=== block 1 ===
===== config.mk =====
export PLATFORM = sky130hd
export DESIGN_NAME = alu_muldiv_lane_sequencer_flat
export DESIGN_NICKNAME = d
export VERILOG_FILES = /design/src/rtl/alu_muldiv_lane_sequencer_pkg.sv /design/src/rtl/alu_muldiv_lane_sequencer_if.sv /design/src/rtl/alu_muldiv_lane_sequencer_lane_batch_finder.sv /design/src/rtl/alu_muldiv_lane_sequencer.sv /design/src/flat_wrapper.sv
export SDC_FILE = /design/constraint.sdc
export NUM_CORES = 1
export LEC_CHECK = 0
export CORE_AREA = 5 5 200 202
export DETAILED_ROUTE_END_ITERATION = 12
export DIE_AREA = 0 0 205 207
export HOLD_SLACK_MARGIN = 0.1
export MAX_ROUTING_LAYER = met4
export PLACE_DENSITY = 0.68
export SYNTH_ARGS = -nofsm -noshare
export SYNTH_HDL_FRONTEND = slang
export SYNTH_SLANG_ARGS = --single-unit

===== constraint.sdc =====
create_clock -name clk -period 44.1 [get_ports clk]
set_clock_uncertainty 0.2 [all_clocks]
set_input_delay 8.82 -clock clk [delete_from_list [all_inputs] [get_ports clk]]
set_output_delay 8.82 -clock clk [all_outputs]
set_load 0.01 [all_outputs]

===== src/rtl/alu_muldiv_lane_sequencer_pkg.sv =====
// Shared types and sizing helpers for the mul/div lane sequencer
// and the matching response-side gather stage.
package alu_muldiv_lane_sequencer_pkg;

    typedef enum logic {
        IDLE  = 1'b0,
        ISSUE = 1'b1
    } state_t;

    function automatic int num_batches(input int num_threads, input int num_lanes);
        return num_threads / num_lanes;
    endfunction

    // A single-batch warp still carries a 1-bit pid so the port never collapses.
    function automatic int pid_width(input int nb);
        return (nb > 1) ? $clog2(nb) : 1;
    endfunction

endpackage


===== src/rtl/alu_muldiv_lane_sequencer_if.sv =====
// Request (full warp) and batch (lane slice) handshake bundle.
// The sequencer uses the slave view; its upstream/downstream neighbours use master.
interface alu_muldiv_lane_sequencer_if #(
    parameter int NUM_THREADS = 4,
    parameter int NUM_LANES   = 2,
    parameter int XLEN        = 32,
    parameter int TAG_W       = 64
);
    localparam int PID_WIDTH = alu_muldiv_lane_sequencer_pkg::pid_width(
        alu_muldiv_lane_sequencer_pkg::num_batches(NUM_THREADS, NUM_LANES));

    logic                        in_valid;
    logic                        in_ready;
    logic [TAG_W-1:0]            in_tag;
    logic [NUM_THREADS-1:0]      in_tmask;
    logic [NUM_THREADS*XLEN-1:0] in_rs1;
    logic [NUM_THREADS*XLEN-1:0] in_rs2;

    logic                        out_valid;
    logic                        out_ready;
    logic [TAG_W-1:0]            out_tag;
    logic [NUM_LANES-1:0]        out_tmask;
    logic [NUM_LANES*XLEN-1:0]   out_rs1;
    logic [NUM_LANES*XLEN-1:0]   out_rs2;
    logic [PID_WIDTH-1:0]        out_pid;
    logic                        out_sop;
    logic                        out_eop;

    modport master (
        output in_valid, in_tag, in_tmask, in_rs1, in_rs2, out_ready,
        input  in_ready, out_valid, out_tag, out_tmask, out_rs1, out_rs2,
               out_pid, out_sop, out_eop
    );

    modport slave (
        input  in_valid, in_tag, in_tmask, in_rs1, in_rs2, out_ready,
        output in_ready, out_valid, out_tag, out_tmask, out_rs1, out_rs2,
               out_pid, out_sop, out_eop
    );

endinterface


===== src/rtl/alu_muldiv_lane_sequencer_lane_batch_finder.sv =====
// Combinational search over per-batch nonempty flags: lowest nonempty batch,
// and the lowest nonempty batch strictly above the current pid.
module lane_batch_finder #(
    parameter int NB    = 2,
    parameter int PID_W = 1
) (
    input  logic [NB-1:0]    nonempty,
    input  logic [PID_W-1:0] cur_pid,
    output logic [PID_W-1:0] next_pid,
    output logic             has_next,
    output logic [PID_W-1:0] first_pid
);

    // Kept in its own process: first_pid feeds back into cur_pid at the caller.
    always_comb begin
        // NOTE: every comb output gets a default first so no path infers a latch.
        first_pid = '0;
        for (int b = NB - 1; b >= 0; b--) begin
            if (nonempty[b]) first_pid = PID_W'(b);
        end
    end

    always_comb begin
        next_pid = '0;
        has_next = 1'b0;
        for (int b = NB - 1; b >= 0; b--) begin
            if (nonempty[b] && (b > int'(cur_pid))) begin
                next_pid = PID_W'(b);
                has_next = 1'b1;
            end
        end
    end

endmodule


===== src/rtl/alu_muldiv_lane_sequencer.sv =====
// Splits one full-warp mul/div request into lane batches, tagging each with
// pid/sop/eop; optionally skips batches whose thread mask is all zero.
module alu_muldiv_lane_sequencer
    import alu_muldiv_lane_sequencer_pkg::*;
#(
    parameter int NUM_THREADS = 4,
    parameter int NUM_LANES   = 2,
    parameter int XLEN        = 32,
    parameter int TAG_W       = 64,
    parameter int SKIP_EMPTY  = 1
) (
    input  logic                       clk,
    input  logic                       reset,
    alu_muldiv_lane_sequencer_if.slave bus
);

    localparam int NB      = num_batches(NUM_THREADS, NUM_LANES);
    localparam int PID_W   = pid_width(NB);
    localparam int BATCH_W = NUM_LANES * XLEN;

    state_t                      state_q, state_d;
    logic [TAG_W-1:0]            tag_q;
    logic [NUM_THREADS-1:0]      tmask_q;
    logic [NUM_THREADS*XLEN-1:0] rs1_q;
    logic [NUM_THREADS*XLEN-1:0] rs2_q;
    logic [PID_W-1:0]            pid_q;
    logic                        sop_q;

    logic [NB-1:0]               nonempty;
    logic [PID_W-1:0]            cur_pid;
    logic [PID_W-1:0]            next_pid;
    logic [PID_W-1:0]            first_pid;
    logic [PID_W-1:0]            adv_pid;
    logic                        has_next;
    logic                        is_last;
    logic                        accept;
    logic                        fire;

    for (genvar b = 0; b < NB; b++) begin : g_nonempty
        assign nonempty[b] = |tmask_q[b*NUM_LANES +: NUM_LANES];
    end

    lane_batch_finder #(
        .NB    (NB),
        .PID_W (PID_W)
    ) u_finder (
        .nonempty  (nonempty),
        .cur_pid   (cur_pid),
        .next_pid  (next_pid),
        .has_next  (has_next),
        .first_pid (first_pid)
    );

    // On the first beat the batch is the lowest nonempty one of the freshly latched mask.
    always_comb begin
        cur_pid = pid_q;
        if ((SKIP_EMPTY != 0) && sop_q) cur_pid = first_pid;
    end

    always_comb begin
        if (SKIP_EMPTY != 0) begin
            is_last = !has_next;
            adv_pid = next_pid;
        end else begin
            is_last = (cur_pid == PID_W'(NB - 1));
            adv_pid = cur_pid + PID_W'(1);
        end
    end

    assign accept = bus.in_valid && bus.in_ready;
    assign fire   = (state_q == ISSUE) && bus.out_ready;

    always_ff @(posedge clk) begin
        if (!reset) state_q <= IDLE;
        else        state_q <= state_d;
    end

    always_comb begin
        state_d = state_q;
        case (state_q)
            IDLE:    if (accept) state_d = ISSUE;
            ISSUE:   if (fire && is_last && !accept) state_d = IDLE;
            default: state_d = IDLE;
        endcase
    end

    always_ff @(posedge clk) begin
        if (!reset) begin
            pid_q <= '0;
            sop_q <= 1'b0;
        end else if (accept) begin
            pid_q <= '0;
            sop_q <= 1'b1;
        end else if (fire) begin
            sop_q <= 1'b0;
            if (!is_last) pid_q <= adv_pid;
        end
    end

    // NOTE: the operand/tag store has no reset; it is only read while in ISSUE.
    always_ff @(posedge clk) begin
        if (accept) begin
            tag_q   <= bus.in_tag;
            tmask_q <= bus.in_tmask;
            rs1_q   <= bus.in_rs1;
            rs2_q   <= bus.in_rs2;
        end
    end

    always_comb begin
        bus.out_valid = (state_q == ISSUE);
        bus.in_ready  = reset && ((state_q == IDLE) || (is_last && bus.out_ready));
        bus.out_tag   = tag_q;
        bus.out_pid   = cur_pid;
        bus.out_sop   = sop_q;
        bus.out_eop   = (state_q == ISSUE) && is_last;
        bus.out_tmask = '0;
        bus.out_rs1   = '0;
        bus.out_rs2   = '0;
        for (int b = 0; b < NB; b++) begin
            if (cur_pid == PID_W'(b)) begin
                bus.out_tmask = tmask_q[b*NUM_LANES +: NUM_LANES];
                bus.out_rs1   = rs1_q[b*BATCH_W +: BATCH_W];
                bus.out_rs2   = rs2_q[b*BATCH_W +: BATCH_W];
            end
        end
    end

endmodule


===== src/flat_wrapper.sv =====
// flat-port wrapper written by rule: the top's interface ports become plain ports
module alu_muldiv_lane_sequencer_flat import alu_muldiv_lane_sequencer_pkg::*;
#(
    parameter int NUM_THREADS = 4,
    parameter int NUM_LANES   = 2,
    parameter int XLEN        = 32,
    parameter int TAG_W       = 64,
    parameter int SKIP_EMPTY  = 1
)
  (clk, reset, bus_in_valid, bus_in_tag, bus_in_tmask, bus_in_rs1, bus_in_rs2, bus_out_ready, bus_in_ready, bus_out_valid, bus_out_tag, bus_out_tmask, bus_out_rs1, bus_out_rs2, bus_out_pid, bus_out_sop, bus_out_eop);
  alu_muldiv_lane_sequencer_if #(.NUM_THREADS(NUM_THREADS), .NUM_LANES(NUM_LANES), .XLEN(XLEN), .TAG_W(TAG_W)) bus_i ();
  input  logic clk;
  input  logic reset;
  input wire logic [$bits(bus_i.in_valid)-1:0] bus_in_valid;
  input wire logic [$bits(bus_i.in_tag)-1:0] bus_in_tag;
  input wire logic [$bits(bus_i.in_tmask)-1:0] bus_in_tmask;
  input wire logic [$bits(bus_i.in_rs1)-1:0] bus_in_rs1;
  input wire logic [$bits(bus_i.in_rs2)-1:0] bus_in_rs2;
  input wire logic [$bits(bus_i.out_ready)-1:0] bus_out_ready;
  output wire logic [$bits(bus_i.in_ready)-1:0] bus_in_ready;
  output wire logic [$bits(bus_i.out_valid)-1:0] bus_out_valid;
  output wire logic [$bits(bus_i.out_tag)-1:0] bus_out_tag;
  output wire logic [$bits(bus_i.out_tmask)-1:0] bus_out_tmask;
  output wire logic [$bits(bus_i.out_rs1)-1:0] bus_out_rs1;
  output wire logic [$bits(bus_i.out_rs2)-1:0] bus_out_rs2;
  output wire logic [$bits(bus_i.out_pid)-1:0] bus_out_pid;
  output wire logic [$bits(bus_i.out_sop)-1:0] bus_out_sop;
  output wire logic [$bits(bus_i.out_eop)-1:0] bus_out_eop;
  assign bus_i.in_valid = bus_in_valid;
  assign bus_i.in_tag = bus_in_tag;
  assign bus_i.in_tmask = bus_in_tmask;
  assign bus_i.in_rs1 = bus_in_rs1;
  assign bus_i.in_rs2 = bus_in_rs2;
  assign bus_i.out_ready = bus_out_ready;
  assign bus_in_ready = bus_i.in_ready;
  assign bus_out_valid = bus_i.out_valid;
  assign bus_out_tag = bus_i.out_tag;
  assign bus_out_tmask = bus_i.out_tmask;
  assign bus_out_rs1 = bus_i.out_rs1;
  assign bus_out_rs2 = bus_i.out_rs2;
  assign bus_out_pid = bus_i.out_pid;
  assign bus_out_sop = bus_i.out_sop;
  assign bus_out_eop = bus_i.out_eop;
  alu_muldiv_lane_sequencer #(.NUM_THREADS(NUM_THREADS), .NUM_LANES(NUM_LANES), .XLEN(XLEN), .TAG_W(TAG_W), .SKIP_EMPTY(SKIP_EMPTY)) u_core (.clk(clk), .reset(reset), .bus(bus_i));
endmodule

Fig. 1: block 1, clock distribution
Scale bar: 50 um.
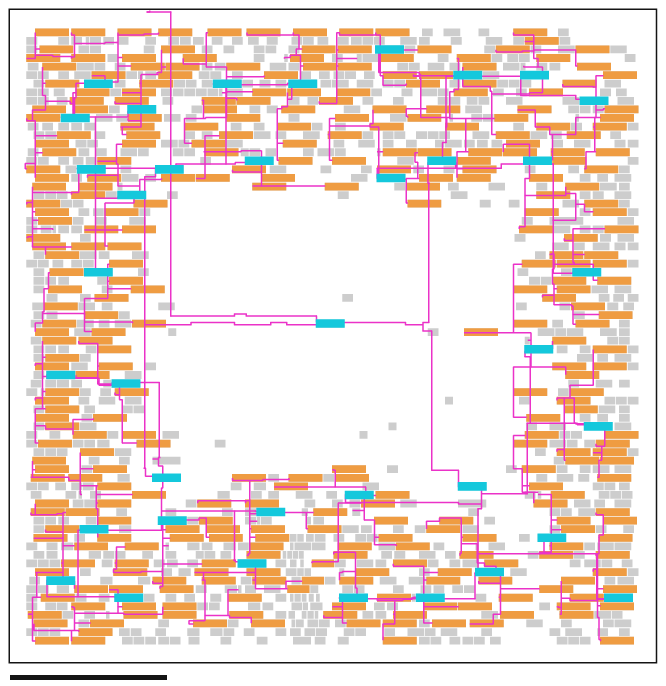
Key: flip-flops = orange [count 327]; clock wires = magenta [length 4170 um]; clock drivers = cyan [count 37]
There are 38 routed clock nets. Position of the flops: widely spread.
part of the power in the clock network: 38.6%
Clk Latency, worst-skew pair: 520 ps
Clk power: 0.284 mW

Fig. 2: block 1, placement view
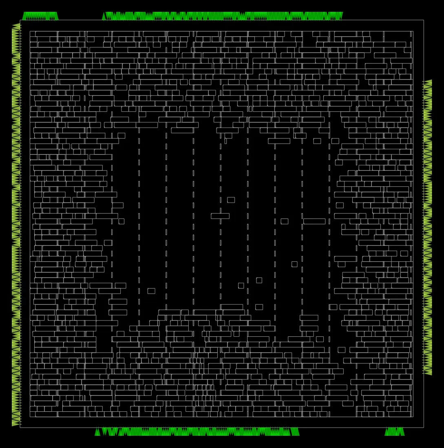
fillcell total: 3200
register share of the cell area: 51.7%
final standard cell count with taps included and fillers excluded: 1607

==> results.sh <==
# source this file to load flow results
export IMPL_status="complete, no violations"
export IMPL_worst_ep_required_time_ps=35080
export IMPL_buf_inv_on_cp=2
export IMPL_period_utilization_post_route_pct=43.9
export IMPL_placed_cells=1537
export IMPL_ys_cells=501
export IMPL_final_signal_buffer_count=532
export IMPL_layout_non_clock_inverters=1
export IMPL_worstRegToRegCells=5
export IMPL_tool_warnings=26
export IMPL_largest_area_cell="edfxtp_1"
export IMPL_yosys_area_share_aoi_pct=0.715
export IMPL_rsz_0062_raised_after_global_routing="false"
export IMPL_grt_util_all_layers_pct=14.8
export IMPL_worstSetupStartpoint="bus_out_ready"
export IMPL_die_extent_in_y_um=207
export IMPL_area_growth_syn_to_layout_pct=56.8
export IMPL_num_vias=6777
export IMPL_ys_flops=327
export IMPL_use_met3_pct=6.41
export IMPL_n_multi_input_combinational_cell=159
export IMPL_grt_busiest_layer="met2"
export IMPL_wirelength_um=31900
export IMPL_post_route_hold_slack_ps=374
export IMPL_power_density_nw_per_um2=38.9
export IMPL_power_sequential_total_mw=0.362
export IMPL_n_clock_buffer=44

=== block 2 ===
File: src/rtl/conv_pool_writeback.sv
// conv_pool_writeback: requantize conv accumulators, 2x2/2 max-pool via a half-row line buffer, write pooled pixels out.
// Write lands 2 cycles after the closing pixel; no backpressure; define RELU_EN to force negative values to zero.
module conv_pool_writeback #(
   parameter int DATA_WIDTH          = 16,
   parameter int ACC_WIDTH           = 32,
   parameter int OUT_FEATURE_WIDTH_W = 24,
   parameter int OUT_FEATURE_WIDTH_H = 24,
   parameter int NUM_MAPS            = 2,
   parameter int FRAC_SHIFT          = 8,
   parameter int ADDR_WIDTH          = 10
) (
   input  logic                  clock,
   input  logic                  reset,
   input  logic                  start,
   input  logic                  in_valid,
   input  logic [ACC_WIDTH-1:0]  in_data,
   output logic                  out_wren,
   output logic [ADDR_WIDTH-1:0] out_addr,
   output logic [DATA_WIDTH-1:0] out_data,
   output logic                  pool_done
);
   localparam int W  = OUT_FEATURE_WIDTH_W;
   localparam int H  = OUT_FEATURE_WIDTH_H;
   localparam int HW = W / 2;
   localparam int HH = H / 2;
   localparam int CW = (W > 1) ? $clog2(W) : 1;
   localparam int RW = (H > 1) ? $clog2(H) : 1;
   localparam int MW = (NUM_MAPS > 1) ? $clog2(NUM_MAPS) : 1;
   localparam int LW = (HW > 1) ? $clog2(HW) : 1;
   localparam logic signed [ACC_WIDTH-1:0] SAT_MAX =
      {{(ACC_WIDTH-DATA_WIDTH+1){1'b0}}, {(DATA_WIDTH-1){1'b1}}};
   localparam logic signed [ACC_WIDTH-1:0] SAT_MIN =
      {{(ACC_WIDTH-DATA_WIDTH+1){1'b1}}, {(DATA_WIDTH-1){1'b0}}};

   logic [CW-1:0] col_q, col_d;
   logic [RW-1:0] row_q, row_d;
   logic [MW-1:0] map_q, map_d;
   logic          last_col, last_row, last_map, accept;

   logic                         s1_vld_q, s1_last_q;
   logic signed [DATA_WIDTH-1:0] s1_dat_q, s1_dat_d;
   logic signed [ACC_WIDTH-1:0]  shifted;
   logic [CW-1:0]                s1_col_q;
   logic [RW-1:0]                s1_row_q;
   logic [MW-1:0]                s1_map_q;

   logic signed [DATA_WIDTH-1:0] pair_q, h, out_data_d;
   logic signed [DATA_WIDTH-1:0] line_buf_q [HW];
   logic [LW-1:0]                lb_idx;
   logic [ADDR_WIDTH-1:0]        addr_d, out_addr_q;
   logic [DATA_WIDTH-1:0]        out_data_q;
   logic                         out_wren_q, wr_last_q, pool_done_q;

   assign last_col = (col_q == CW'(W - 1));
   assign last_row = (row_q == RW'(H - 1));
   assign last_map = (map_q == MW'(NUM_MAPS - 1));
   assign accept   = in_valid & ~start & ~pool_done_q;

   always_comb begin
      col_d = col_q + 1'b1;
      row_d = row_q;
      map_d = map_q;
      if (last_col) begin
         col_d = '0;
         row_d = row_q + 1'b1;
         if (last_row) begin
            row_d = '0;
            map_d = last_map ? '0 : map_q + 1'b1;
         end
      end
   end

   // Saturate in the accumulator domain before narrowing so wrap-around can never leak through.
   always_comb begin
      shifted = $signed(in_data) >>> FRAC_SHIFT;
      if (shifted > SAT_MAX)
         s1_dat_d = SAT_MAX[DATA_WIDTH-1:0];
      else if (shifted < SAT_MIN)
         s1_dat_d = SAT_MIN[DATA_WIDTH-1:0];
      else
         s1_dat_d = shifted[DATA_WIDTH-1:0];
`ifdef RELU_EN
      if (s1_dat_d[DATA_WIDTH-1])
         s1_dat_d = '0;
`endif
   end

   always_comb begin
      lb_idx     = LW'(s1_col_q >> 1);
      h          = (s1_dat_q > pair_q) ? s1_dat_q : pair_q;
      out_data_d = (line_buf_q[lb_idx] > h) ? line_buf_q[lb_idx] : h;
      addr_d     = ADDR_WIDTH'(int'(s1_map_q) * (HW * HH) + int'(s1_row_q >> 1) * HW + int'(lb_idx));
   end

   always_ff @(posedge clock or negedge reset) begin
      if (!reset) begin
         col_q       <= '0;
         row_q       <= '0;
         map_q       <= '0;
         s1_vld_q    <= 1'b0;
         s1_last_q   <= 1'b0;
         s1_dat_q    <= '0;
         s1_col_q    <= '0;
         s1_row_q    <= '0;
         s1_map_q    <= '0;
         pair_q      <= '0;
         out_wren_q  <= 1'b0;
         out_addr_q  <= '0;
         out_data_q  <= '0;
         wr_last_q   <= 1'b0;
         pool_done_q <= 1'b0;
      end else if (start) begin
         // In-flight stage-1 entry is dropped here; out_addr/out_data keep their last values.
         col_q       <= '0;
         row_q       <= '0;
         map_q       <= '0;
         s1_vld_q    <= 1'b0;
         s1_last_q   <= 1'b0;
         out_wren_q  <= 1'b0;
         wr_last_q   <= 1'b0;
         pool_done_q <= 1'b0;
      end else begin
         s1_vld_q <= accept;
         if (accept) begin
            col_q     <= col_d;
            row_q     <= row_d;
            map_q     <= map_d;
            s1_dat_q  <= s1_dat_d;
            s1_col_q  <= col_q;
            s1_row_q  <= row_q;
            s1_map_q  <= map_q;
            s1_last_q <= last_col & last_row & last_map;
         end
         out_wren_q <= 1'b0;
         wr_last_q  <= 1'b0;
         if (s1_vld_q) begin
            if (!s1_col_q[0]) begin
               pair_q <= s1_dat_q;
            end else if (s1_row_q[0]) begin
               out_wren_q <= 1'b1;
               out_addr_q <= addr_d;
               out_data_q <= out_data_d;
               wr_last_q  <= s1_last_q;
            end
         end
         pool_done_q <= pool_done_q | wr_last_q;
      end
   end

   // Line buffer contents need no reset: every odd row reads only what the even row above just wrote.
   always_ff @(posedge clock) begin
      if (!start && s1_vld_q && s1_col_q[0] && !s1_row_q[0])
         line_buf_q[lb_idx] <= h;
   end

   assign out_wren  = out_wren_q;
   assign out_addr  = out_addr_q;
   assign out_data  = out_data_q;
   assign pool_done = pool_done_q;
endmodule

File: config.mk
export PLATFORM = sky130hd
export DESIGN_NAME = conv_pool_writeback
export DESIGN_NICKNAME = d
export VERILOG_FILES = /design/src/rtl/conv_pool_writeback.sv
export SDC_FILE = /design/constraint.sdc
export NUM_CORES = 1
export LEC_CHECK = 0
export CAP_MARGIN = 15
export CORE_MARGIN = 5
export CORE_UTILIZATION = 57
export CTS_CLUSTER_DIAMETER = 80
export CTS_CLUSTER_SIZE = 30
export DETAILED_ROUTE_END_ITERATION = 10
export PLACE_DENSITY = 0.76
export SYNTH_ARGS = -nofsm -noshare
export SYNTH_HDL_FRONTEND = slang
export SYNTH_SLANG_ARGS = --single-unit
File: constraint.sdc
create_clock -name clock -period 5.8 [get_ports clock]
set_clock_uncertainty 0.15 [all_clocks]
set_input_delay 0.87 -clock clock [delete_from_list [all_inputs] [get_ports clock]]
set_output_delay 0.87 -clock clock [all_outputs]
set_load 0.1 [all_outputs]
Fig. 3: block 2, placement by cell class
Fill, decap, tap and diode cells in gray.
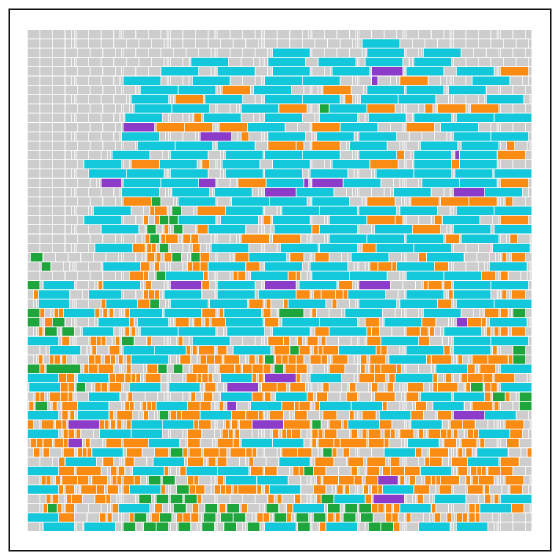
Key: remaining buffers and delay cells = green [cells 80]; sequential cells = cyan [cells 276]; clock drivers and dummy loads = purple [cells 24]; combinational and other logic = orange [cells 578]
post-route cell area: 13900 um2
Core ar.: 21700 um2
end-of-flow core utilization: 64.0%
register share of the cell area: 56.7%
number of standard-cell rows in the floorplan: 54

==> results.sh <==
# source this file to load flow results
export IMPL_grt_util_all_layers_pct=20.8
export IMPL_crit_path_max_fanout=16
export IMPL_clock_path_buffers=3
export IMPL_async_reset_ff_share_pct=30.4
export IMPL_avgViaCountPerCell=5.95
export IMPL_drv_cap=0
export IMPL_layout_nonclk_buf_share_pct=5.52
export IMPL_pre_cts_ws_ps=977
export IMPL_n_clock_buffer=18
export IMPL_use_met1_pct=30.5
export IMPL_setup_worst_path_class="register to register"
export IMPL_ys_sh_xor_pct=0.631
export IMPL_final_layout_size_suffix_gt1_share_pct=15.2
export IMPL_status="complete, no violations"
export IMPL_path_depth=14
export IMPL_wl_met2_um=12300
export IMPL_p_int_mw=3.24
export IMPL_cpLargestDelayFamily="AND-OR/OR-AND gates"
export IMPL_synth_sequential_area_ratio_pct=63.0
export IMPL_yosys_area_share_adder_pct=4.53
export IMPL_antenna_found_initial=0
export IMPL_rsz_0062_raised_after_global_routing="false"
export IMPL_grtUsageMet2_pct=34.3
export IMPL_achievable_frequency_ghz=0.205
export IMPL_setup_viol=0
export IMPL_power_sequential_total_mw=2.43
export IMPL_irDropWorstVdd_uv=268

=== block 3 ===
[src/rtl/asic_padcfg_seq.sv]
// Pad configuration shadow registers with a staggered, side-by-side power-up enable sequence.
// Disabled sides drive the safe state (oen=1, ie=0, cfg=0) regardless of programmed shadows.
module asic_padcfg_seq #(
  parameter int unsigned GPIO    = 9,
  parameter int unsigned CFGW    = 8,
  parameter int unsigned STAGGER = 16
) (
  input  logic                         clk,
  input  logic                         nreset,
  input  logic                         restart,
  input  logic                         wr_valid,
  output logic                         wr_ready,
  input  logic [$clog2(4*GPIO)-1:0]    wr_addr,
  input  logic [CFGW+1:0]              wr_data,
  output logic [4*GPIO*CFGW-1:0]       pad_cfg,
  output logic [4*GPIO-1:0]            pad_ie,
  output logic [4*GPIO-1:0]            pad_oen,
  output logic                         seq_done,
  output logic                         err
);

  localparam int unsigned NPAD = 4 * GPIO;
  localparam int unsigned DW   = CFGW + 2;
  localparam int unsigned CW   = $clog2(STAGGER + 1);

  typedef enum logic {StSeq, StRun} state_e;

  state_e          r_state, w_state_d;
  logic [1:0]      r_k, w_k_d;
  logic [CW-1:0]   r_cnt, w_cnt_d;
  logic [3:0]      r_side_en, w_side_en_d;
  logic            r_wr_ready;
  logic            r_err;
  logic [DW-1:0]   r_shadow [NPAD];

  logic            w_wr_fire;
  logic            w_addr_ok;

  assign w_wr_fire = wr_valid & r_wr_ready;
  assign w_addr_ok = (32'(wr_addr) < NPAD);
  assign wr_ready  = r_wr_ready;
  assign err       = r_err;
  assign seq_done  = (r_state == StRun);

  always_ff @(posedge clk or negedge nreset) begin
    if (!nreset) begin
      r_state    <= StSeq;
      r_k        <= 2'd0;
      r_cnt      <= '0;
      r_side_en  <= 4'h0;
      r_wr_ready <= 1'b0;
      r_err      <= 1'b0;
    end else begin
      r_state    <= w_state_d;
      r_k        <= w_k_d;
      r_cnt      <= w_cnt_d;
      r_side_en  <= w_side_en_d;
      r_wr_ready <= 1'b1;
      // restart wins over a same-edge bad address so the flag always clears
      if (restart) begin
        r_err <= 1'b0;
      end else if (w_wr_fire && !w_addr_ok) begin
        r_err <= 1'b1;
      end
    end
  end

  // Shadows are only cleared by nreset; restart never touches them.
  always_ff @(posedge clk or negedge nreset) begin
    if (!nreset) begin
      for (int unsigned i = 0; i < NPAD; i++) begin
        r_shadow[i] <= {2'b11, {CFGW{1'b0}}};
      end
    end else if (w_wr_fire && w_addr_ok) begin
      r_shadow[wr_addr] <= wr_data;
    end
  end

  always_comb begin
    w_state_d   = r_state;
    w_k_d       = r_k;
    w_cnt_d     = r_cnt;
    w_side_en_d = r_side_en;
    if (restart) begin
      w_state_d   = StSeq;
      w_k_d       = 2'd0;
      w_cnt_d     = '0;
      w_side_en_d = 4'h0;
    end else begin
      unique case (r_state)
        StSeq: begin
          if (r_cnt == CW'(STAGGER - 1)) begin
            w_side_en_d[r_k] = 1'b1;
            w_cnt_d          = '0;
            w_k_d            = r_k + 2'd1;
            if (r_k == 2'd3) begin
              w_state_d = StRun;
            end
          end else begin
            w_cnt_d = r_cnt + CW'(1);
          end
        end
        StRun: begin
          w_side_en_d = 4'hF;
        end
      endcase
    end
  end

  always_comb begin
    pad_cfg = '0;
    pad_ie  = '0;
    pad_oen = '1;
    for (int unsigned s = 0; s < 4; s++) begin
      for (int unsigned p = 0; p < GPIO; p++) begin
        if (r_side_en[s]) begin
          pad_cfg[(s*GPIO+p)*CFGW +: CFGW] = r_shadow[s*GPIO+p][CFGW-1:0];
          pad_ie[s*GPIO+p]                 = r_shadow[s*GPIO+p][CFGW];
          pad_oen[s*GPIO+p]                = r_shadow[s*GPIO+p][CFGW+1];
        end
      end
    end
  end

endmodule
[config.mk]
export PLATFORM = sky130hd
export DESIGN_NAME = asic_padcfg_seq
export DESIGN_NICKNAME = d
export VERILOG_FILES = /design/src/rtl/asic_padcfg_seq.sv
export SDC_FILE = /design/constraint.sdc
export NUM_CORES = 1
export LEC_CHECK = 0
export ABC_AREA = 0
export CAP_MARGIN = 40
export CORE_MARGIN = 2
export CORE_UTILIZATION = 30
export DETAILED_ROUTE_END_ITERATION = 8
export SETUP_SLACK_MARGIN = 0.02
export SYNTH_ARGS = -nofsm -noshare
export SYNTH_HDL_FRONTEND = slang
export SYNTH_SLANG_ARGS = --single-unit
[constraint.sdc]
create_clock -name clk -period 1.8 [get_ports clk]
set_input_delay 0.18 -clock clk [delete_from_list [all_inputs] [get_ports clk]]
set_output_delay 0.18 -clock clk [all_outputs]
set_load 0.05 [all_outputs]
Fig. 4: block 3, ports around the boundary
Pins as bars across the die edge, other pins in gray.
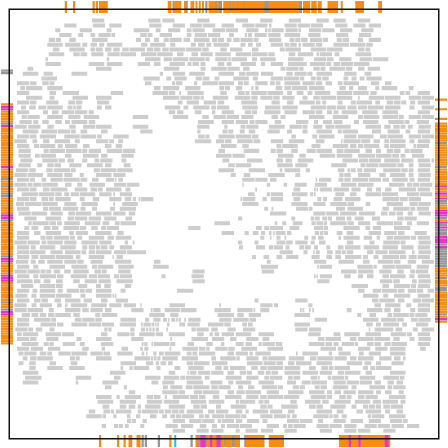
Key: pad_ie = magenta [pins 36, direction output, edge 13 right, 13 left, 10 bottom]; pad_cfg = orange [pins 288, direction output, edge 89 top, 78 left, 70 bottom, 51 right]; restart = cyan [pins 1, direction input, edge bottom]
Port Buffers: 382
Die W: 241 um
die extent in y: 241 um

Fig. 5: block 3, placement view
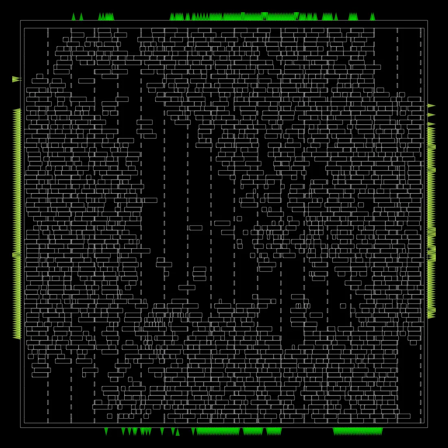
number of standard-cell rows in the floorplan: 86
end-of-flow core utilization: 52.5%
register share of the cell area: 32.5%
sequential cell count: 374

Fig. 6: block 3, clock distribution
Scale bar: 50 um.
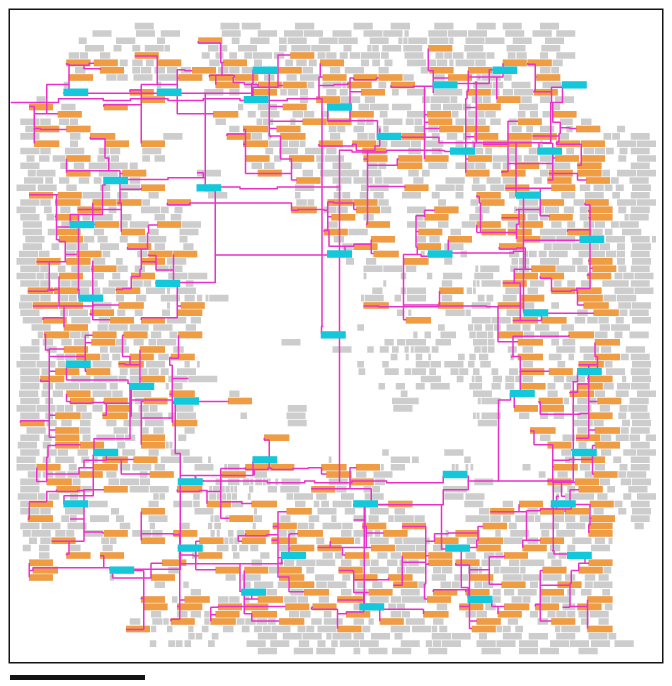
Key: clock drivers = cyan [count 43]; flip-flops = orange [count 374]; clock wires = magenta [length 5310 um]
Position of the flops: widely spread. There are 44 routed clock nets.
part of the power in the clock network: 45.1%
Clk power: 8.96 mW
setup clock skew after layout: 6.47 ps
Clk Latency, worst-skew pair: 550 ps

==> results.sh <==
# source this file to load flow results
export IMPL_setup_viol=112
export IMPL_avgViaCountPerCell=4.66
export IMPL_fin_ws_ps=-32.5
export IMPL_timing_critical_path_to_type="output pin"
export IMPL_wirelength_um=59600
export IMPL_use_met3_pct=6.14
export IMPL_pre_cts_ws_ps=-501
export IMPL_yosys_area_share_adder_pct=0.371
export IMPL_crit_path_max_incr_delay_ps=450
export IMPL_top_cell="mux2_2"
export IMPL_netlist_instances=1284
export IMPL_violations_in_the_final_reports="negative setup slack"
export IMPL_finalHoldViolCount=0
export IMPL_path_depth=4
export IMPL_status="finished, violations left"
export IMPL_power_mw=19.9
export IMPL_final_report_max_slew_violation_count=0
export IMPL_arrival_ps=1650

=== block 4 ===
==> config.mk <==
export PLATFORM = sky130hd
export DESIGN_NAME = cpu_execute_control_flat
export DESIGN_NICKNAME = d
export VERILOG_FILES = /design/src/rtl/cpu_pkg.sv /design/src/rtl/cpu_execute_control_if.sv /design/src/rtl/cpu_jump_detect.sv /design/src/rtl/cpu_execute_control.sv /design/src/flat_wrapper.sv
export SDC_FILE = /design/constraint.sdc
export NUM_CORES = 1
export LEC_CHECK = 0
export ABC_AREA = 1
export CAP_MARGIN = 15
export CORE_AREA = 8 8 47 49
export CTS_CLUSTER_DIAMETER = 80
export DETAILED_ROUTE_END_ITERATION = 10
export DIE_AREA = 0 0 55 57
export PLACE_DENSITY = 0.8
export SYNTH_ARGS = -nofsm -noshare
export SYNTH_HDL_FRONTEND = slang
export SYNTH_SLANG_ARGS = --single-unit
==> constraint.sdc <==
create_clock -name clk -period 2.5 [get_ports clk]
set_input_delay 0.25 -clock clk [delete_from_list [all_inputs] [get_ports clk]]
set_output_delay 0.25 -clock clk [all_outputs]
set_load 0.005 [all_outputs]
==> src/rtl/cpu_pkg.sv <==
// Shared definitions for the 16-bit CPU pipeline control logic.
// Contents:
//   op_e          - instruction opcode encoding (ir[3:0])
//   ex_state_e    - execute-stage sequencing states
//   ALU_*         - ALU operation select codes
//   OP_MSB/OP_LSB - opcode field position, IMM_BIT - immediate/jump-form flag
//   f_jump_taken  - jump condition evaluation shared by execute and decode
package cpu_pkg;

  localparam int OP_MSB  = 3;
  localparam int OP_LSB  = 0;
  localparam int IMM_BIT = 4;

  typedef enum logic [3:0] {
    OP_MV   = 4'd0,
    OP_ADD  = 4'd1,
    OP_SUB  = 4'd2,
    OP_CMP  = 4'd3,
    OP_LD   = 4'd4,
    OP_ST   = 4'd5,
    OP_MVHI = 4'd6,
    OP_J    = 4'd8,
    OP_JZ   = 4'd9,
    OP_JN   = 4'd10,
    OP_CALL = 4'd12
  } op_e;

  typedef enum logic [1:0] {
    ST_RUN    = 2'd0,
    ST_MEM    = 2'd1,
    ST_SQUASH = 2'd2
  } ex_state_e;

  localparam logic [1:0] ALU_PASS = 2'd0;
  localparam logic [1:0] ALU_ADD  = 2'd1;
  localparam logic [1:0] ALU_SUB  = 2'd2;

  // Condition check only; validity/squash qualification is the caller's job.
  function automatic logic f_jump_taken(input logic [3:0] op, input logic n, input logic z);
    logic taken;
    case (op)
      OP_J, OP_CALL: taken = 1'b1;
      OP_JZ:         taken = z;
      OP_JN:         taken = n;
      default:       taken = 1'b0;
    endcase
    return taken;
  endfunction

endpackage

==> src/rtl/cpu_execute_control_if.sv <==
// Data-memory handshake between the execute stage and data memory.
// Signals:
//   mem_rd          - read request (execute -> memory)
//   mem_wr          - write request (execute -> memory)
//   mem_waitrequest - memory not ready (memory -> execute)
// Modports: master = execute control, slave = data memory.
interface cpu_execute_control_if;

  logic mem_rd;
  logic mem_wr;
  logic mem_waitrequest;

  modport master (
    output mem_rd,
    output mem_wr,
    input  mem_waitrequest
  );

  modport slave (
    input  mem_rd,
    input  mem_wr,
    output mem_waitrequest
  );

endinterface

==> src/rtl/cpu_jump_detect.sv <==
// Combinational jump resolution for one instruction word.
// Ports:
//   i_ir     - instruction word ([3:0] opcode, [4] immediate form)
//   i_n/i_z  - negative / zero flags
//   o_jump_i - jump taken, immediate form
//   o_jump_r - jump taken, register form
// Outputs are not qualified by instruction validity; the user gates them.
module cpu_jump_detect
  import cpu_pkg::*;
(
  input  logic [15:0] i_ir,
  input  logic        i_n,
  input  logic        i_z,
  output logic        o_jump_i,
  output logic        o_jump_r
);

  logic w_taken;
  logic w_unused_hi;

  // Only opcode and form bits matter for jump resolution.
  assign w_unused_hi = ^i_ir[15:IMM_BIT+1];

  assign w_taken  = f_jump_taken(i_ir[OP_MSB:OP_LSB], i_n, i_z);
  // Form bit selects exactly one of the two outputs, never both.
  assign o_jump_i = w_taken &  i_ir[IMM_BIT];
  assign o_jump_r = w_taken & ~i_ir[IMM_BIT];

endmodule

==> src/rtl/cpu_execute_control.sv <==
// Execute-stage control for the 16-bit pipelined CPU.
// Decodes ir_ex, resolves jumps against N/Z, sequences load/store
// handshakes with a pipeline stall, squashes wrong-path instructions after
// a taken jump and registers the writeback valid qualifier.
// Ports:
//   clk, reset_n           - clock, asynchronous active-low reset
//   i_ir_ex, i_ex_valid    - instruction in execute and its valid bit
//   i_n, i_z               - current flags
//   mem_bus (master)       - data memory rd/wr request and waitrequest
//   o_ex_jump_i/_r, o_pc_sel - taken jump (to decode control / PC mux)
//   o_alu_op, o_alu_b_sel  - ALU operation and B-operand select
//   o_nz_ld                - flag load
//   o_stall                - freeze front of pipeline
//   o_lr_wr                - write return address (call)
//   o_ir_wr_ld             - load ir_wr
//   o_wr_valid             - registered writeback valid
// All combinational outputs are forced low while reset_n is low.
module cpu_execute_control
  import cpu_pkg::*;
#(
  parameter int SQUASH_CYCLES = 1
) (
  input  logic                         clk,
  input  logic                         reset_n,
  input  logic [15:0]                  i_ir_ex,
  input  logic                         i_ex_valid,
  input  logic                         i_n,
  input  logic                         i_z,
  cpu_execute_control_if.master        mem_bus,
  output logic                         o_ex_jump_i,
  output logic                         o_ex_jump_r,
  output logic                         o_pc_sel,
  output logic [1:0]                   o_alu_op,
  output logic                         o_alu_b_sel,
  output logic                         o_nz_ld,
  output logic                         o_stall,
  output logic                         o_lr_wr,
  output logic                         o_ir_wr_ld,
  output logic                         o_wr_valid
);

  localparam logic [1:0] SQ_LOAD = SQUASH_CYCLES[1:0];

  ex_state_e   r_state;
  logic [1:0]  r_sq_cnt;
  logic        r_mem_rd;
  logic        r_mem_wr;
  logic        r_wr_valid;

  logic [3:0]  w_opcode;
  logic        w_imm;
  logic        w_effective;
  logic        w_raw_jump_i;
  logic        w_raw_jump_r;

  logic [1:0]  w_dec_alu_op;
  logic        w_dec_nz_ld;
  logic        w_dec_ld;
  logic        w_dec_st;
  logic        w_dec_call;

  logic        w_jump_i;
  logic        w_jump_r;
  logic [1:0]  w_alu_op;
  logic        w_alu_b_sel;
  logic        w_nz_ld;
  logic        w_mem_rd;
  logic        w_mem_wr;
  logic        w_stall;
  logic        w_lr_wr;
  logic        w_ir_wr_ld;

  assign w_opcode = i_ir_ex[OP_MSB:OP_LSB];
  assign w_imm    = i_ir_ex[IMM_BIT];

  // Reset is folded in so every side effect is suppressed while held.
  assign w_effective = reset_n & i_ex_valid & (r_state != ST_SQUASH);

  cpu_jump_detect u_jump_detect (
    .i_ir     (i_ir_ex),
    .i_n      (i_n),
    .i_z      (i_z),
    .o_jump_i (w_raw_jump_i),
    .o_jump_r (w_raw_jump_r)
  );

  // Opcode decode, independent of validity and state.
  always_comb begin
    w_dec_alu_op = ALU_PASS;
    w_dec_nz_ld  = 1'b0;
    w_dec_ld     = 1'b0;
    w_dec_st     = 1'b0;
    w_dec_call   = 1'b0;
    case (w_opcode)
      OP_ADD: begin
        w_dec_alu_op = ALU_ADD;
        w_dec_nz_ld  = 1'b1;
      end
      OP_SUB, OP_CMP: begin
        w_dec_alu_op = ALU_SUB;
        w_dec_nz_ld  = 1'b1;
      end
      OP_LD:   w_dec_ld   = 1'b1;
      OP_ST:   w_dec_st   = 1'b1;
      OP_CALL: w_dec_call = 1'b1;
      default: w_dec_alu_op = ALU_PASS;
    endcase
  end

  // Output qualification by reset, effectiveness and sequencing state.
  always_comb begin
    w_jump_i    = 1'b0;
    w_jump_r    = 1'b0;
    w_alu_op    = ALU_PASS;
    w_alu_b_sel = 1'b0;
    w_nz_ld     = 1'b0;
    w_mem_rd    = 1'b0;
    w_mem_wr    = 1'b0;
    w_stall     = 1'b0;
    w_lr_wr     = 1'b0;
    w_ir_wr_ld  = 1'b0;
    if (!reset_n) begin
      w_ir_wr_ld = 1'b0;
    end else begin
      w_alu_op    = w_dec_alu_op;
      w_alu_b_sel = w_imm;
      w_nz_ld     = w_effective & w_dec_nz_ld;
      case (r_state)
        ST_RUN: begin
          w_jump_i = w_effective & w_raw_jump_i;
          w_jump_r = w_effective & w_raw_jump_r;
          w_lr_wr  = w_effective & w_dec_call;
          w_mem_rd = w_effective & w_dec_ld;
          w_mem_wr = w_effective & w_dec_st;
          // Waitrequest only matters when a request is actually issued.
          w_stall  = (w_mem_rd | w_mem_wr) & mem_bus.mem_waitrequest;
        end
        ST_MEM: begin
          // Request replayed from the registered copy so it stays stable.
          w_mem_rd = r_mem_rd;
          w_mem_wr = r_mem_wr;
          w_stall  = mem_bus.mem_waitrequest;
        end
        ST_SQUASH: begin
          w_stall = 1'b0;
        end
        default: begin
          w_stall = 1'b0;
        end
      endcase
      w_ir_wr_ld = ~w_stall;
    end
  end

  // Sequencing FSM, squash counter, held memory request and writeback valid.
  always_ff @(posedge clk or negedge reset_n) begin
    if (!reset_n) begin
      r_state    <= ST_RUN;
      r_sq_cnt   <= 2'd0;
      r_mem_rd   <= 1'b0;
      r_mem_wr   <= 1'b0;
      r_wr_valid <= 1'b0;
    end else begin
      if (w_ir_wr_ld) begin
        r_wr_valid <= w_effective;
      end else begin
        r_wr_valid <= r_wr_valid;
      end
      case (r_state)
        ST_RUN: begin
          if (w_jump_i | w_jump_r) begin
            r_state  <= ST_SQUASH;
            r_sq_cnt <= SQ_LOAD;
          end else if (w_stall) begin
            r_state  <= ST_MEM;
            r_mem_rd <= w_mem_rd;
            r_mem_wr <= w_mem_wr;
          end else begin
            r_state  <= ST_RUN;
          end
        end
        ST_MEM: begin
          if (!mem_bus.mem_waitrequest) begin
            r_state  <= ST_RUN;
            r_mem_rd <= 1'b0;
            r_mem_wr <= 1'b0;
          end else begin
            r_state  <= ST_MEM;
          end
        end
        ST_SQUASH: begin
          // Counter value N at entry squashes exactly N instructions.
          if (r_sq_cnt <= 2'd1) begin
            r_state  <= ST_RUN;
            r_sq_cnt <= 2'd0;
          end else begin
            r_sq_cnt <= r_sq_cnt - 2'd1;
          end
        end
        default: begin
          r_state  <= ST_RUN;
          r_sq_cnt <= 2'd0;
        end
      endcase
    end
  end

  assign o_ex_jump_i    = w_jump_i;
  assign o_ex_jump_r    = w_jump_r;
  assign o_pc_sel       = w_jump_i | w_jump_r;
  assign o_alu_op       = w_alu_op;
  assign o_alu_b_sel    = w_alu_b_sel;
  assign o_nz_ld        = w_nz_ld;
  assign o_stall        = w_stall;
  assign o_lr_wr        = w_lr_wr;
  assign o_ir_wr_ld     = w_ir_wr_ld;
  assign o_wr_valid     = r_wr_valid;
  assign mem_bus.mem_rd = w_mem_rd;
  assign mem_bus.mem_wr = w_mem_wr;

endmodule
==> src/flat_wrapper.sv <==
// flat-port wrapper written by rule: the top's interface ports become plain ports
module cpu_execute_control_flat import cpu_pkg::*;
#(
  parameter int SQUASH_CYCLES = 1
)
  (clk, reset_n, i_ir_ex, i_ex_valid, i_n, i_z, o_ex_jump_i, o_ex_jump_r, o_pc_sel, o_alu_op, o_alu_b_sel, o_nz_ld, o_stall, o_lr_wr, o_ir_wr_ld, o_wr_valid, mem_bus_mem_rd, mem_bus_mem_wr, mem_bus_mem_waitrequest);
  cpu_execute_control_if mem_bus_i ();
  input  logic clk;
  input  logic reset_n;
  input  logic [15:0] i_ir_ex;
  input  logic i_ex_valid;
  input  logic i_n;
  input  logic i_z;
  output logic o_ex_jump_i;
  output logic o_ex_jump_r;
  output logic o_pc_sel;
  output logic [1:0] o_alu_op;
  output logic o_alu_b_sel;
  output logic o_nz_ld;
  output logic o_stall;
  output logic o_lr_wr;
  output logic o_ir_wr_ld;
  output logic o_wr_valid;
  output wire logic [$bits(mem_bus_i.mem_rd)-1:0] mem_bus_mem_rd;
  output wire logic [$bits(mem_bus_i.mem_wr)-1:0] mem_bus_mem_wr;
  input wire logic [$bits(mem_bus_i.mem_waitrequest)-1:0] mem_bus_mem_waitrequest;
  assign mem_bus_mem_rd = mem_bus_i.mem_rd;
  assign mem_bus_mem_wr = mem_bus_i.mem_wr;
  assign mem_bus_i.mem_waitrequest = mem_bus_mem_waitrequest;
  cpu_execute_control #(.SQUASH_CYCLES(SQUASH_CYCLES)) u_core (.clk(clk), .reset_n(reset_n), .i_ir_ex(i_ir_ex), .i_ex_valid(i_ex_valid), .i_n(i_n), .i_z(i_z), .mem_bus(mem_bus_i), .o_ex_jump_i(o_ex_jump_i), .o_ex_jump_r(o_ex_jump_r), .o_pc_sel(o_pc_sel), .o_alu_op(o_alu_op), .o_alu_b_sel(o_alu_b_sel), .o_nz_ld(o_nz_ld), .o_stall(o_stall), .o_lr_wr(o_lr_wr), .o_ir_wr_ld(o_ir_wr_ld), .o_wr_valid(o_wr_valid));
endmodule
Fig. 7: block 4, placement by cell class
Fill, decap, tap and diode cells in gray.
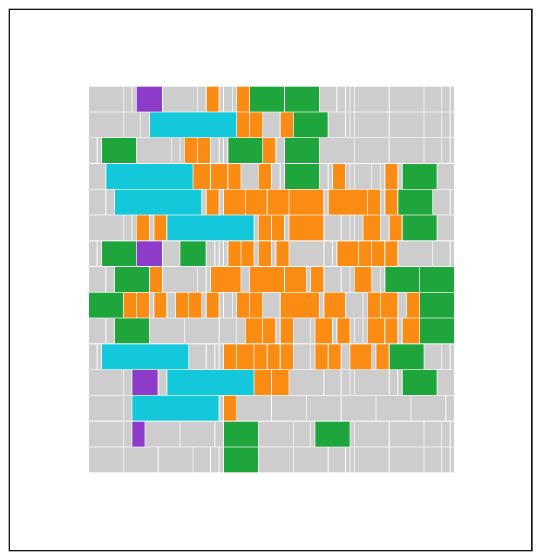
Key: sequential cells = cyan [cells 7]; remaining buffers and delay cells = green [cells 24]; combinational and other logic = orange [cells 76]; clock drivers and dummy loads = purple [cells 4]
Core ar.: 1580 um2
post-route cell area: 817 um2

==> results.sh <==
# source this file to load flow results
export IMPL_status="complete, no violations"
export IMPL_die_size_x_um=55
export IMPL_chip_area_um2=3140
export IMPL_power_density_nw_per_um2=361
export IMPL_post_route_min_period_ps=2080
export IMPL_cts_hold_buffers_added=0
export IMPL_floorplanUtilization_pct=33.7
export IMPL_path_clk_slew_ps=50
export IMPL_finish_utilization_pct=51.8
export IMPL_buf_inv_on_cp=3
export IMPL_std_cell_rows=15
export IMPL_cts_repair_resize_count=0
export IMPL_grt_pass1_vias=617
export IMPL_min_path_type="input port to asynchronous set/reset pin"
export IMPL_ys_sh_xor_pct=0
export IMPL_area_growth_syn_to_layout_pct=53.6
export IMPL_final_layout_size_suffix_gt1_share_pct=18.0
export IMPL_p_int_mw=0.217
export IMPL_synthMuxAreaShare_pct=0
export IMPL_netlist_instances=83
export IMPL_cts_sinks=7
export IMPL_yosys_area_share_adder_pct=0
export IMPL_critical_path_endpoint="o_stall"
export IMPL_yosys_area_share_aoi_pct=4.47
export IMPL_clockNetworkPower_mw=0.0994
export IMPL_layout_non_clock_inverters=17

=== block 5 ===
Fig. 8: block 5, ports around the boundary
Pins as bars across the die edge, other pins in gray.
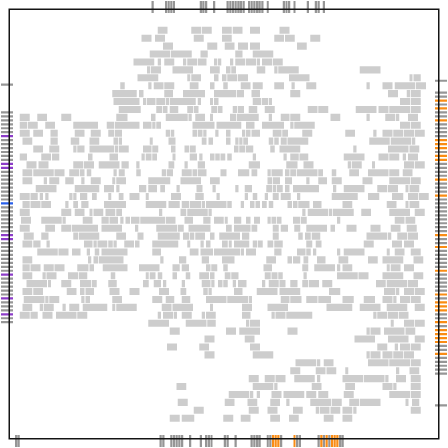
Fig. 9: block 5, clock distribution
Scale bar: 50 um.
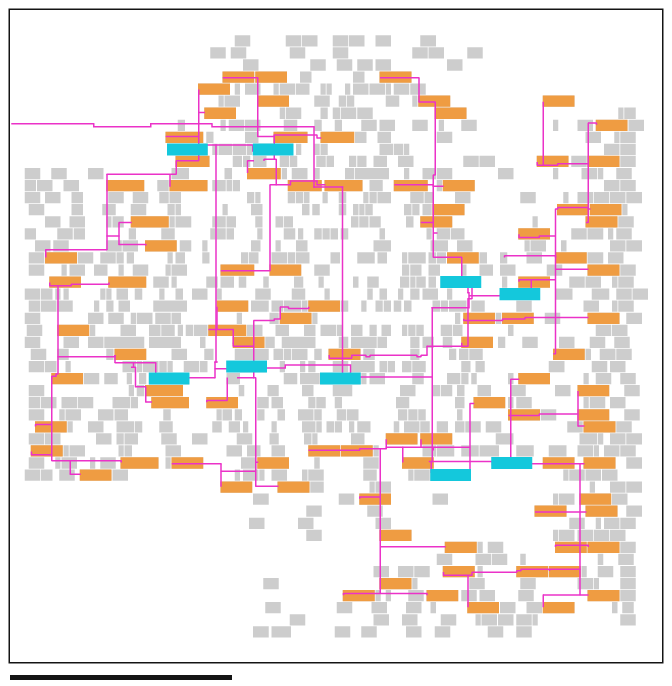
Fig. 10: block 5, metal layers overlaid
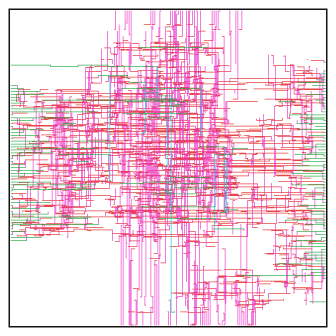
## src/rtl/mips_pkg.sv

```systemverilog
// Shared MIPS pipeline definitions: NOP encoding, reset PC default, opcodes and the IF/ID record.
package mips_pkg;

  localparam logic [31:0] NOP_INSTR        = 32'h0000_0000;
  localparam logic [31:0] RESET_PC_DEFAULT = 32'h0000_0000;

  localparam logic [5:0] OP_RTYPE = 6'h00;
  localparam logic [5:0] OP_J     = 6'h02;
  localparam logic [5:0] OP_BEQ   = 6'h04;
  localparam logic [5:0] OP_ADDI  = 6'h08;
  localparam logic [5:0] OP_ANDI  = 6'h0C;
  localparam logic [5:0] OP_LW    = 6'h23;
  localparam logic [5:0] OP_SW    = 6'h2B;

  typedef struct packed {
    logic [31:0] instr;
    logic [31:0] pc_plus4;
    logic        valid;
  } if_id_t;

endpackage

```

## src/rtl/if_id_reg.sv

```systemverilog
// IF/ID pipeline register: sync reset, then flush (to a NOP bubble), then load, else hold.
module if_id_reg
  import mips_pkg::*;
(
  input  logic   clk,
  input  logic   rst,
  input  logic   load_i,
  input  logic   flush_i,
  input  if_id_t d_i,
  output if_id_t q_o
);

  if_id_t entry_q;

  always_ff @(posedge clk) begin
    if (rst) begin
      entry_q <= '{instr: NOP_INSTR, pc_plus4: 32'h0, valid: 1'b0};
    end else if (flush_i) begin
      entry_q <= '{instr: NOP_INSTR, pc_plus4: 32'h0, valid: 1'b0};
    end else if (load_i) begin
      entry_q <= d_i;
    end
  end

  assign q_o = entry_q;

endmodule

```

## src/rtl/instr_fetch.sv

```systemverilog
// Fetch stage: PC register, next-PC mux (rst > branch > jump > stall > pc+4) and IF/ID feed.
// Optional BRANCH_DELAY_SLOT_EN: a redirect loads the fetched word into IF/ID instead of flushing.
module instr_fetch
  import mips_pkg::*;
#(
  parameter logic [31:0] RESET_PC = RESET_PC_DEFAULT,
  parameter int          IMEM_AW  = 8
) (
  input  logic               clk,
  input  logic               rst,
  input  logic               stall,
  input  logic               branch_taken,
  input  logic [31:0]        branch_target,
  input  logic               jump,
  input  logic [25:0]        instr_index,
  output logic [IMEM_AW-1:0] imem_addr,
  input  logic [31:0]        imem_rdata,
  output logic [31:0]        pc,
  output logic [31:0]        id_instr,
  output logic [31:0]        id_pc_plus4,
  output logic               id_valid
);

  logic [31:0] pc_q, pc_d;
  logic [31:0] pc_plus4;
  logic [31:0] jump_target;
  logic        redirect;
  logic        ifid_load;
  logic        ifid_flush;
  if_id_t      ifid_d, ifid_q;

  // Byte-offset bits of the branch target are dropped by design.
  logic unused_target_bits;
  assign unused_target_bits = ^branch_target[1:0];

  assign pc_plus4    = pc_q + 32'd4;
  assign jump_target = {ifid_q.pc_plus4[31:28], instr_index, 2'b00};
  assign redirect    = branch_taken | jump;

  always_comb begin
    pc_d = pc_q;
    if (branch_taken) begin
      pc_d = {branch_target[31:2], 2'b00};
    end else if (jump) begin
      pc_d = jump_target;
    end else if (!stall) begin
      pc_d = pc_plus4;
    end
  end

  always_ff @(posedge clk) begin
    if (rst) begin
      pc_q <= RESET_PC;
    end else begin
      pc_q <= pc_d;
    end
  end

  assign ifid_d = '{instr: imem_rdata, pc_plus4: pc_plus4, valid: 1'b1};

`ifdef BRANCH_DELAY_SLOT_EN
  // The word after a redirecting instruction is kept as its delay slot.
  assign ifid_flush = 1'b0;
  assign ifid_load  = redirect | ~stall;
`else
  assign ifid_flush = redirect;
  assign ifid_load  = ~stall;
`endif

  if_id_reg u_if_id_reg (
    .clk     (clk),
    .rst     (rst),
    .load_i  (ifid_load),
    .flush_i (ifid_flush),
    .d_i     (ifid_d),
    .q_o     (ifid_q)
  );

  assign imem_addr   = pc_q[IMEM_AW+1:2];
  assign pc          = pc_q;
  assign id_instr    = ifid_q.instr;
  assign id_pc_plus4 = ifid_q.pc_plus4;
  assign id_valid    = ifid_q.valid;

endmodule
```

## config.mk

```make
export PLATFORM = sky130hd
export DESIGN_NAME = instr_fetch
export DESIGN_NICKNAME = d
export VERILOG_FILES = /design/src/rtl/mips_pkg.sv /design/src/rtl/if_id_reg.sv /design/src/rtl/instr_fetch.sv
export SDC_FILE = /design/constraint.sdc
export NUM_CORES = 1
export LEC_CHECK = 0
export CORE_MARGIN = 3
export CORE_UTILIZATION = 25
export DETAILED_ROUTE_END_ITERATION = 7
export GPL_TIMING_DRIVEN = 0
export PLACE_DENSITY_LB_ADDON = 0.25
export SKIP_LAST_GASP = 1
export SYNTH_ARGS = -nofsm -noshare
export SYNTH_HDL_FRONTEND = slang
export SYNTH_HIERARCHICAL = 1
export SYNTH_SLANG_ARGS = --single-unit
```

## constraint.sdc

```tcl
create_clock -name clk -period 2.2 [get_ports clk]
set_input_delay 0.44 -clock clk [delete_from_list [all_inputs] [get_ports clk]]
set_output_delay 0.44 -clock clk [all_outputs]
set_load 0.05 [all_outputs]
```

==> results.sh <==
# source this file to load flow results
export IMPL_startpoint_types="register"
export IMPL_area_growth_syn_to_layout_pct=55.3
export IMPL_grtUsageMet2_pct=26.8
export IMPL_status="complete, no violations"
export IMPL_post_synth_top_area_fraction_pct=38.2
export IMPL_min_path_cells=2
export IMPL_setup_worst_path_class="register to output pin"
export IMPL_first_pass_grt_wire_length_um=29100
export IMPL_post_cts_repair_setup_buffers=1
export IMPL_detailed_place_area_um2=7300
export IMPL_fin_setup_tns_ps=0
export IMPL_clock_skew_ps=8.12
export IMPL_path_depth=3
export IMPL_crit_path_max_incr_delay_ps=790
export IMPL_timing_critical_path_to_type="output pin"
export IMPL_power_density_nw_per_um2=579
export IMPL_worstSetupStartpoint="pc[3]"
export IMPL_clock_path_buffers=2
export IMPL_chip_area_um2=21600
export IMPL_yosys_area_share_adder_pct=0.252
export IMPL_comb_share_pct=35.7
Notes on Fig. 8 above:
Key: stall = blue [pins 1, direction input, edge left]; imem_addr = purple [pins 8, direction output, edge left]; imem_rdata = orange [pins 32, direction input, edge 23 right, 9 bottom]
All pins by edge: 74 right, 55 left, 40 bottom, 31 top.
Port Buffers: 194
die extent in y: 147 um
Die W: 147 um

Notes on Fig. 9 above:
Key: clock drivers = cyan [count 9]; clock wires = magenta [length 1400 um]; flip-flops = orange [count 95]
Position of the flops: widely spread.
Clk Latency, worst-skew pair: 350 ps
part of the power in the clock network: 34.8%
Clk power: 1.56 mW

Notes on Fig. 10 above:
Key: metal 2 = magenta [wire length 8540 um]; metal 4 = cyan [wire length 326 um]; metal 1 = red [wire length 8430 um]; metal 3 = green [wire length 1800 um]
via count: 5026
global-route usage over all layers: 17.1%
final routed wirelength across all metal layers: 19100 um


=== block 6 ===
Fig. 11: block 6, placement view
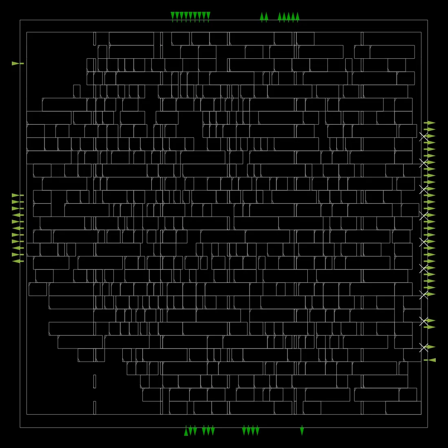
Fig. 12: block 6, ports around the boundary
Pins as bars across the die edge, other pins in gray.
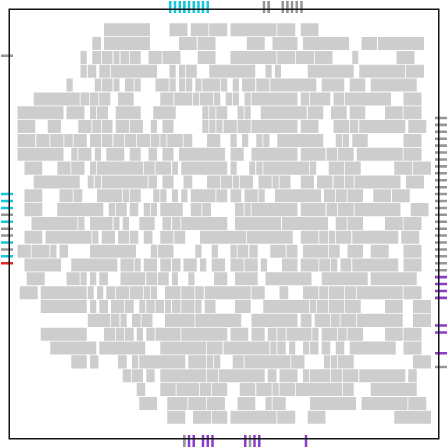
**src/rtl/lvds_tx_framer_if.sv**
```systemverilog
// Framer signal bundle: upstream pixel stream plus the single-ended LVDS word lane.
// master = framer side (consumes the pixel stream, drives the lane),
// slave  = environment side (pixel source and OBUFDS wrapper / receiver).
interface lvds_tx_framer_if #(
  parameter int DW = 15
);
  logic [DW-1:0] s_data;
  logic          s_valid;
  logic          s_ready;
  logic [DW-1:0] tx_data;
  logic          tx_group;
  logic          tx_sync;

  modport master (
    input  s_data,
    input  s_valid,
    output s_ready,
    output tx_data,
    output tx_group,
    output tx_sync
  );

  modport slave (
    output s_data,
    output s_valid,
    input  s_ready,
    input  tx_data,
    input  tx_group,
    input  tx_sync
  );
endinterface

```
**src/rtl/lvds_tx_framer.sv**
```systemverilog
// Transmit framer: emits SYNC / header / fixed-length payload / blanking words per line.
// Latency: a payload word accepted in cycle n is on tx_data in cycle n+1; all tx_* registered.
// Backpressure: none toward the link; s_ready is high for the whole payload window and
// missing words are padded with IDLE so every line keeps its fixed length.
module lvds_tx_framer #(
  parameter int DW         = 15,
  parameter int LINE_WORDS = 64,
  parameter int LINES      = 16,
  parameter int BLANK_CYC  = 8
) (
  input  logic                clk,
  input  logic                rst_n,
  input  logic                enable,
  lvds_tx_framer_if.master    bus,
  output logic                busy,
  output logic [15:0]         frame_cnt,
  output logic [15:0]         underrun
);

  // Line index fits the header's index field; one counter serves payload and blanking.
  localparam int LW   = DW - 1;
  localparam int CMAX = (LINE_WORDS > BLANK_CYC) ? LINE_WORDS : BLANK_CYC;
  localparam int CW   = $clog2(CMAX + 1);

  localparam logic [DW-1:0] SYNC_W    = {DW{1'b1}};
  localparam logic [DW-1:0] SYNC_M1   = {{(DW-1){1'b1}}, 1'b0};
  localparam logic [DW-1:0] IDLE_W    = '0;
  localparam logic [CW-1:0] CNT_ONE   = CW'(1);
  localparam logic [CW-1:0] PAY_LAST  = CW'(LINE_WORDS - 1);
  localparam logic [CW-1:0] BLK_LAST  = CW'(BLANK_CYC - 1);
  localparam logic [LW-1:0] LINE_ONE  = LW'(1);
  localparam logic [LW-1:0] LINE_LAST = LW'(LINES - 1);

  typedef enum logic [2:0] {
    ST_IDLE,
    ST_SYNC,
    ST_HDR,
    ST_PAY,
    ST_BLANK
  } state_t;

  state_t        state_q, state_d;
  logic [CW-1:0] cnt_q, cnt_d;
  logic [LW-1:0] line_q, line_d;
  logic [15:0]   frame_cnt_q, frame_cnt_d;
  logic [15:0]   underrun_q, underrun_d;
  logic [DW-1:0] tx_data_q, tx_data_d;
  logic          tx_group_q, tx_group_d;
  logic          tx_sync_q, tx_sync_d;
  logic          s_ready_c;

  // State register; reset abandons any partial line.
  always_ff @(posedge clk or negedge rst_n) begin
    if (!rst_n) begin
      state_q <= ST_IDLE;
    end else begin
      state_q <= state_d;
    end
  end

  // Next state plus line/word sequencing; frames always run to their last line.
  always_comb begin
    state_d     = state_q;
    cnt_d       = cnt_q;
    line_d      = line_q;
    frame_cnt_d = frame_cnt_q;
    unique case (state_q)
      ST_IDLE: begin
        if (enable) begin
          state_d = ST_SYNC;
          line_d  = '0;
        end
      end
      ST_SYNC: state_d = ST_HDR;
      ST_HDR: begin
        state_d = ST_PAY;
        cnt_d   = '0;
      end
      ST_PAY: begin
        if (cnt_q == PAY_LAST) begin
          state_d = ST_BLANK;
          cnt_d   = '0;
        end else begin
          cnt_d = cnt_q + CNT_ONE;
        end
      end
      ST_BLANK: begin
        if (cnt_q == BLK_LAST) begin
          cnt_d = '0;
          if (line_q == LINE_LAST) begin
            // Frame done: enable decides between back-to-back SYNC and IDLE.
            frame_cnt_d = frame_cnt_q + 16'd1;
            line_d      = '0;
            state_d     = enable ? ST_SYNC : ST_IDLE;
          end else begin
            line_d  = line_q + LINE_ONE;
            state_d = ST_SYNC;
          end
        end else begin
          cnt_d = cnt_q + CNT_ONE;
        end
      end
      default: state_d = ST_IDLE;
    endcase
  end

  // Word selection for the next tx cycle, payload acceptance and pad accounting.
  always_comb begin
    tx_data_d  = IDLE_W;
    tx_sync_d  = 1'b0;
    tx_group_d = line_q[0];
    underrun_d = underrun_q;
    s_ready_c  = 1'b0;
    unique case (state_q)
      ST_SYNC: begin
        tx_data_d = SYNC_W;
        tx_sync_d = 1'b1;
      end
      ST_HDR: tx_data_d = {(line_q == '0), line_q};
      ST_PAY: begin
        s_ready_c = 1'b1;
        if (bus.s_valid) begin
          // A payload word equal to SYNC would alias the line marker.
          tx_data_d = (bus.s_data == SYNC_W) ? SYNC_M1 : bus.s_data;
        end else if (underrun_q != 16'hFFFF) begin
          underrun_d = underrun_q + 16'd1;
        end
      end
      default: tx_data_d = IDLE_W;
    endcase
  end

  // Datapath registers: counters and the registered tx lane.
  always_ff @(posedge clk or negedge rst_n) begin
    if (!rst_n) begin
      cnt_q       <= '0;
      line_q      <= '0;
      frame_cnt_q <= '0;
      underrun_q  <= '0;
      tx_data_q   <= '0;
      tx_group_q  <= 1'b0;
      tx_sync_q   <= 1'b0;
    end else begin
      cnt_q       <= cnt_d;
      line_q      <= line_d;
      frame_cnt_q <= frame_cnt_d;
      underrun_q  <= underrun_d;
      tx_data_q   <= tx_data_d;
      tx_group_q  <= tx_group_d;
      tx_sync_q   <= tx_sync_d;
    end
  end

  assign bus.s_ready  = s_ready_c;
  assign bus.tx_data  = tx_data_q;
  assign bus.tx_group = tx_group_q;
  assign bus.tx_sync  = tx_sync_q;
  assign busy         = (state_q != ST_IDLE);
  assign frame_cnt    = frame_cnt_q;
  assign underrun     = underrun_q;

endmodule

```
**src/flat_wrapper.sv**
```systemverilog
// flat-port wrapper written by rule: the top's interface ports become plain ports
module lvds_tx_framer_flat 
#(
  parameter int DW         = 15,
  parameter int LINE_WORDS = 64,
  parameter int LINES      = 16,
  parameter int BLANK_CYC  = 8
)
  (clk, rst_n, enable, busy, frame_cnt, underrun, bus_s_data, bus_s_valid, bus_s_ready, bus_tx_data, bus_tx_group, bus_tx_sync);
  lvds_tx_framer_if #(.DW(DW)) bus_i ();
  input  logic clk;
  input  logic rst_n;
  input  logic enable;
  output logic busy;
  output logic [15:0] frame_cnt;
  output logic [15:0] underrun;
  input wire logic [$bits(bus_i.s_data)-1:0] bus_s_data;
  input wire logic [$bits(bus_i.s_valid)-1:0] bus_s_valid;
  output wire logic [$bits(bus_i.s_ready)-1:0] bus_s_ready;
  output wire logic [$bits(bus_i.tx_data)-1:0] bus_tx_data;
  output wire logic [$bits(bus_i.tx_group)-1:0] bus_tx_group;
  output wire logic [$bits(bus_i.tx_sync)-1:0] bus_tx_sync;
  assign bus_i.s_data = bus_s_data;
  assign bus_i.s_valid = bus_s_valid;
  assign bus_s_ready = bus_i.s_ready;
  assign bus_tx_data = bus_i.tx_data;
  assign bus_tx_group = bus_i.tx_group;
  assign bus_tx_sync = bus_i.tx_sync;
  lvds_tx_framer #(.DW(DW), .LINE_WORDS(LINE_WORDS), .LINES(LINES), .BLANK_CYC(BLANK_CYC)) u_core (.clk(clk), .rst_n(rst_n), .enable(enable), .bus(bus_i), .busy(busy), .frame_cnt(frame_cnt), .underrun(underrun));
endmodule
```
**config.mk**
```make
export PLATFORM = sky130hd
export DESIGN_NAME = lvds_tx_framer_flat
export DESIGN_NICKNAME = d
export VERILOG_FILES = /design/src/rtl/lvds_tx_framer_if.sv /design/src/rtl/lvds_tx_framer.sv /design/src/flat_wrapper.sv
export SDC_FILE = /design/constraint.sdc
export NUM_CORES = 1
export LEC_CHECK = 0
export CORE_UTILIZATION = 54
export CTS_BUF_LIST = sky130_fd_sc_hd__clkbuf_8
export DETAILED_ROUTE_END_ITERATION = 12
export PLACE_DENSITY = 0.89
export SLEW_MARGIN = 10
export SYNTH_ARGS = -nofsm -noshare
export SYNTH_HDL_FRONTEND = slang
export SYNTH_SLANG_ARGS = --single-unit
```
**constraint.sdc**
```tcl
create_clock -name clk -period 2.4 [get_ports clk]
set_clock_uncertainty 0.2 [all_clocks]
set_input_delay 0.36 -clock clk [delete_from_list [all_inputs] [get_ports clk]]
set_output_delay 0.36 -clock clk [all_outputs]
set_load 0.05 [all_outputs]
```
==> results.sh <==
# source this file to load flow results
export IMPL_status="finished, violations left"
export IMPL_violations_in_the_final_reports="design-rule violations"
export IMPL_path_depth=1
export IMPL_seq_area_share_pct=39.1
export IMPL_timing_slew_headroom_pct=60.8
export IMPL_cp_cell_sequence="clkdlybuf4s50_1"
export IMPL_synth_simple_gate_area_share_pct=24.8
export IMPL_wirelength_um=9130
export IMPL_min_path_cells=1
export IMPL_insertion_delay_ps=350
export IMPL_timing_critical_path_to_type="output pin"
export IMPL_netlist_top_cells_area="dfrtp_1 (50%), nand2_1 (6.4%), xnor2_1 (5.8%)"
export IMPL_use_met3_pct=7.32
export IMPL_final_report_max_slew_violation_count=0
export IMPL_cpLargestDelayFamily="buffers and inverters"
export IMPL_critical_path_slowest_cell="clkdlybuf4s50_1"
export IMPL_ranking_of_synthesized_cells_by_instance_count="dfrtp_1 (73), nand2_1 (62), nor2_1 (34)"
export IMPL_grt_max_degree=74
export IMPL_placed_cells=531
export IMPL_drc=18
export IMPL_io_buffers=69
export IMPL_final_seq_area_um2=1830
Notes on Fig. 11 above:
tap cell count: 77
end-of-flow core utilization: 72.8%

Notes on Fig. 12 above:
Key: underrun = purple [pins 16, direction output, edge 9 bottom, 7 right]; bus_s_data = cyan [pins 15, direction input, edge 9 top, 6 left]; bus_s_ready = red [pins 1, direction output, edge left]
die extent in y: 84.1 um
Die W: 84.1 um


=== block 7 ===
Fig. 13: block 7, ports around the boundary
Pins as bars across the die edge, other pins in gray.
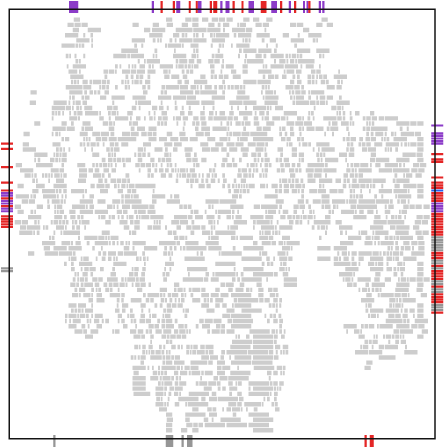
Fig. 14: block 7, metal layers overlaid
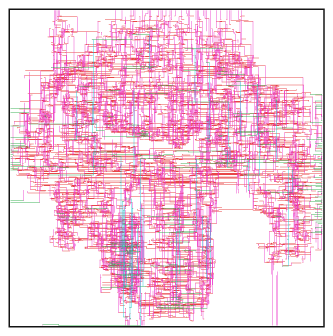
### config.mk
export PLATFORM = sky130hd
export DESIGN_NAME = joltage_selector
export DESIGN_NICKNAME = d
export VERILOG_FILES = /design/src/rtl/aoc_day3_pkg.sv /design/src/rtl/joltage_stack.sv /design/src/rtl/joltage_selector.sv
export SDC_FILE = /design/constraint.sdc
export NUM_CORES = 1
export LEC_CHECK = 0
export CAP_MARGIN = 40
export CORE_AREA = 2 2 220 222
export DETAILED_ROUTE_END_ITERATION = 8
export DIE_AREA = 0 0 222 224
export GPL_ROUTABILITY_DRIVEN = 0
export SYNTH_ARGS = -nofsm -noshare
export SYNTH_HDL_FRONTEND = slang
export SYNTH_SLANG_ARGS = --single-unit
### constraint.sdc
create_clock -name clk -period 8.3 [get_ports clk]
set_input_delay 2.075 -clock clk [delete_from_list [all_inputs] [get_ports clk]]
set_output_delay 2.075 -clock clk [all_outputs]
set_load 0.01 [all_outputs]
### src/rtl/aoc_day3_pkg.sv
// Shared constants, FSM encoding and width helper for the joltage selector.
package aoc_day3_pkg;

    localparam int unsigned DIGIT_W = 4;

    typedef enum logic [1:0] {
        StAccept,
        StConvert,
        StEmit
    } state_e;

    // Bits needed to hold any k-digit decimal number: ceil(log2(10^k)).
    function automatic int unsigned val_width(input int unsigned k);
        logic [63:0] pow10;
        int unsigned w;
        pow10 = 64'd1;
        for (int unsigned n = 0; n < k; n++) begin
            pow10 = pow10 * 64'd10;
        end
        w = 0;
        for (int unsigned b = 0; b < 64; b++) begin
            if ((64'd1 << b) < pow10) w = b + 1;
        end
        return w;
    endfunction

endpackage

### src/rtl/joltage_stack.sv
// Monotonic digit stack keeping the largest in-order K-digit selection of a bank.
module joltage_stack
    import aoc_day3_pkg::*;
#(
    parameter int unsigned K        = 12,
    parameter int unsigned LINE_LEN = 100
) (
    input  logic                      clk,
    input  logic                      rst_n,
    input  logic                      flush_i,
    input  logic                      push_i,
    input  logic [DIGIT_W-1:0]        digit_i,
    input  logic [7:0]                pos_i,
    output logic [K-1:0][DIGIT_W-1:0] stack_o
);

    localparam int unsigned CNT_W = $clog2(K + 1);

    logic [K-1:0][DIGIT_W-1:0] stack_q, stack_d;
    logic [CNT_W-1:0]          size_q, size_d;

    int   rem, lb, sz, tgt;
    logic run, wr_en;

    always_comb begin
        rem   = int'(LINE_LEN) - int'(pos_i);
        // Entries below lb must stay, or too few digits would remain to fill K slots.
        lb    = (int'(K) > rem) ? int'(K) - rem : 0;
        sz    = int'(size_q);
        tgt   = sz;
        run   = 1'b1;
        for (int q = int'(K) - 1; q >= 0; q--) begin
            if (run && q < sz && q >= lb) begin
                if (stack_q[q] < digit_i) tgt = q;
                else run = 1'b0;
            end
        end
        wr_en   = (tgt < sz) || (sz < int'(K));
        stack_d = stack_q;
        size_d  = size_q;
        if (flush_i) begin
            size_d = '0;
        end else if (push_i && wr_en) begin
            for (int q = 0; q < int'(K); q++) begin
                if (q == tgt) stack_d[q] = digit_i;
            end
            size_d = CNT_W'(tgt + 1);
        end
    end

    always_ff @(posedge clk) begin
        if (!rst_n) size_q <= '0;
        else        size_q <= size_d;
    end

    always_ff @(posedge clk) begin
        stack_q <= stack_d;
    end

    assign stack_o = stack_q;

endmodule

### src/rtl/joltage_selector.sv
// Streams digit banks, selects the largest K-digit subsequence of each and sums them.
module joltage_selector
    import aoc_day3_pkg::*;
#(
    parameter int unsigned K        = 12,
    parameter int unsigned LINE_LEN = 100,
    parameter int unsigned ACC_W    = 64,
    localparam int unsigned VAL_W   = val_width(K)
) (
    input  logic               clk,
    input  logic               rst_n,
    input  logic               clear,
    input  logic               in_valid,
    input  logic [DIGIT_W-1:0] in_digit,
    input  logic               in_last,
    output logic               in_ready,
    output logic               bank_valid,
    output logic [VAL_W-1:0]   bank_value,
    output logic [ACC_W-1:0]   total,
    output logic [15:0]        bank_count,
    output logic               err
);

    localparam int unsigned CNT_W = $clog2(K + 1);

    state_e                    state_q, state_d;
    logic [7:0]                pos_q, pos_d;
    logic [CNT_W-1:0]          conv_q, conv_d;
    logic [VAL_W-1:0]          acc_q, acc_d;
    logic [VAL_W-1:0]          bank_value_q, bank_value_d;
    logic                      bank_valid_q, bank_valid_d;
    logic [ACC_W-1:0]          total_q, total_d;
    logic [15:0]               count_q, count_d;
    logic                      err_q, err_d;
    logic                      push, flush, at_end;
    logic [K-1:0][DIGIT_W-1:0] stack;
    logic [DIGIT_W-1:0]        cur_digit;

    joltage_stack #(
        .K        (K),
        .LINE_LEN (LINE_LEN)
    ) u_stack (
        .clk     (clk),
        .rst_n   (rst_n),
        .flush_i (flush),
        .push_i  (push),
        .digit_i (in_digit),
        .pos_i   (pos_q),
        .stack_o (stack)
    );

    always_comb begin
        cur_digit = '0;
        for (int j = 0; j < int'(K); j++) begin
            if (conv_q == CNT_W'(j)) cur_digit = stack[j];
        end
    end

    assign at_end = (pos_q == 8'(LINE_LEN - 1));

    always_comb begin
        state_d      = state_q;
        pos_d        = pos_q;
        conv_d       = conv_q;
        acc_d        = acc_q;
        bank_valid_d = 1'b0;
        bank_value_d = bank_value_q;
        total_d      = total_q;
        count_d      = count_q;
        err_d        = err_q;
        push         = 1'b0;
        flush        = 1'b0;
        unique case (state_q)
            StAccept: begin
                if (in_valid) begin
                    if (in_last && at_end) begin
                        push    = 1'b1;
                        pos_d   = '0;
                        conv_d  = '0;
                        acc_d   = '0;
                        state_d = StConvert;
                    end else if (in_last || at_end) begin
                        // Misframed bank: drop everything gathered so far.
                        err_d = 1'b1;
                        flush = 1'b1;
                        pos_d = '0;
                    end else begin
                        push  = 1'b1;
                        pos_d = pos_q + 8'd1;
                    end
                end
            end
            StConvert: begin
                acc_d  = acc_q * VAL_W'(10) + VAL_W'(cur_digit);
                conv_d = conv_q + CNT_W'(1);
                if (conv_q == CNT_W'(K - 1)) state_d = StEmit;
            end
            StEmit: begin
                bank_valid_d = 1'b1;
                bank_value_d = acc_q;
                total_d      = total_q + ACC_W'(acc_q);
                count_d      = (count_q == 16'hFFFF) ? count_q : count_q + 16'd1;
                flush        = 1'b1;
                state_d      = StAccept;
            end
            default: state_d = StAccept;
        endcase
        if (clear) begin
            state_d      = StAccept;
            pos_d        = '0;
            conv_d       = '0;
            acc_d        = '0;
            bank_valid_d = 1'b0;
            bank_value_d = '0;
            total_d      = '0;
            count_d      = '0;
            err_d        = 1'b0;
            push         = 1'b0;
            flush        = 1'b1;
        end
    end

    always_ff @(posedge clk) begin
        if (!rst_n) begin
            state_q      <= StAccept;
            pos_q        <= '0;
            conv_q       <= '0;
            acc_q        <= '0;
            bank_valid_q <= 1'b0;
            bank_value_q <= '0;
            total_q      <= '0;
            count_q      <= '0;
            err_q        <= 1'b0;
        end else begin
            state_q      <= state_d;
            pos_q        <= pos_d;
            conv_q       <= conv_d;
            acc_q        <= acc_d;
            bank_valid_q <= bank_valid_d;
            bank_value_q <= bank_value_d;
            total_q      <= total_d;
            count_q      <= count_d;
            err_q        <= err_d;
        end
    end

    assign in_ready   = (state_q == StAccept);
    assign bank_valid = bank_valid_q;
    assign bank_value = bank_value_q;
    assign total      = total_q;
    assign bank_count = count_q;
    assign err        = err_q;

endmodule

==> results.sh <==
# source this file to load flow results
export IMPL_buffer_type_at_the_clock_tree_root="clkbuf_16"
export IMPL_routed_wl_met3_um=2250
export IMPL_period_utilization_post_route_pct=84.4
export IMPL_fin_ws_ps=1300
export IMPL_finalNetCount=2288
export IMPL_layout_non_clock_inverters=80
export IMPL_p_comb_mw=0.0794
export IMPL_grt_busiest_layer="met2"
export IMPL_largest_class="combinational gates"
export IMPL_clockNetworkPower_mw=1.25
export IMPL_drt_iter0_markers=945
export IMPL_power_leakage_nw=7.50
export IMPL_cts_repair_resize_count=0
export IMPL_status="complete, no violations"
export IMPL_wl_met1_um=22000
export IMPL_min_path_type="register to register"
export IMPL_wl_met2_um=20500
export IMPL_chip_area_um2=49700
export IMPL_yosys_area_share_adder_pct=13.8
export IMPL_avgViaCountPerCell=5.44
export IMPL_tool_warnings=36
export IMPL_netlist_top_cells_area="dfxtp_1 (22%), ha_1 (13%), edfxtp_1 (8.8%)"
Notes on Fig. 13 above:
Key: total = red [pins 64, direction output, edge 34 right, 15 top, 12 left, 3 bottom]; bank_value = purple [pins 40, direction output, edge 24 top, 10 right, 6 left]; bank_valid = blue [pins 1, direction output, edge right]
die extent in y: 224 um
Port Buffers: 131
Die W: 222 um

Notes on Fig. 14 above:
Key: metal 1 = red [wire length 22.0 mm]; metal 4 = cyan [wire length 1540 um]; metal 3 = green [wire length 2250 um]; metal 2 = magenta [wire length 20.5 mm]
final routed wirelength across all metal layers: 46200 um
via count: 14900
global-route usage over all layers: 18.0%


=== block 8 ===
Fig. 15: block 8, clock distribution
Scale bar: 20 um.
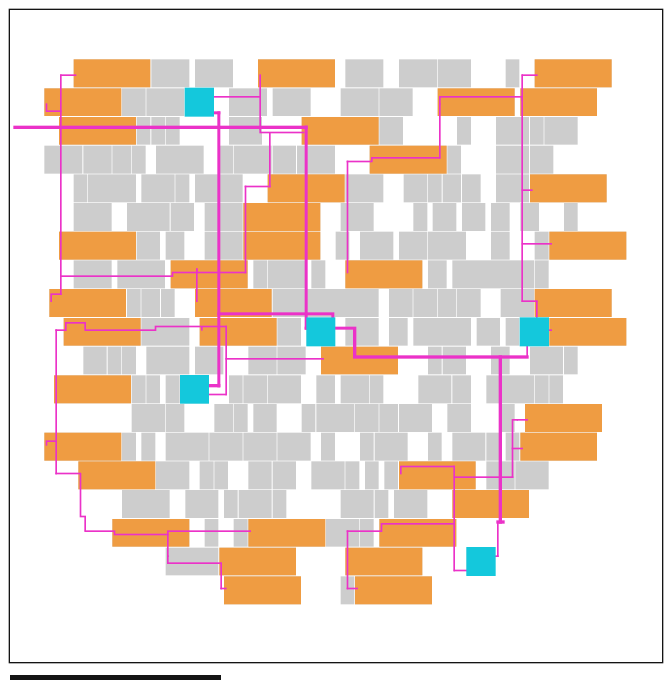
### config.mk
export PLATFORM = sky130hd
export DESIGN_NAME = clock_mode_ctrl
export DESIGN_NICKNAME = d
export VERILOG_FILES = /design/src/rtl/clock_pkg.sv /design/src/rtl/edge_detect.sv /design/src/rtl/clock_mode_ctrl.sv
export SDC_FILE = /design/constraint.sdc
export NUM_CORES = 1
export LEC_CHECK = 0
export CORE_MARGIN = 3
export CORE_UTILIZATION = 57
export DETAILED_ROUTE_END_ITERATION = 10
export PLACE_DENSITY = 0.85
export REMOVE_ABC_BUFFERS = 1
export SKIP_CTS_REPAIR_TIMING = 1
export SYNTH_ARGS = -nofsm -noshare
export SYNTH_HDL_FRONTEND = slang
export SYNTH_SLANG_ARGS = --single-unit
### constraint.sdc
create_clock -name clk -period 2.3 [get_ports clk]
set_input_delay 0.345 -clock clk [delete_from_list [all_inputs] [get_ports clk]]
set_output_delay 0.345 -clock clk [all_outputs]
set_load 0.05 [all_outputs]
### src/rtl/clock_pkg.sv
// Shared mode/state encoding for the clock mode controller.
package clock_pkg;

    localparam int unsigned MODE_W = 2;

    typedef enum logic [MODE_W-1:0] {
        RUN     = 2'd0,
        SET_HR  = 2'd1,
        SET_MIN = 2'd2,
        SET_SEC = 2'd3
    } mode_e;

    function automatic int unsigned max_u(input int unsigned a, input int unsigned b);
        return (a > b) ? a : b;
    endfunction

endpackage

### src/rtl/edge_detect.sv
// One-bit rising-edge detector against the previous-cycle sample.
module edge_detect (
    input  logic clk,
    input  logic rst,
    input  logic din,
    output logic rise_c
);

    logic prev;

    always_ff @(posedge clk) begin
        if (rst) prev <= 1'b0;
        else     prev <= din;
    end

    assign rise_c = din & ~prev;

endmodule

### src/rtl/clock_mode_ctrl.sv
// Run/set mode controller for a HH:MM:SS clock: counter enables, inc auto-repeat, blink.
module clock_mode_ctrl
    import clock_pkg::*;
#(
    parameter int unsigned REPEAT_DLY = 50_000_000,
    parameter int unsigned REPEAT_PER = 10_000_000
) (
    input  logic                clk,
    input  logic                rst,
    input  logic                tick_1hz,
    input  logic                rco_sec,
    input  logic                rco_min,
    input  logic                btn_mode,
    input  logic                btn_inc,
    output logic                en_sec,
    output logic                en_min,
    output logic                en_hr,
    output logic                clr_sec,
    output logic [MODE_W-1:0]   mode,
    output logic                blink
);

    localparam int unsigned CNT_W = $clog2(max_u(REPEAT_DLY, REPEAT_PER)) + 1;

    mode_e             state_q, state_d;
    logic              en_sec_q, en_sec_d;
    logic              en_min_q, en_min_d;
    logic              en_hr_q, en_hr_d;
    logic              clr_sec_q, clr_sec_d;
    logic              blink_q, blink_d;
    logic [CNT_W-1:0]  cnt_q, cnt_d;
    logic              rpt_phase_q, rpt_phase_d;
    logic              inc_block_q, inc_block_d;

    logic              mode_rise_c;
    logic              inc_rise_c;
    logic [CNT_W-1:0]  rpt_thr_c;
    logic              rpt_hit_c;
    logic              inc_c;

    edge_detect u_mode_edge (.clk(clk), .rst(rst), .din(btn_mode), .rise_c(mode_rise_c));
    edge_detect u_inc_edge  (.clk(clk), .rst(rst), .din(btn_inc),  .rise_c(inc_rise_c));

    // First repeat waits REPEAT_DLY after the press, later ones REPEAT_PER apart
    assign rpt_thr_c = rpt_phase_q ? CNT_W'(REPEAT_PER) : CNT_W'(REPEAT_DLY);
    assign rpt_hit_c = btn_inc & ~inc_rise_c & ~inc_block_q & (cnt_q == rpt_thr_c);
    assign inc_c     = (inc_rise_c & ~inc_block_q) | rpt_hit_c;

    always_ff @(posedge clk) begin
        if (rst) begin
            state_q     <= RUN;
            en_sec_q    <= 1'b0;
            en_min_q    <= 1'b0;
            en_hr_q     <= 1'b0;
            clr_sec_q   <= 1'b0;
            blink_q     <= 1'b0;
            cnt_q       <= '0;
            rpt_phase_q <= 1'b0;
            inc_block_q <= 1'b0;
        end else begin
            state_q     <= state_d;
            en_sec_q    <= en_sec_d;
            en_min_q    <= en_min_d;
            en_hr_q     <= en_hr_d;
            clr_sec_q   <= clr_sec_d;
            blink_q     <= blink_d;
            cnt_q       <= cnt_d;
            rpt_phase_q <= rpt_phase_d;
            inc_block_q <= inc_block_d;
        end
    end

    always_comb begin
        state_d     = state_q;
        en_sec_d    = 1'b0;
        en_min_d    = 1'b0;
        en_hr_d     = 1'b0;
        clr_sec_d   = 1'b0;
        blink_d     = blink_q;
        cnt_d       = cnt_q;
        rpt_phase_d = rpt_phase_q;

        // A mode press that collides with an inc locks inc out until btn_inc is released
        inc_block_d = btn_inc & (inc_block_q | (mode_rise_c & inc_c));

        if (!btn_inc || inc_block_q || (mode_rise_c && inc_c)) begin
            cnt_d       = '0;
            rpt_phase_d = 1'b0;
        end else if (rpt_hit_c) begin
            cnt_d       = CNT_W'(1);
            rpt_phase_d = 1'b1;
        end else begin
            cnt_d = cnt_q + CNT_W'(1);
        end

        if (mode_rise_c) begin
            blink_d = 1'b0;
            case (state_q)
                RUN:     state_d = SET_HR;
                SET_HR:  state_d = SET_MIN;
                SET_MIN: state_d = SET_SEC;
                default: state_d = RUN;
            endcase
        end else begin
            case (state_q)
                RUN: begin
                    blink_d  = 1'b0;
                    en_sec_d = tick_1hz;
                    en_min_d = tick_1hz & rco_sec;
                    en_hr_d  = tick_1hz & rco_sec & rco_min;
                end
                SET_HR:  en_hr_d   = inc_c;
                SET_MIN: en_min_d  = inc_c;
                default: clr_sec_d = inc_c;
            endcase
            if (state_q != RUN && tick_1hz) blink_d = ~blink_q;
        end
    end

    assign mode    = state_q;
    assign en_sec  = en_sec_q;
    assign en_min  = en_min_q;
    assign en_hr   = en_hr_q;
    assign clr_sec = clr_sec_q;
    assign blink   = blink_q;

endmodule

==> results.sh <==
# source this file to load flow results
export IMPL_drt_iter0_markers=59
export IMPL_timing_critical_path_to_type="register"
export IMPL_postSynth_topFlopCell="dfxtp_1"
export IMPL_wl_per_cell_um=13.8
export IMPL_routed_wl_met3_um=98
export IMPL_grt_max_degree=15
export IMPL_worstSetupStartpoint="cnt_q[0]"
export IMPL_io_pins=14
export IMPL_critical_path_endpoint="cnt_q[15]"
export IMPL_status="complete, no violations"
export IMPL_flip_flop_count_of_the_largest_register_all_copies_and_words_added=27
export IMPL_die_extent_in_y_um=61.8
export IMPL_fin_setup_tns_ps=0
export IMPL_grt_overflow_total=0
export IMPL_p_comb_mw=0.0977
export IMPL_critical_path_slowest_cell="a2111oi_4"
export IMPL_chip_area_um2=3820
export IMPL_mostFrequentLayoutCell="nor2_1"
export IMPL_period_utilization_post_route_pct=88.9
export IMPL_setup_worst_path_class="register to register"
export IMPL_tritoncts_num_buffers=5
export IMPL_layout_non_clock_inverters=8
export IMPL_top_cell="nor2_1"
export IMPL_drv_cap=0
export IMPL_irDropWorstVdd_uv=491
export IMPL_synth_simple_gate_area_share_pct=30.6
export IMPL_setup_viol=0
export IMPL_ys_flops=38
export IMPL_antenna_found_initial=0
Notes on Fig. 15 above:
Key: clock drivers = cyan [count 5]; flip-flops = orange [count 38]; clock wires = magenta [length 414 um]
Position of the flops: widely spread.
setup clock skew after layout: 10.8 ps
Clk power: 0.363 mW


=== block 9 ===
Fig. 16: block 9, clock distribution
Scale bar: 20 um.
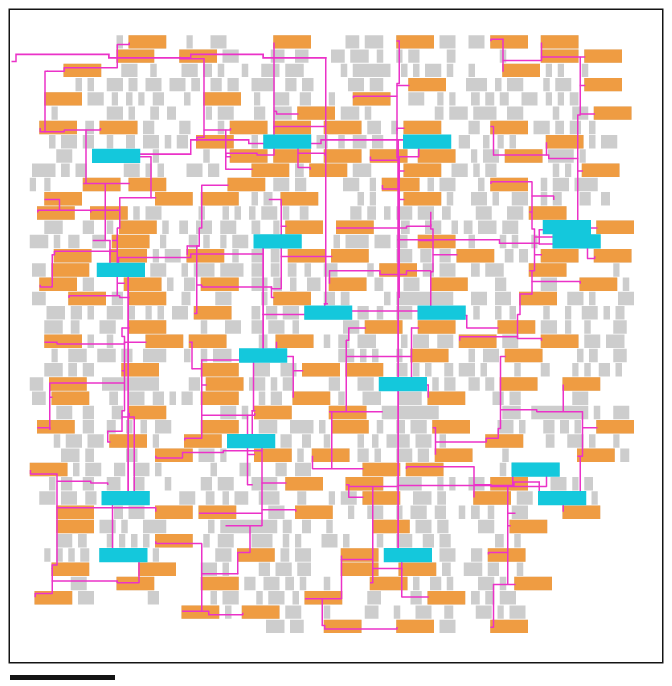
[src/rtl/sc_io_pkg.sv]
// sc_io_pkg: shared switch-conditioner constants (switch width, default debounce length, one/two bit positions)
package sc_io_pkg;
  localparam int SC_SW_WIDTH = 8;
  localparam int SC_DEBOUNCE_DEFAULT = 50000;
  localparam int SC_SW_ONE_LSB = 0;
  localparam int SC_SW_TWO_LSB = 4;
endpackage

[src/rtl/sc_debounce_bit.sv]
// sc_debounce_bit: 2-FF sync + debounce of one switch bit; ports clock, reset, raw -> stable, updated (combinational: stable flips at the next edge)
module sc_debounce_bit #(
  parameter int DEBOUNCE_CYCLES = 50000,
  parameter int CNT_W = 16
) (
  input  logic clock,
  input  logic reset,
  input  logic raw,
  output logic stable,
  output logic updated
);
  logic s1, s2, mis, done;
  logic [CNT_W-1:0] cnt;
  always_comb begin
    mis = s2 != stable;
    done = cnt == CNT_W'(DEBOUNCE_CYCLES - 1);
    updated = mis && done;
  end
  always_ff @(posedge clock)
    if (reset) begin
      s1 <= 1'b0;
      s2 <= 1'b0;
      stable <= 1'b0;
      cnt <= '0;
    end else begin
      s1 <= raw;
      s2 <= s1;
      cnt <= (!mis || done) ? '0 : cnt + 1'b1;
      stable <= updated ? s2 : stable;
    end
endmodule

[src/rtl/sc_switch_conditioner.sv]
// sc_switch_conditioner: sync+debounce sw_raw into sw_db/one/two, change_pulse + sticky change_flag (ack clears); change_cnt port only with SC_SWITCH_CHANGE_COUNT_EN
module sc_switch_conditioner
  import sc_io_pkg::*;
#(
  parameter int WIDTH = SC_SW_WIDTH,
  parameter int DEBOUNCE_CYCLES = SC_DEBOUNCE_DEFAULT,
  parameter int CNT_W = 16
) (
  input  logic             clock,
  input  logic             reset,
  input  logic [WIDTH-1:0] sw_raw,
  input  logic             ack,
  output logic [3:0]       one,
  output logic [3:0]       two,
  output logic [WIDTH-1:0] sw_db,
  output logic             change_pulse,
  output logic             change_flag
`ifdef SC_SWITCH_CHANGE_COUNT_EN
  ,
  output logic [7:0]       change_cnt
`endif
);
  logic [WIDTH-1:0] upd;
  logic any_upd;
  for (genvar i = 0; i < WIDTH; i++) begin : g_bit
    sc_debounce_bit #(
      .DEBOUNCE_CYCLES(DEBOUNCE_CYCLES),
      .CNT_W(CNT_W)
    ) u_bit (
      .clock(clock),
      .reset(reset),
      .raw(sw_raw[i]),
      .stable(sw_db[i]),
      .updated(upd[i])
    );
  end
  always_comb begin
    any_upd = |upd;
    one = sw_db[SC_SW_ONE_LSB +: 4];
    two = sw_db[SC_SW_TWO_LSB +: 4];
  end
  always_ff @(posedge clock)
    if (reset) begin
      change_pulse <= 1'b0;
      change_flag <= 1'b0;
`ifdef SC_SWITCH_CHANGE_COUNT_EN
      change_cnt <= '0;
`endif
    end else begin
      change_pulse <= any_upd;
      change_flag <= any_upd || (change_flag && !ack);
`ifdef SC_SWITCH_CHANGE_COUNT_EN
      change_cnt <= any_upd ? change_cnt + 8'd1 : change_cnt;
`endif
    end
endmodule

[config.mk]
export PLATFORM = sky130hd
export DESIGN_NAME = sc_switch_conditioner
export DESIGN_NICKNAME = d
export VERILOG_FILES = /design/src/rtl/sc_io_pkg.sv /design/src/rtl/sc_debounce_bit.sv /design/src/rtl/sc_switch_conditioner.sv
export SDC_FILE = /design/constraint.sdc
export NUM_CORES = 1
export LEC_CHECK = 0
export CELL_PAD_IN_SITES_DETAIL_PLACEMENT = 1
export CELL_PAD_IN_SITES_GLOBAL_PLACEMENT = 1
export CORE_MARGIN = 3
export CORE_UTILIZATION = 46
export DETAILED_ROUTE_END_ITERATION = 7
export PLACE_DENSITY = 0.79
export SLEW_MARGIN = 25
export SYNTH_ARGS = -nofsm -noshare
export SYNTH_HDL_FRONTEND = slang
export SYNTH_SLANG_ARGS = --single-unit
[constraint.sdc]
create_clock -name clock -period 2.77 [get_ports clock]
set_clock_uncertainty 0.2 [all_clocks]
set_input_delay 0.554 -clock clock [delete_from_list [all_inputs] [get_ports clock]]
set_output_delay 0.554 -clock clock [all_outputs]
set_load 0.1 [all_outputs]
==> results.sh <==
# source this file to load flow results
export IMPL_place_congestion=0.775
export IMPL_layout_top_cells="nor2_1 (157), dfxtp_1 (154), xnor2_1 (61), xor2_1 (56), nand3_1 (47)"
export IMPL_wl_met1_um=6140
export IMPL_r2r_end="g_bit[2].u_bit.cnt[11]"
export IMPL_ys_warn_count=0
export IMPL_worst_ep_required_time_ps=2860
export IMPL_well_tap_count=176
export IMPL_worst_slew_pin_slew_ps=575
export IMPL_drc=0
export IMPL_critical_path_slowest_cell="or4bb_1"
export IMPL_grt_busiest_layer="met2"
export IMPL_finalHoldViolCount=0
export IMPL_tool_warnings=26
export IMPL_detailedPlacementHpwl_um=9610
export IMPL_power_mw=4.87
export IMPL_final_report_max_slew_violation_count=0
export IMPL_final_signal_buffer_count=29
export IMPL_antennaDiodeCount=0
export IMPL_status="complete, no violations"
export IMPL_path_depth=4
export IMPL_synth_edff_count=0
export IMPL_arrival_ps=2480
export IMPL_p_int_mw=3.92
export IMPL_wl_per_cell_um=15.0
export IMPL_multi_input_comb_area_um2=3100
export IMPL_synth_sequential_area_ratio_pct=47.8
export IMPL_clockNetworkPower_mw=2.58
export IMPL_buf_inv_on_cp=0
export IMPL_n_clock_buffer=20
export IMPL_ys_cells=710
## Picture notes: Fig. 16
Key: clock wires = magenta [length 1950 um]; clock drivers = cyan [count 17]; flip-flops = orange [count 154]
There are 18 routed clock nets.
Clk Latency, worst-skew pair: 430 ps
part of the power in the clock network: 52.9%


=== block 10 ===
Fig. 17: block 10, clock distribution
Scale bar: 10 um.
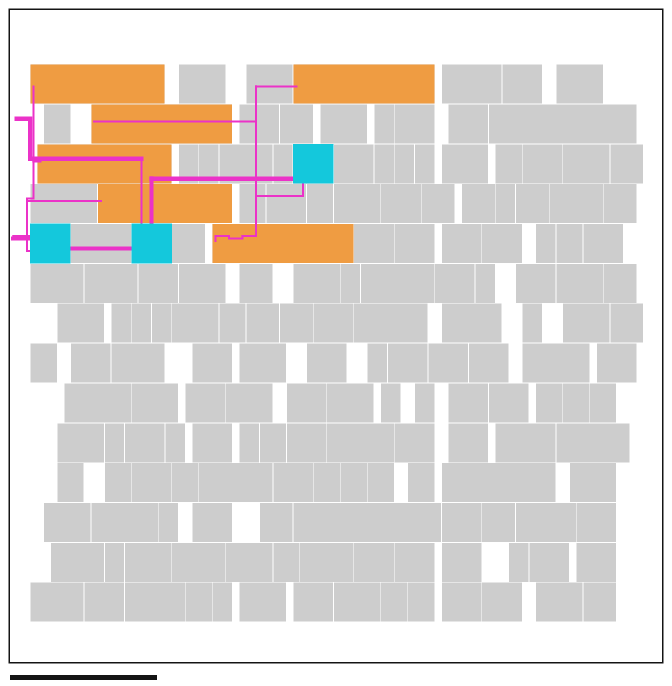
Fig. 18: block 10, ports around the boundary
Pins as bars across the die edge, other pins in gray.
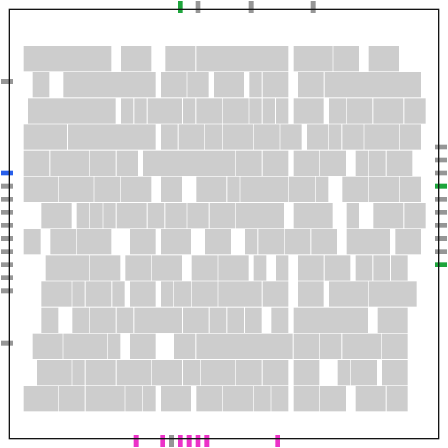
Fig. 19: block 10, metal layers overlaid
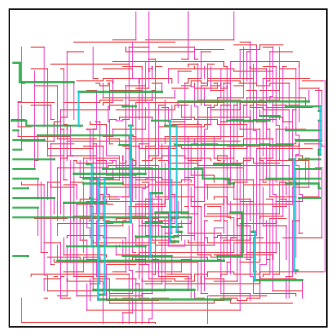
`config.mk`:
```
export PLATFORM = sky130hd
export DESIGN_NAME = multicycle_controller
export DESIGN_NICKNAME = d
export VERILOG_FILES = /design/src/rtl/multicycle_controller.sv
export SDC_FILE = /design/constraint.sdc
export NUM_CORES = 1
export LEC_CHECK = 0
export CAP_MARGIN = 10
export CORE_UTILIZATION = 46
export CTS_CLUSTER_DIAMETER = 150
export DETAILED_ROUTE_END_ITERATION = 12
export PLACE_DENSITY = 0.85
export SYNTH_ARGS = -nofsm -noshare
export SYNTH_HDL_FRONTEND = slang
export SYNTH_SLANG_ARGS = --single-unit
```
`constraint.sdc`:
```
create_clock -name clk -period 2.1 [get_ports clk]
set_input_delay 0.42 -clock clk [delete_from_list [all_inputs] [get_ports clk]]
set_output_delay 0.42 -clock clk [all_outputs]
set_load 0.02 [all_outputs]
```
`src/rtl/multicycle_controller.sv`:
```
// Main control FSM of the multicycle RISC-V core: decodes the IR and sequences
// the shared datapath through fetch/decode/execute/memory/writeback.
module multicycle_controller (
    input  logic       clk,
    input  logic       rst,
    input  logic [6:0] Opcode,
    input  logic [2:0] Funct3,
    input  logic       Funct7b5,
    input  logic       Zero,
    input  logic       SignBit,
    output logic       PCWrite,
    output logic       AdrSrc,
    output logic       MemWrite,
    output logic       IRWrite,
    output logic       RegWrite,
    output logic [1:0] ResultSrc,
    output logic [1:0] ALUSrcA,
    output logic [1:0] ALUSrcB,
    output logic [2:0] ImmSrc,
    output logic [2:0] ALUOp,
    output logic       LtFlag,
    output logic       Illegal
);

    localparam int unsigned OP_W  = 7;
    localparam int unsigned SEL_W = 2;
    localparam int unsigned IMM_W = 3;
    localparam int unsigned ALU_W = 3;

    localparam logic [OP_W-1:0] OP_LOAD   = 7'b0000011;
    localparam logic [OP_W-1:0] OP_STORE  = 7'b0100011;
    localparam logic [OP_W-1:0] OP_RTYPE  = 7'b0110011;
    localparam logic [OP_W-1:0] OP_ITYPE  = 7'b0010011;
    localparam logic [OP_W-1:0] OP_BRANCH = 7'b1100011;
    localparam logic [OP_W-1:0] OP_JAL    = 7'b1101111;
    localparam logic [OP_W-1:0] OP_LUI    = 7'b0110111;

    localparam logic [ALU_W-1:0] ALU_ADD = 3'b000;
    localparam logic [ALU_W-1:0] ALU_SUB = 3'b001;
    localparam logic [ALU_W-1:0] ALU_AND = 3'b010;
    localparam logic [ALU_W-1:0] ALU_OR  = 3'b011;
    localparam logic [ALU_W-1:0] ALU_XOR = 3'b100;

    localparam logic [IMM_W-1:0] IMM_I = 3'b000;
    localparam logic [IMM_W-1:0] IMM_S = 3'b001;
    localparam logic [IMM_W-1:0] IMM_B = 3'b010;
    localparam logic [IMM_W-1:0] IMM_U = 3'b100;

    localparam logic [SEL_W-1:0] RES_ALUOUT = 2'b00;
    localparam logic [SEL_W-1:0] RES_MEM    = 2'b01;
    localparam logic [SEL_W-1:0] RES_ALU    = 2'b10;
    localparam logic [SEL_W-1:0] RES_LT     = 2'b11;

    localparam logic [SEL_W-1:0] SRCA_PC    = 2'b00;
    localparam logic [SEL_W-1:0] SRCA_OLDPC = 2'b01;
    localparam logic [SEL_W-1:0] SRCA_RS1   = 2'b10;
    localparam logic [SEL_W-1:0] SRCA_ZERO  = 2'b11;

    localparam logic [SEL_W-1:0] SRCB_RS2  = 2'b00;
    localparam logic [SEL_W-1:0] SRCB_IMM  = 2'b01;
    localparam logic [SEL_W-1:0] SRCB_FOUR = 2'b10;

    localparam logic [2:0] F3_ADD = 3'b000;
    localparam logic [2:0] F3_SLT = 3'b010;
    localparam logic [2:0] F3_XOR = 3'b100;
    localparam logic [2:0] F3_OR  = 3'b110;
    localparam logic [2:0] F3_AND = 3'b111;
    localparam logic [2:0] F3_WORD = 3'b010;
    localparam logic [2:0] F3_BEQ = 3'b000;
    localparam logic [2:0] F3_BNE = 3'b001;
    localparam logic [2:0] F3_BLT = 3'b100;
    localparam logic [2:0] F3_BGE = 3'b101;

    typedef enum logic [3:0] {
        S_FETCH, S_DECODE, S_MEMADR, S_MEMREAD, S_MEMWB, S_MEMWRITE,
        S_EXECR, S_EXECI, S_ALUWB, S_BRANCH, S_JAL, S_LUI, S_ILLEGAL
    } state_t;

    state_t state, state_next;

    logic       alu_f3_ok_c;
    logic       is_slt_c;
    logic       is_store_c;
    state_t     decode_target_c;
    logic [2:0] exec_aluop_c;
    logic       pcwrite_c, memwrite_c, irwrite_c, regwrite_c;

    // Funct3 codes the ALU instruction groups implement (no shifts, no sltu)
    always_comb begin
        alu_f3_ok_c = 1'b0;
        case (Funct3)
            F3_ADD, F3_SLT, F3_XOR, F3_OR, F3_AND: alu_f3_ok_c = 1'b1;
            default:                               alu_f3_ok_c = 1'b0;
        endcase
    end

    assign is_slt_c   = ((Opcode == OP_RTYPE) || (Opcode == OP_ITYPE)) && (Funct3 == F3_SLT);
    assign is_store_c = Opcode[5];

    // DECODE dispatch; unsupported opcode/funct combinations divert to ILLEGAL
    always_comb begin
        decode_target_c = S_ILLEGAL;
        case (Opcode)
            OP_LOAD, OP_STORE:
                if (Funct3 == F3_WORD) decode_target_c = S_MEMADR;
            OP_RTYPE:
                if (alu_f3_ok_c && (!Funct7b5 || (Funct3 == F3_ADD))) decode_target_c = S_EXECR;
            OP_ITYPE:
                if (alu_f3_ok_c) decode_target_c = S_EXECI;
            OP_BRANCH:
                if ((Funct3 == F3_BEQ) || (Funct3 == F3_BNE) ||
                    (Funct3 == F3_BLT) || (Funct3 == F3_BGE)) decode_target_c = S_BRANCH;
            OP_JAL:  decode_target_c = S_JAL;
            OP_LUI:  decode_target_c = S_LUI;
            default: decode_target_c = S_ILLEGAL;
        endcase
    end

    // ALU operation for EXECR/EXECI; IR[30] selects sub only for R-type
    always_comb begin
        exec_aluop_c = ALU_ADD;
        case (Funct3)
            F3_ADD:  exec_aluop_c = ((Opcode == OP_RTYPE) && Funct7b5) ? ALU_SUB : ALU_ADD;
            F3_SLT:  exec_aluop_c = ALU_SUB;
            F3_XOR:  exec_aluop_c = ALU_XOR;
            F3_OR:   exec_aluop_c = ALU_OR;
            F3_AND:  exec_aluop_c = ALU_AND;
            default: exec_aluop_c = ALU_ADD;
        endcase
    end

    always_ff @(posedge clk or posedge rst) begin
        if (rst) state <= S_FETCH;
        else     state <= state_next;
    end

    // LtFlag captures the ALU sign at the end of execute; Illegal is sticky
    always_ff @(posedge clk or posedge rst) begin
        if (rst) begin
            LtFlag  <= 1'b0;
            Illegal <= 1'b0;
        end else begin
            if ((state == S_EXECR) || (state == S_EXECI)) LtFlag <= SignBit;
            if ((state == S_DECODE) && (decode_target_c == S_ILLEGAL)) Illegal <= 1'b1;
        end
    end

    always_comb begin
        state_next = state;
        pcwrite_c  = 1'b0;
        AdrSrc     = 1'b0;
        memwrite_c = 1'b0;
        irwrite_c  = 1'b0;
        regwrite_c = 1'b0;
        ResultSrc  = RES_ALUOUT;
        ALUSrcA    = SRCA_PC;
        ALUSrcB    = SRCB_RS2;
        ImmSrc     = IMM_I;
        ALUOp      = ALU_ADD;
        case (state)
            S_FETCH: begin
                irwrite_c  = 1'b1;
                pcwrite_c  = 1'b1;
                ALUSrcA    = SRCA_PC;
                ALUSrcB    = SRCB_FOUR;
                ResultSrc  = RES_ALU;
                state_next = S_DECODE;
            end
            S_DECODE: begin
                ALUSrcA    = SRCA_OLDPC;
                ALUSrcB    = SRCB_IMM;
                ImmSrc     = IMM_B;
                state_next = decode_target_c;
            end
            S_MEMADR: begin
                ALUSrcA    = SRCA_RS1;
                ALUSrcB    = SRCB_IMM;
                ImmSrc     = is_store_c ? IMM_S : IMM_I;
                state_next = is_store_c ? S_MEMWRITE : S_MEMREAD;
            end
            S_MEMREAD: begin
                AdrSrc     = 1'b1;
                state_next = S_MEMWB;
            end
            S_MEMWB: begin
                ResultSrc  = RES_MEM;
                regwrite_c = 1'b1;
                state_next = S_FETCH;
            end
            S_MEMWRITE: begin
                AdrSrc     = 1'b1;
                memwrite_c = 1'b1;
                state_next = S_FETCH;
            end
            S_EXECR: begin
                ALUSrcA    = SRCA_RS1;
                ALUSrcB    = SRCB_RS2;
                ALUOp      = exec_aluop_c;
                state_next = S_ALUWB;
            end
            S_EXECI: begin
                ALUSrcA    = SRCA_RS1;
                ALUSrcB    = SRCB_IMM;
                ImmSrc     = IMM_I;
                ALUOp      = exec_aluop_c;
                state_next = S_ALUWB;
            end
            S_ALUWB: begin
                regwrite_c = 1'b1;
                ResultSrc  = is_slt_c ? RES_LT : RES_ALUOUT;
                state_next = S_FETCH;
            end
            S_BRANCH: begin
                ALUSrcA    = SRCA_RS1;
                ALUSrcB    = SRCB_RS2;
                ALUOp      = ALU_SUB;
                ResultSrc  = RES_ALUOUT;
                case (Funct3)
                    F3_BEQ:  pcwrite_c = Zero;
                    F3_BNE:  pcwrite_c = ~Zero;
                    F3_BLT:  pcwrite_c = SignBit;
                    F3_BGE:  pcwrite_c = ~SignBit;
                    default: pcwrite_c = 1'b0;
                endcase
                state_next = S_FETCH;
            end
            S_JAL: begin
                ALUSrcA    = SRCA_OLDPC;
                ALUSrcB    = SRCB_FOUR;
                ResultSrc  = RES_ALUOUT;
                pcwrite_c  = 1'b1;
                state_next = S_ALUWB;
            end
            S_LUI: begin
                ALUSrcA    = SRCA_ZERO;
                ALUSrcB    = SRCB_IMM;
                ImmSrc     = IMM_U;
                state_next = S_ALUWB;
            end
            S_ILLEGAL: state_next = S_ILLEGAL;
            default:   state_next = S_FETCH;
        endcase
    end

    // Write enables are held off for the whole time rst is high
    assign PCWrite  = pcwrite_c  & ~rst;
    assign MemWrite = memwrite_c & ~rst;
    assign IRWrite  = irwrite_c  & ~rst;
    assign RegWrite = regwrite_c & ~rst;

endmodule

```
==> results.sh <==
# source this file to load flow results
export IMPL_status="finished, violations left"
export IMPL_violations_in_the_final_reports="negative setup slack"
export IMPL_area_growth_syn_to_layout_pct=71.8
export IMPL_timing_critical_path_to_type="output pin"
export IMPL_clockNetworkPower_mw=0.109
export IMPL_pre_cts_ws_ps=-812
export IMPL_power_mw=1.23
export IMPL_fin_ws_ps=-7.90
export IMPL_critical_path_endpoint="ALUOp[0]"
export IMPL_highest_signal_layer="met4"
export IMPL_grt_overflow_total=0
export IMPL_ys_sh_xor_pct=2.11
export IMPL_irDropWorstVdd_uv=705
export IMPL_setup_worst_path_class="input port to output pin"
export IMPL_timing_slew_headroom_pct=77.4
export IMPL_yosys_area_share_adder_pct=0
export IMPL_clkCellAreaFrac_pct=1.58
export IMPL_period_utilization_post_route_pct=100
export IMPL_finalNetCount=187
export IMPL_post_route_hold_slack_ps=472
export IMPL_synth_area_yosys_um2=831
export IMPL_final_cells=194
export IMPL_async_reset_ff_share_pct=100
export IMPL_cp_cell_sequence="dlygate4sd2_1, nand4bb_4, nor2_4, buf_4, a21oi_1, o21ai_0, buf_2"
export IMPL_setup_viol=1
export IMPL_netlist_top_cells_area="dfrtp_1 (18%), buf_6 (6.8%), nand2_1 (5.9%)"
Notes on Fig. 17 above:
Key: clock wires = magenta [length 99.6 um]; flip-flops = orange [count 6]; clock drivers = cyan [count 3]
There are 4 routed clock nets.
part of the power in the clock network: 8.9%
Clk Latency, worst-skew pair: 250 ps

Notes on Fig. 18 above:
Key: Opcode = magenta [pins 7, direction input, edge bottom]; Illegal = blue [pins 1, direction output, edge left]; ImmSrc = green [pins 3, direction output, edge 2 right, 1 top]
All pins by edge: 12 left, 10 right, 8 bottom, 4 top.
die extent in y: 44.5 um
Port Buffers: 33
Die W: 44.5 um

Notes on Fig. 19 above:
Key: metal 3 = green [wire length 362 um]; metal 4 = cyan [wire length 133 um]; metal 2 = magenta [wire length 1660 um]; metal 1 = red [wire length 1440 um]
final routed wirelength across all metal layers: 3600 um
via count: 1167
global-route usage over all layers: 35.4%
WL/cell: 18.5 um


=== block 11 ===
Fig. 20: block 11, placement by cell class
Fill, decap, tap and diode cells in gray.
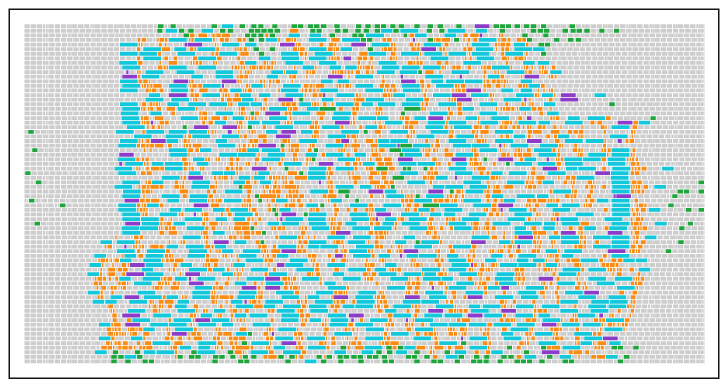
<file path="config.mk">
export PLATFORM = sky130hd
export DESIGN_NAME = uart_rx_pkt_assembler
export DESIGN_NICKNAME = d
export VERILOG_FILES = /design/src/rtl/uart_pkg.sv /design/src/rtl/uart_pkt_fifo.sv /design/src/rtl/uart_rx_pkt_assembler.sv
export SDC_FILE = /design/constraint.sdc
export NUM_CORES = 1
export LEC_CHECK = 0
export CAP_MARGIN = 20
export CORE_ASPECT_RATIO = 0.5
export CORE_MARGIN = 8
export CORE_UTILIZATION = 40
export DETAILED_ROUTE_END_ITERATION = 16
export SYNTH_ARGS = -nofsm -noshare
export SYNTH_HDL_FRONTEND = slang
export SYNTH_HIERARCHICAL = 1
export SYNTH_SLANG_ARGS = --single-unit
</file>
<file path="constraint.sdc">
create_clock -name CLK -period 12.85 [get_ports CLK]
set_input_delay 1.285 -clock CLK [delete_from_list [all_inputs] [get_ports CLK]]
set_output_delay 1.285 -clock CLK [all_outputs]
set_load 0.02 [all_outputs]
</file>
<file path="src/rtl/uart_pkg.sv">
// Shared definitions for the UART packet receive path.
//   - comma_sel codes carried on rx_comma_sel
//   - err_code_e: error codes reported on err_code
//   - pkt_meta_t: header/length part of a buffered packet entry
//   - comma_hdr(): extracts a zero-extended header from a comma word
package uart_pkg;

   localparam logic [1:0] COMMA_NONE   = 2'd0;
   localparam logic [1:0] COMMA_1_FLIT = 2'd1;
   localparam logic [1:0] COMMA_2_FLIT = 2'd2;
   localparam logic [1:0] COMMA_DATA   = 2'd3;

   localparam int unsigned HDR_W = 20;

   typedef enum logic [1:0] {
      ErrNone     = 2'd0,
      ErrOrphan   = 2'd1,
      ErrAbort    = 2'd2,
      ErrOverflow = 2'd3
   } err_code_e;

   // Beat data is sized by the top's PORTCOUNT, so only the fixed-size
   // part of an entry lives here; the data beats are concatenated above it.
   typedef struct packed {
      logic             len;
      logic [HDR_W-1:0] hdr;
   } pkt_meta_t;

   localparam int unsigned META_W = $bits(pkt_meta_t);

   // COMMA_1 carries a 10-bit header, COMMA_2 a 20-bit header.
   function automatic logic [HDR_W-1:0] comma_hdr(input logic [1:0]       sel,
                                                  input logic [HDR_W-1:0] lo);
      return (sel == COMMA_1_FLIT) ? {10'b0, lo[9:0]} : lo;
   endfunction

endpackage

</file>
<file path="src/rtl/uart_pkt_fifo.sv">
// Synchronous FIFO with a registered head entry.
//   clk, rst : clock, synchronous active-high reset
//   push     : write request; taken when not full, or when full with a pop
//   wdata    : entry to write
//   pop      : read request; ignored when empty
//   rdata    : registered head entry (zero when empty)
//   full     : DEPTH entries held
//   empty    : no entries held
module uart_pkt_fifo #(
   parameter int unsigned WIDTH = 8,
   parameter int unsigned DEPTH = 4
) (
   input  logic             clk,
   input  logic             rst,
   input  logic             push,
   input  logic [WIDTH-1:0] wdata,
   input  logic             pop,
   output logic [WIDTH-1:0] rdata,
   output logic             full,
   output logic             empty
);

   localparam int unsigned PW = (DEPTH > 1) ? $clog2(DEPTH) : 1;
   localparam int unsigned CW = $clog2(DEPTH + 1);

   logic [WIDTH-1:0] mem_q [DEPTH];
   logic [PW-1:0]    wr_ptr_q, wr_ptr_d;
   logic [PW-1:0]    rd_ptr_q, rd_ptr_d;
   logic [CW-1:0]    count_q, count_d;
   logic [WIDTH-1:0] rdata_q, rdata_d;
   logic             do_push, do_pop;

   assign full    = (count_q == CW'(DEPTH));
   assign empty   = (count_q == '0);
   assign do_pop  = pop && !empty;
   assign do_push = push && (!full || do_pop);
   assign rdata   = rdata_q;

   always_comb begin
      wr_ptr_d = wr_ptr_q;
      rd_ptr_d = rd_ptr_q;
      count_d  = count_q;
      // Pointers wrap naturally since DEPTH is a power of two.
      if (do_push) wr_ptr_d = wr_ptr_q + PW'(1);
      if (do_pop)  rd_ptr_d = rd_ptr_q + PW'(1);
      case ({do_push, do_pop})
         2'b10:   count_d = count_q + CW'(1);
         2'b01:   count_d = count_q - CW'(1);
         default: count_d = count_q;
      endcase
      // Head register preloads whatever will sit at rd_ptr after this edge,
      // bypassing the write when that slot is being written now.
      if (count_d == '0) begin
         rdata_d = '0;
      end else if (do_push && (wr_ptr_q == rd_ptr_d)) begin
         rdata_d = wdata;
      end else begin
         rdata_d = mem_q[rd_ptr_d];
      end
   end

   always_ff @(posedge clk) begin
      if (rst) begin
         wr_ptr_q <= '0;
         rd_ptr_q <= '0;
         count_q  <= '0;
         rdata_q  <= '0;
      end else begin
         wr_ptr_q <= wr_ptr_d;
         rd_ptr_q <= rd_ptr_d;
         count_q  <= count_d;
         rdata_q  <= rdata_d;
      end
   end

   always_ff @(posedge clk) begin
      if (do_push) mem_q[wr_ptr_q] <= wdata;
   end

endmodule

</file>
<file path="src/rtl/uart_rx_pkt_assembler.sv">
// Assembles UART receiver items (comma header + 1 or 2 data beats) into
// packets and buffers them in a FIFO.
//   CLK, RST         : clock, synchronous active-high reset
//   rx_done          : item strobe from the receiver
//   rx_comma_sel     : item kind (COMMA_1_FLIT / COMMA_2_FLIT / COMMA_DATA / none)
//   rx_data          : item payload, PORTCOUNT*10 bits
//   rx_err           : receiver error, qualifies rx_done
//   pkt_valid/ready  : packet handshake at the FIFO head
//   pkt_hdr/data/len : head packet fields
//   err_pulse/code   : one-cycle error report (ORPHAN/ABORT/OVERFLOW)
//   drop_cnt         : saturating count of discarded packets/words
module uart_rx_pkt_assembler import uart_pkg::*; #(
   parameter int unsigned PORTCOUNT  = 5,
   parameter int unsigned FIFO_DEPTH = 4,
   parameter int unsigned TIMEOUT    = 1023
) (
   input  logic                        CLK,
   input  logic                        RST,
   input  logic                        rx_done,
   input  logic [1:0]                  rx_comma_sel,
   input  logic [PORTCOUNT*10-1:0]     rx_data,
   input  logic                        rx_err,
   output logic                        pkt_valid,
   input  logic                        pkt_ready,
   output logic [19:0]                 pkt_hdr,
   output logic [2*PORTCOUNT*10-1:0]   pkt_data,
   output logic                        pkt_len,
   output logic                        err_pulse,
   output logic [1:0]                  err_code,
   output logic [7:0]                  drop_cnt
);

   localparam int unsigned W  = PORTCOUNT * 10;
   localparam int unsigned FW = 2 * W + META_W;
   localparam int unsigned TW = $clog2(TIMEOUT + 1);
   localparam logic [TW-1:0] TMO_LAST = TW'(TIMEOUT - 1);

   typedef enum logic [1:0] {StIdle, StBeat0, StBeat1} state_e;

   state_e            state_q, state_d;
   logic [HDR_W-1:0]  hdr_q, hdr_d;
   logic [W-1:0]      beat0_q, beat0_d;
   logic              len_q, len_d;
   logic [TW-1:0]     tmo_q, tmo_d;
   logic [7:0]        drop_q, drop_d;
   err_code_e         err_q, err_d;

   logic              item, is_comma, pop;
   logic              push_req;
   logic [W-1:0]      push_beat0, push_beat1;
   pkt_meta_t         push_meta, head_meta;
   logic              fifo_full, fifo_empty;
   logic [FW-1:0]     fifo_rdata;

   // rx_done with kind 0 carries nothing and is ignored entirely.
   assign item     = rx_done && (rx_comma_sel != COMMA_NONE);
   assign is_comma = (rx_comma_sel == COMMA_1_FLIT) || (rx_comma_sel == COMMA_2_FLIT);
   assign pop      = pkt_valid && pkt_ready;

   always_comb begin
      state_d    = state_q;
      hdr_d      = hdr_q;
      beat0_d    = beat0_q;
      len_d      = len_q;
      tmo_d      = tmo_q;
      err_d      = ErrNone;
      push_req   = 1'b0;
      push_beat0 = '0;
      push_beat1 = '0;
      push_meta  = '{len: len_q, hdr: hdr_q};

      if (item) begin
         tmo_d = '0;
         if (rx_err) begin
            state_d = StIdle;
            err_d   = ErrAbort;
         end else if (is_comma) begin
            // A comma always opens a new packet; one in progress is aborted.
            if (state_q != StIdle) err_d = ErrAbort;
            hdr_d   = comma_hdr(rx_comma_sel, rx_data[HDR_W-1:0]);
            len_d   = (rx_comma_sel == COMMA_2_FLIT);
            state_d = StBeat0;
         end else begin
            case (state_q)
               StBeat0: begin
                  if (len_q) begin
                     beat0_d = rx_data;
                     state_d = StBeat1;
                  end else begin
                     push_req   = 1'b1;
                     push_beat0 = rx_data;
                     state_d    = StIdle;
                  end
               end
               StBeat1: begin
                  push_req   = 1'b1;
                  push_beat0 = beat0_q;
                  push_beat1 = rx_data;
                  state_d    = StIdle;
               end
               default: begin
                  err_d   = ErrOrphan;
                  state_d = StIdle;
               end
            endcase
         end
      end else if (state_q != StIdle) begin
         if (tmo_q == TMO_LAST) begin
            state_d = StIdle;
            tmo_d   = '0;
            err_d   = ErrAbort;
         end else begin
            tmo_d = tmo_q + TW'(1);
         end
      end

      // The FIFO itself refuses the write; only the report is made here.
      if (push_req && fifo_full && !pop) err_d = ErrOverflow;

      drop_d = drop_q;
      if ((err_d != ErrNone) && (drop_q != 8'hFF)) drop_d = drop_q + 8'd1;
   end

   always_ff @(posedge CLK) begin
      if (RST) begin
         state_q <= StIdle;
         hdr_q   <= '0;
         beat0_q <= '0;
         len_q   <= 1'b0;
         tmo_q   <= '0;
         drop_q  <= '0;
         err_q   <= ErrNone;
      end else begin
         state_q <= state_d;
         hdr_q   <= hdr_d;
         beat0_q <= beat0_d;
         len_q   <= len_d;
         tmo_q   <= tmo_d;
         drop_q  <= drop_d;
         err_q   <= err_d;
      end
   end

   uart_pkt_fifo #(
      .WIDTH (FW),
      .DEPTH (FIFO_DEPTH)
   ) u_fifo (
      .clk   (CLK),
      .rst   (RST),
      .push  (push_req),
      .wdata ({push_beat1, push_beat0, push_meta}),
      .pop   (pop),
      .rdata (fifo_rdata),
      .full  (fifo_full),
      .empty (fifo_empty)
   );

   assign head_meta = fifo_rdata[META_W-1:0];
   assign pkt_valid = !fifo_empty;
   assign pkt_hdr   = head_meta.hdr;
   assign pkt_len   = head_meta.len;
   assign pkt_data  = fifo_rdata[FW-1:META_W];
   assign err_pulse = (err_q != ErrNone);
   assign err_code  = err_q;
   assign drop_cnt  = drop_q;

endmodule

</file>
==> results.sh <==
# source this file to load flow results
export IMPL_status="complete, no violations"
export IMPL_syn_nets=3099
export IMPL_grt_max_degree=301
export IMPL_final_report_max_slew_violation_count=0
export IMPL_io_buffers=189
export IMPL_place_congestion=0.801
export IMPL_drc=0
export IMPL_total_switching_power_mw=0.930
export IMPL_htreeDepth=3
export IMPL_post_route_hold_slack_ps=456
export IMPL_pwr_share_comb_pct=1.6
export IMPL_use_met3_pct=2.94
export IMPL_insertion_delay_ps=620
export IMPL_yosys_area_share_adder_pct=0.600
export IMPL_worstRegToRegCells=8
export IMPL_rsz_0062_raised_after_global_routing="false"
export IMPL_net_sw_share_pct=20.3
export IMPL_p_int_mw=3.65
export IMPL_ys_cells=3027
Notes on Fig. 20 above:
Key: remaining buffers and delay cells = green [cells 232]; clock drivers and dummy loads = purple [cells 123]; combinational and other logic = orange [cells 2009]; sequential cells = cyan [cells 705]
post-route cell area: 37300 um2
number of standard-cell rows in the floorplan: 74
register share of the cell area: 50.9%



==> notes/layouts.md <==
Pictures saved along the way, in no particular order.

Ports around the boundary.
Pins as bars across the die edge, other pins in gray.
Plate I
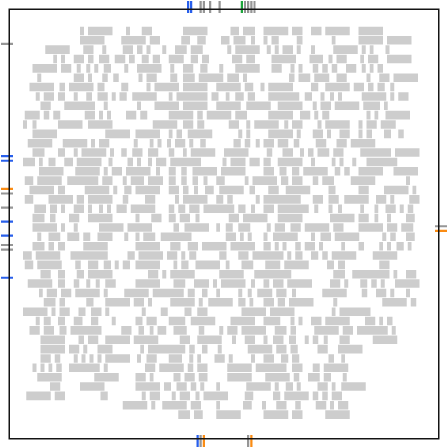
Plate II
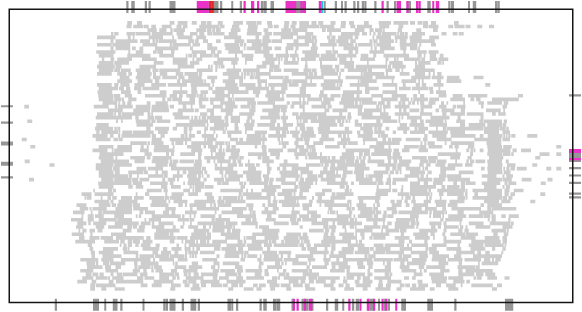
Plate III
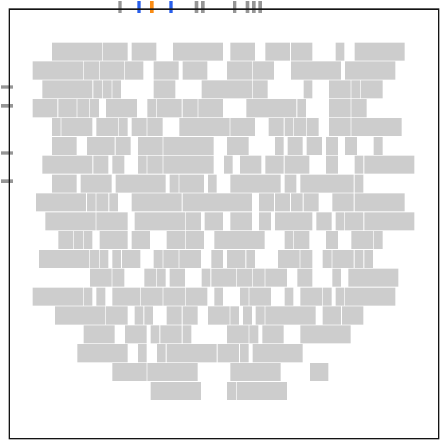
Plate IV
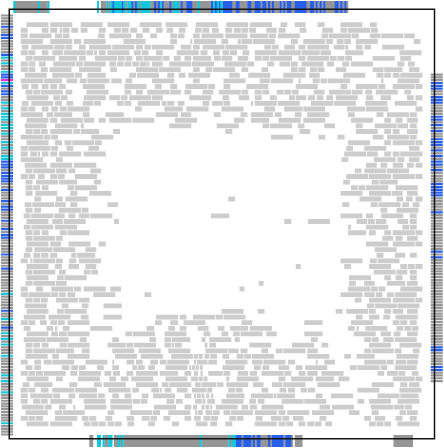
Plate V
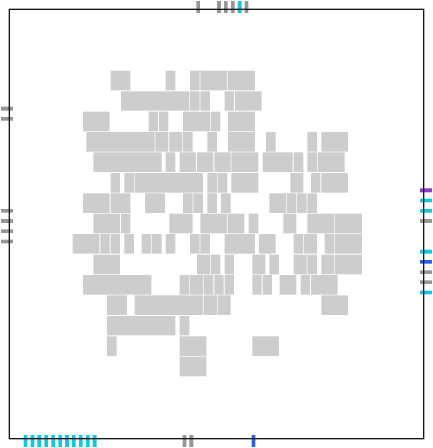
Plate VI
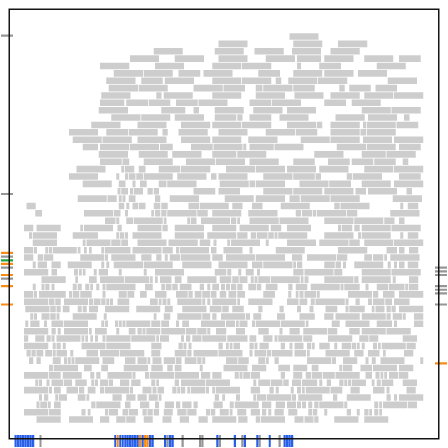
- block 11 = Plate II
- block 1 = Plate IV
- block 4 = Plate V
- block 9 = Plate I
- block 8 = Plate III
- block 2 = Plate VI
The one with the fewest pins is Plate III.
The one with the most pins is Plate IV.

Key to Plate V:
Key: o_alu_op = blue [pins 2, direction output, edge 1 bottom, 1 right]; i_ir_ex = cyan [pins 16, direction input, edge 11 bottom, 4 right, 1 top]; o_lr_wr = purple [pins 1, direction output, edge right]
All pins by edge: 14 bottom, 9 right, 6 left, 6 top.


==> screenshots <==
Metal layers overlaid.
panel A
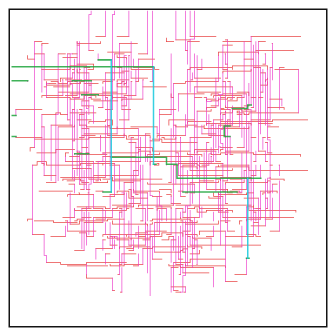
panel B
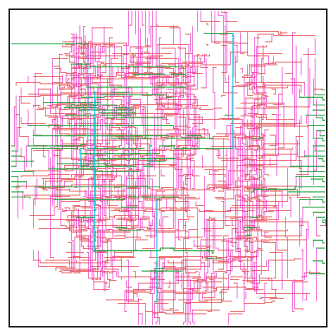
panel C
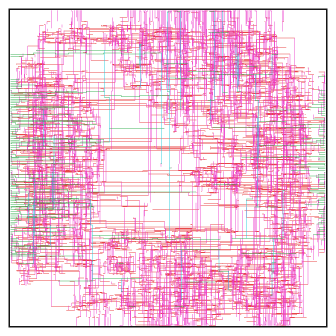
panel D
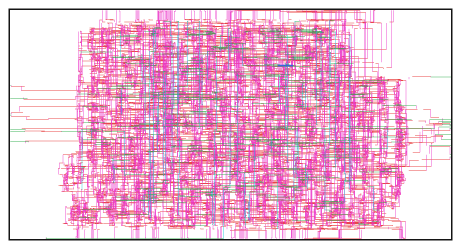
panel E
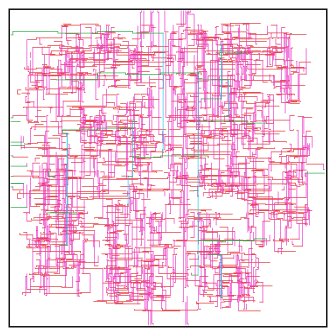
panel F
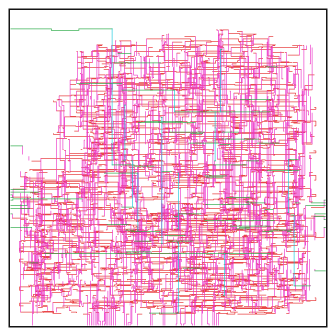
Of these, least wire: panel A
panel F -> block 2
panel D -> block 11
panel A -> block 8
panel C -> block 3
panel B -> block 6
panel E -> block 9

Key to panel C:
Key: metal 1 = red [wire length 25.2 mm]; metal 2 = magenta [wire length 29.0 mm]; metal 3 = green [wire length 4070 um]; metal 4 = cyan [wire length 1320 um]

Power is estimated from default activity; no workload was simulated.
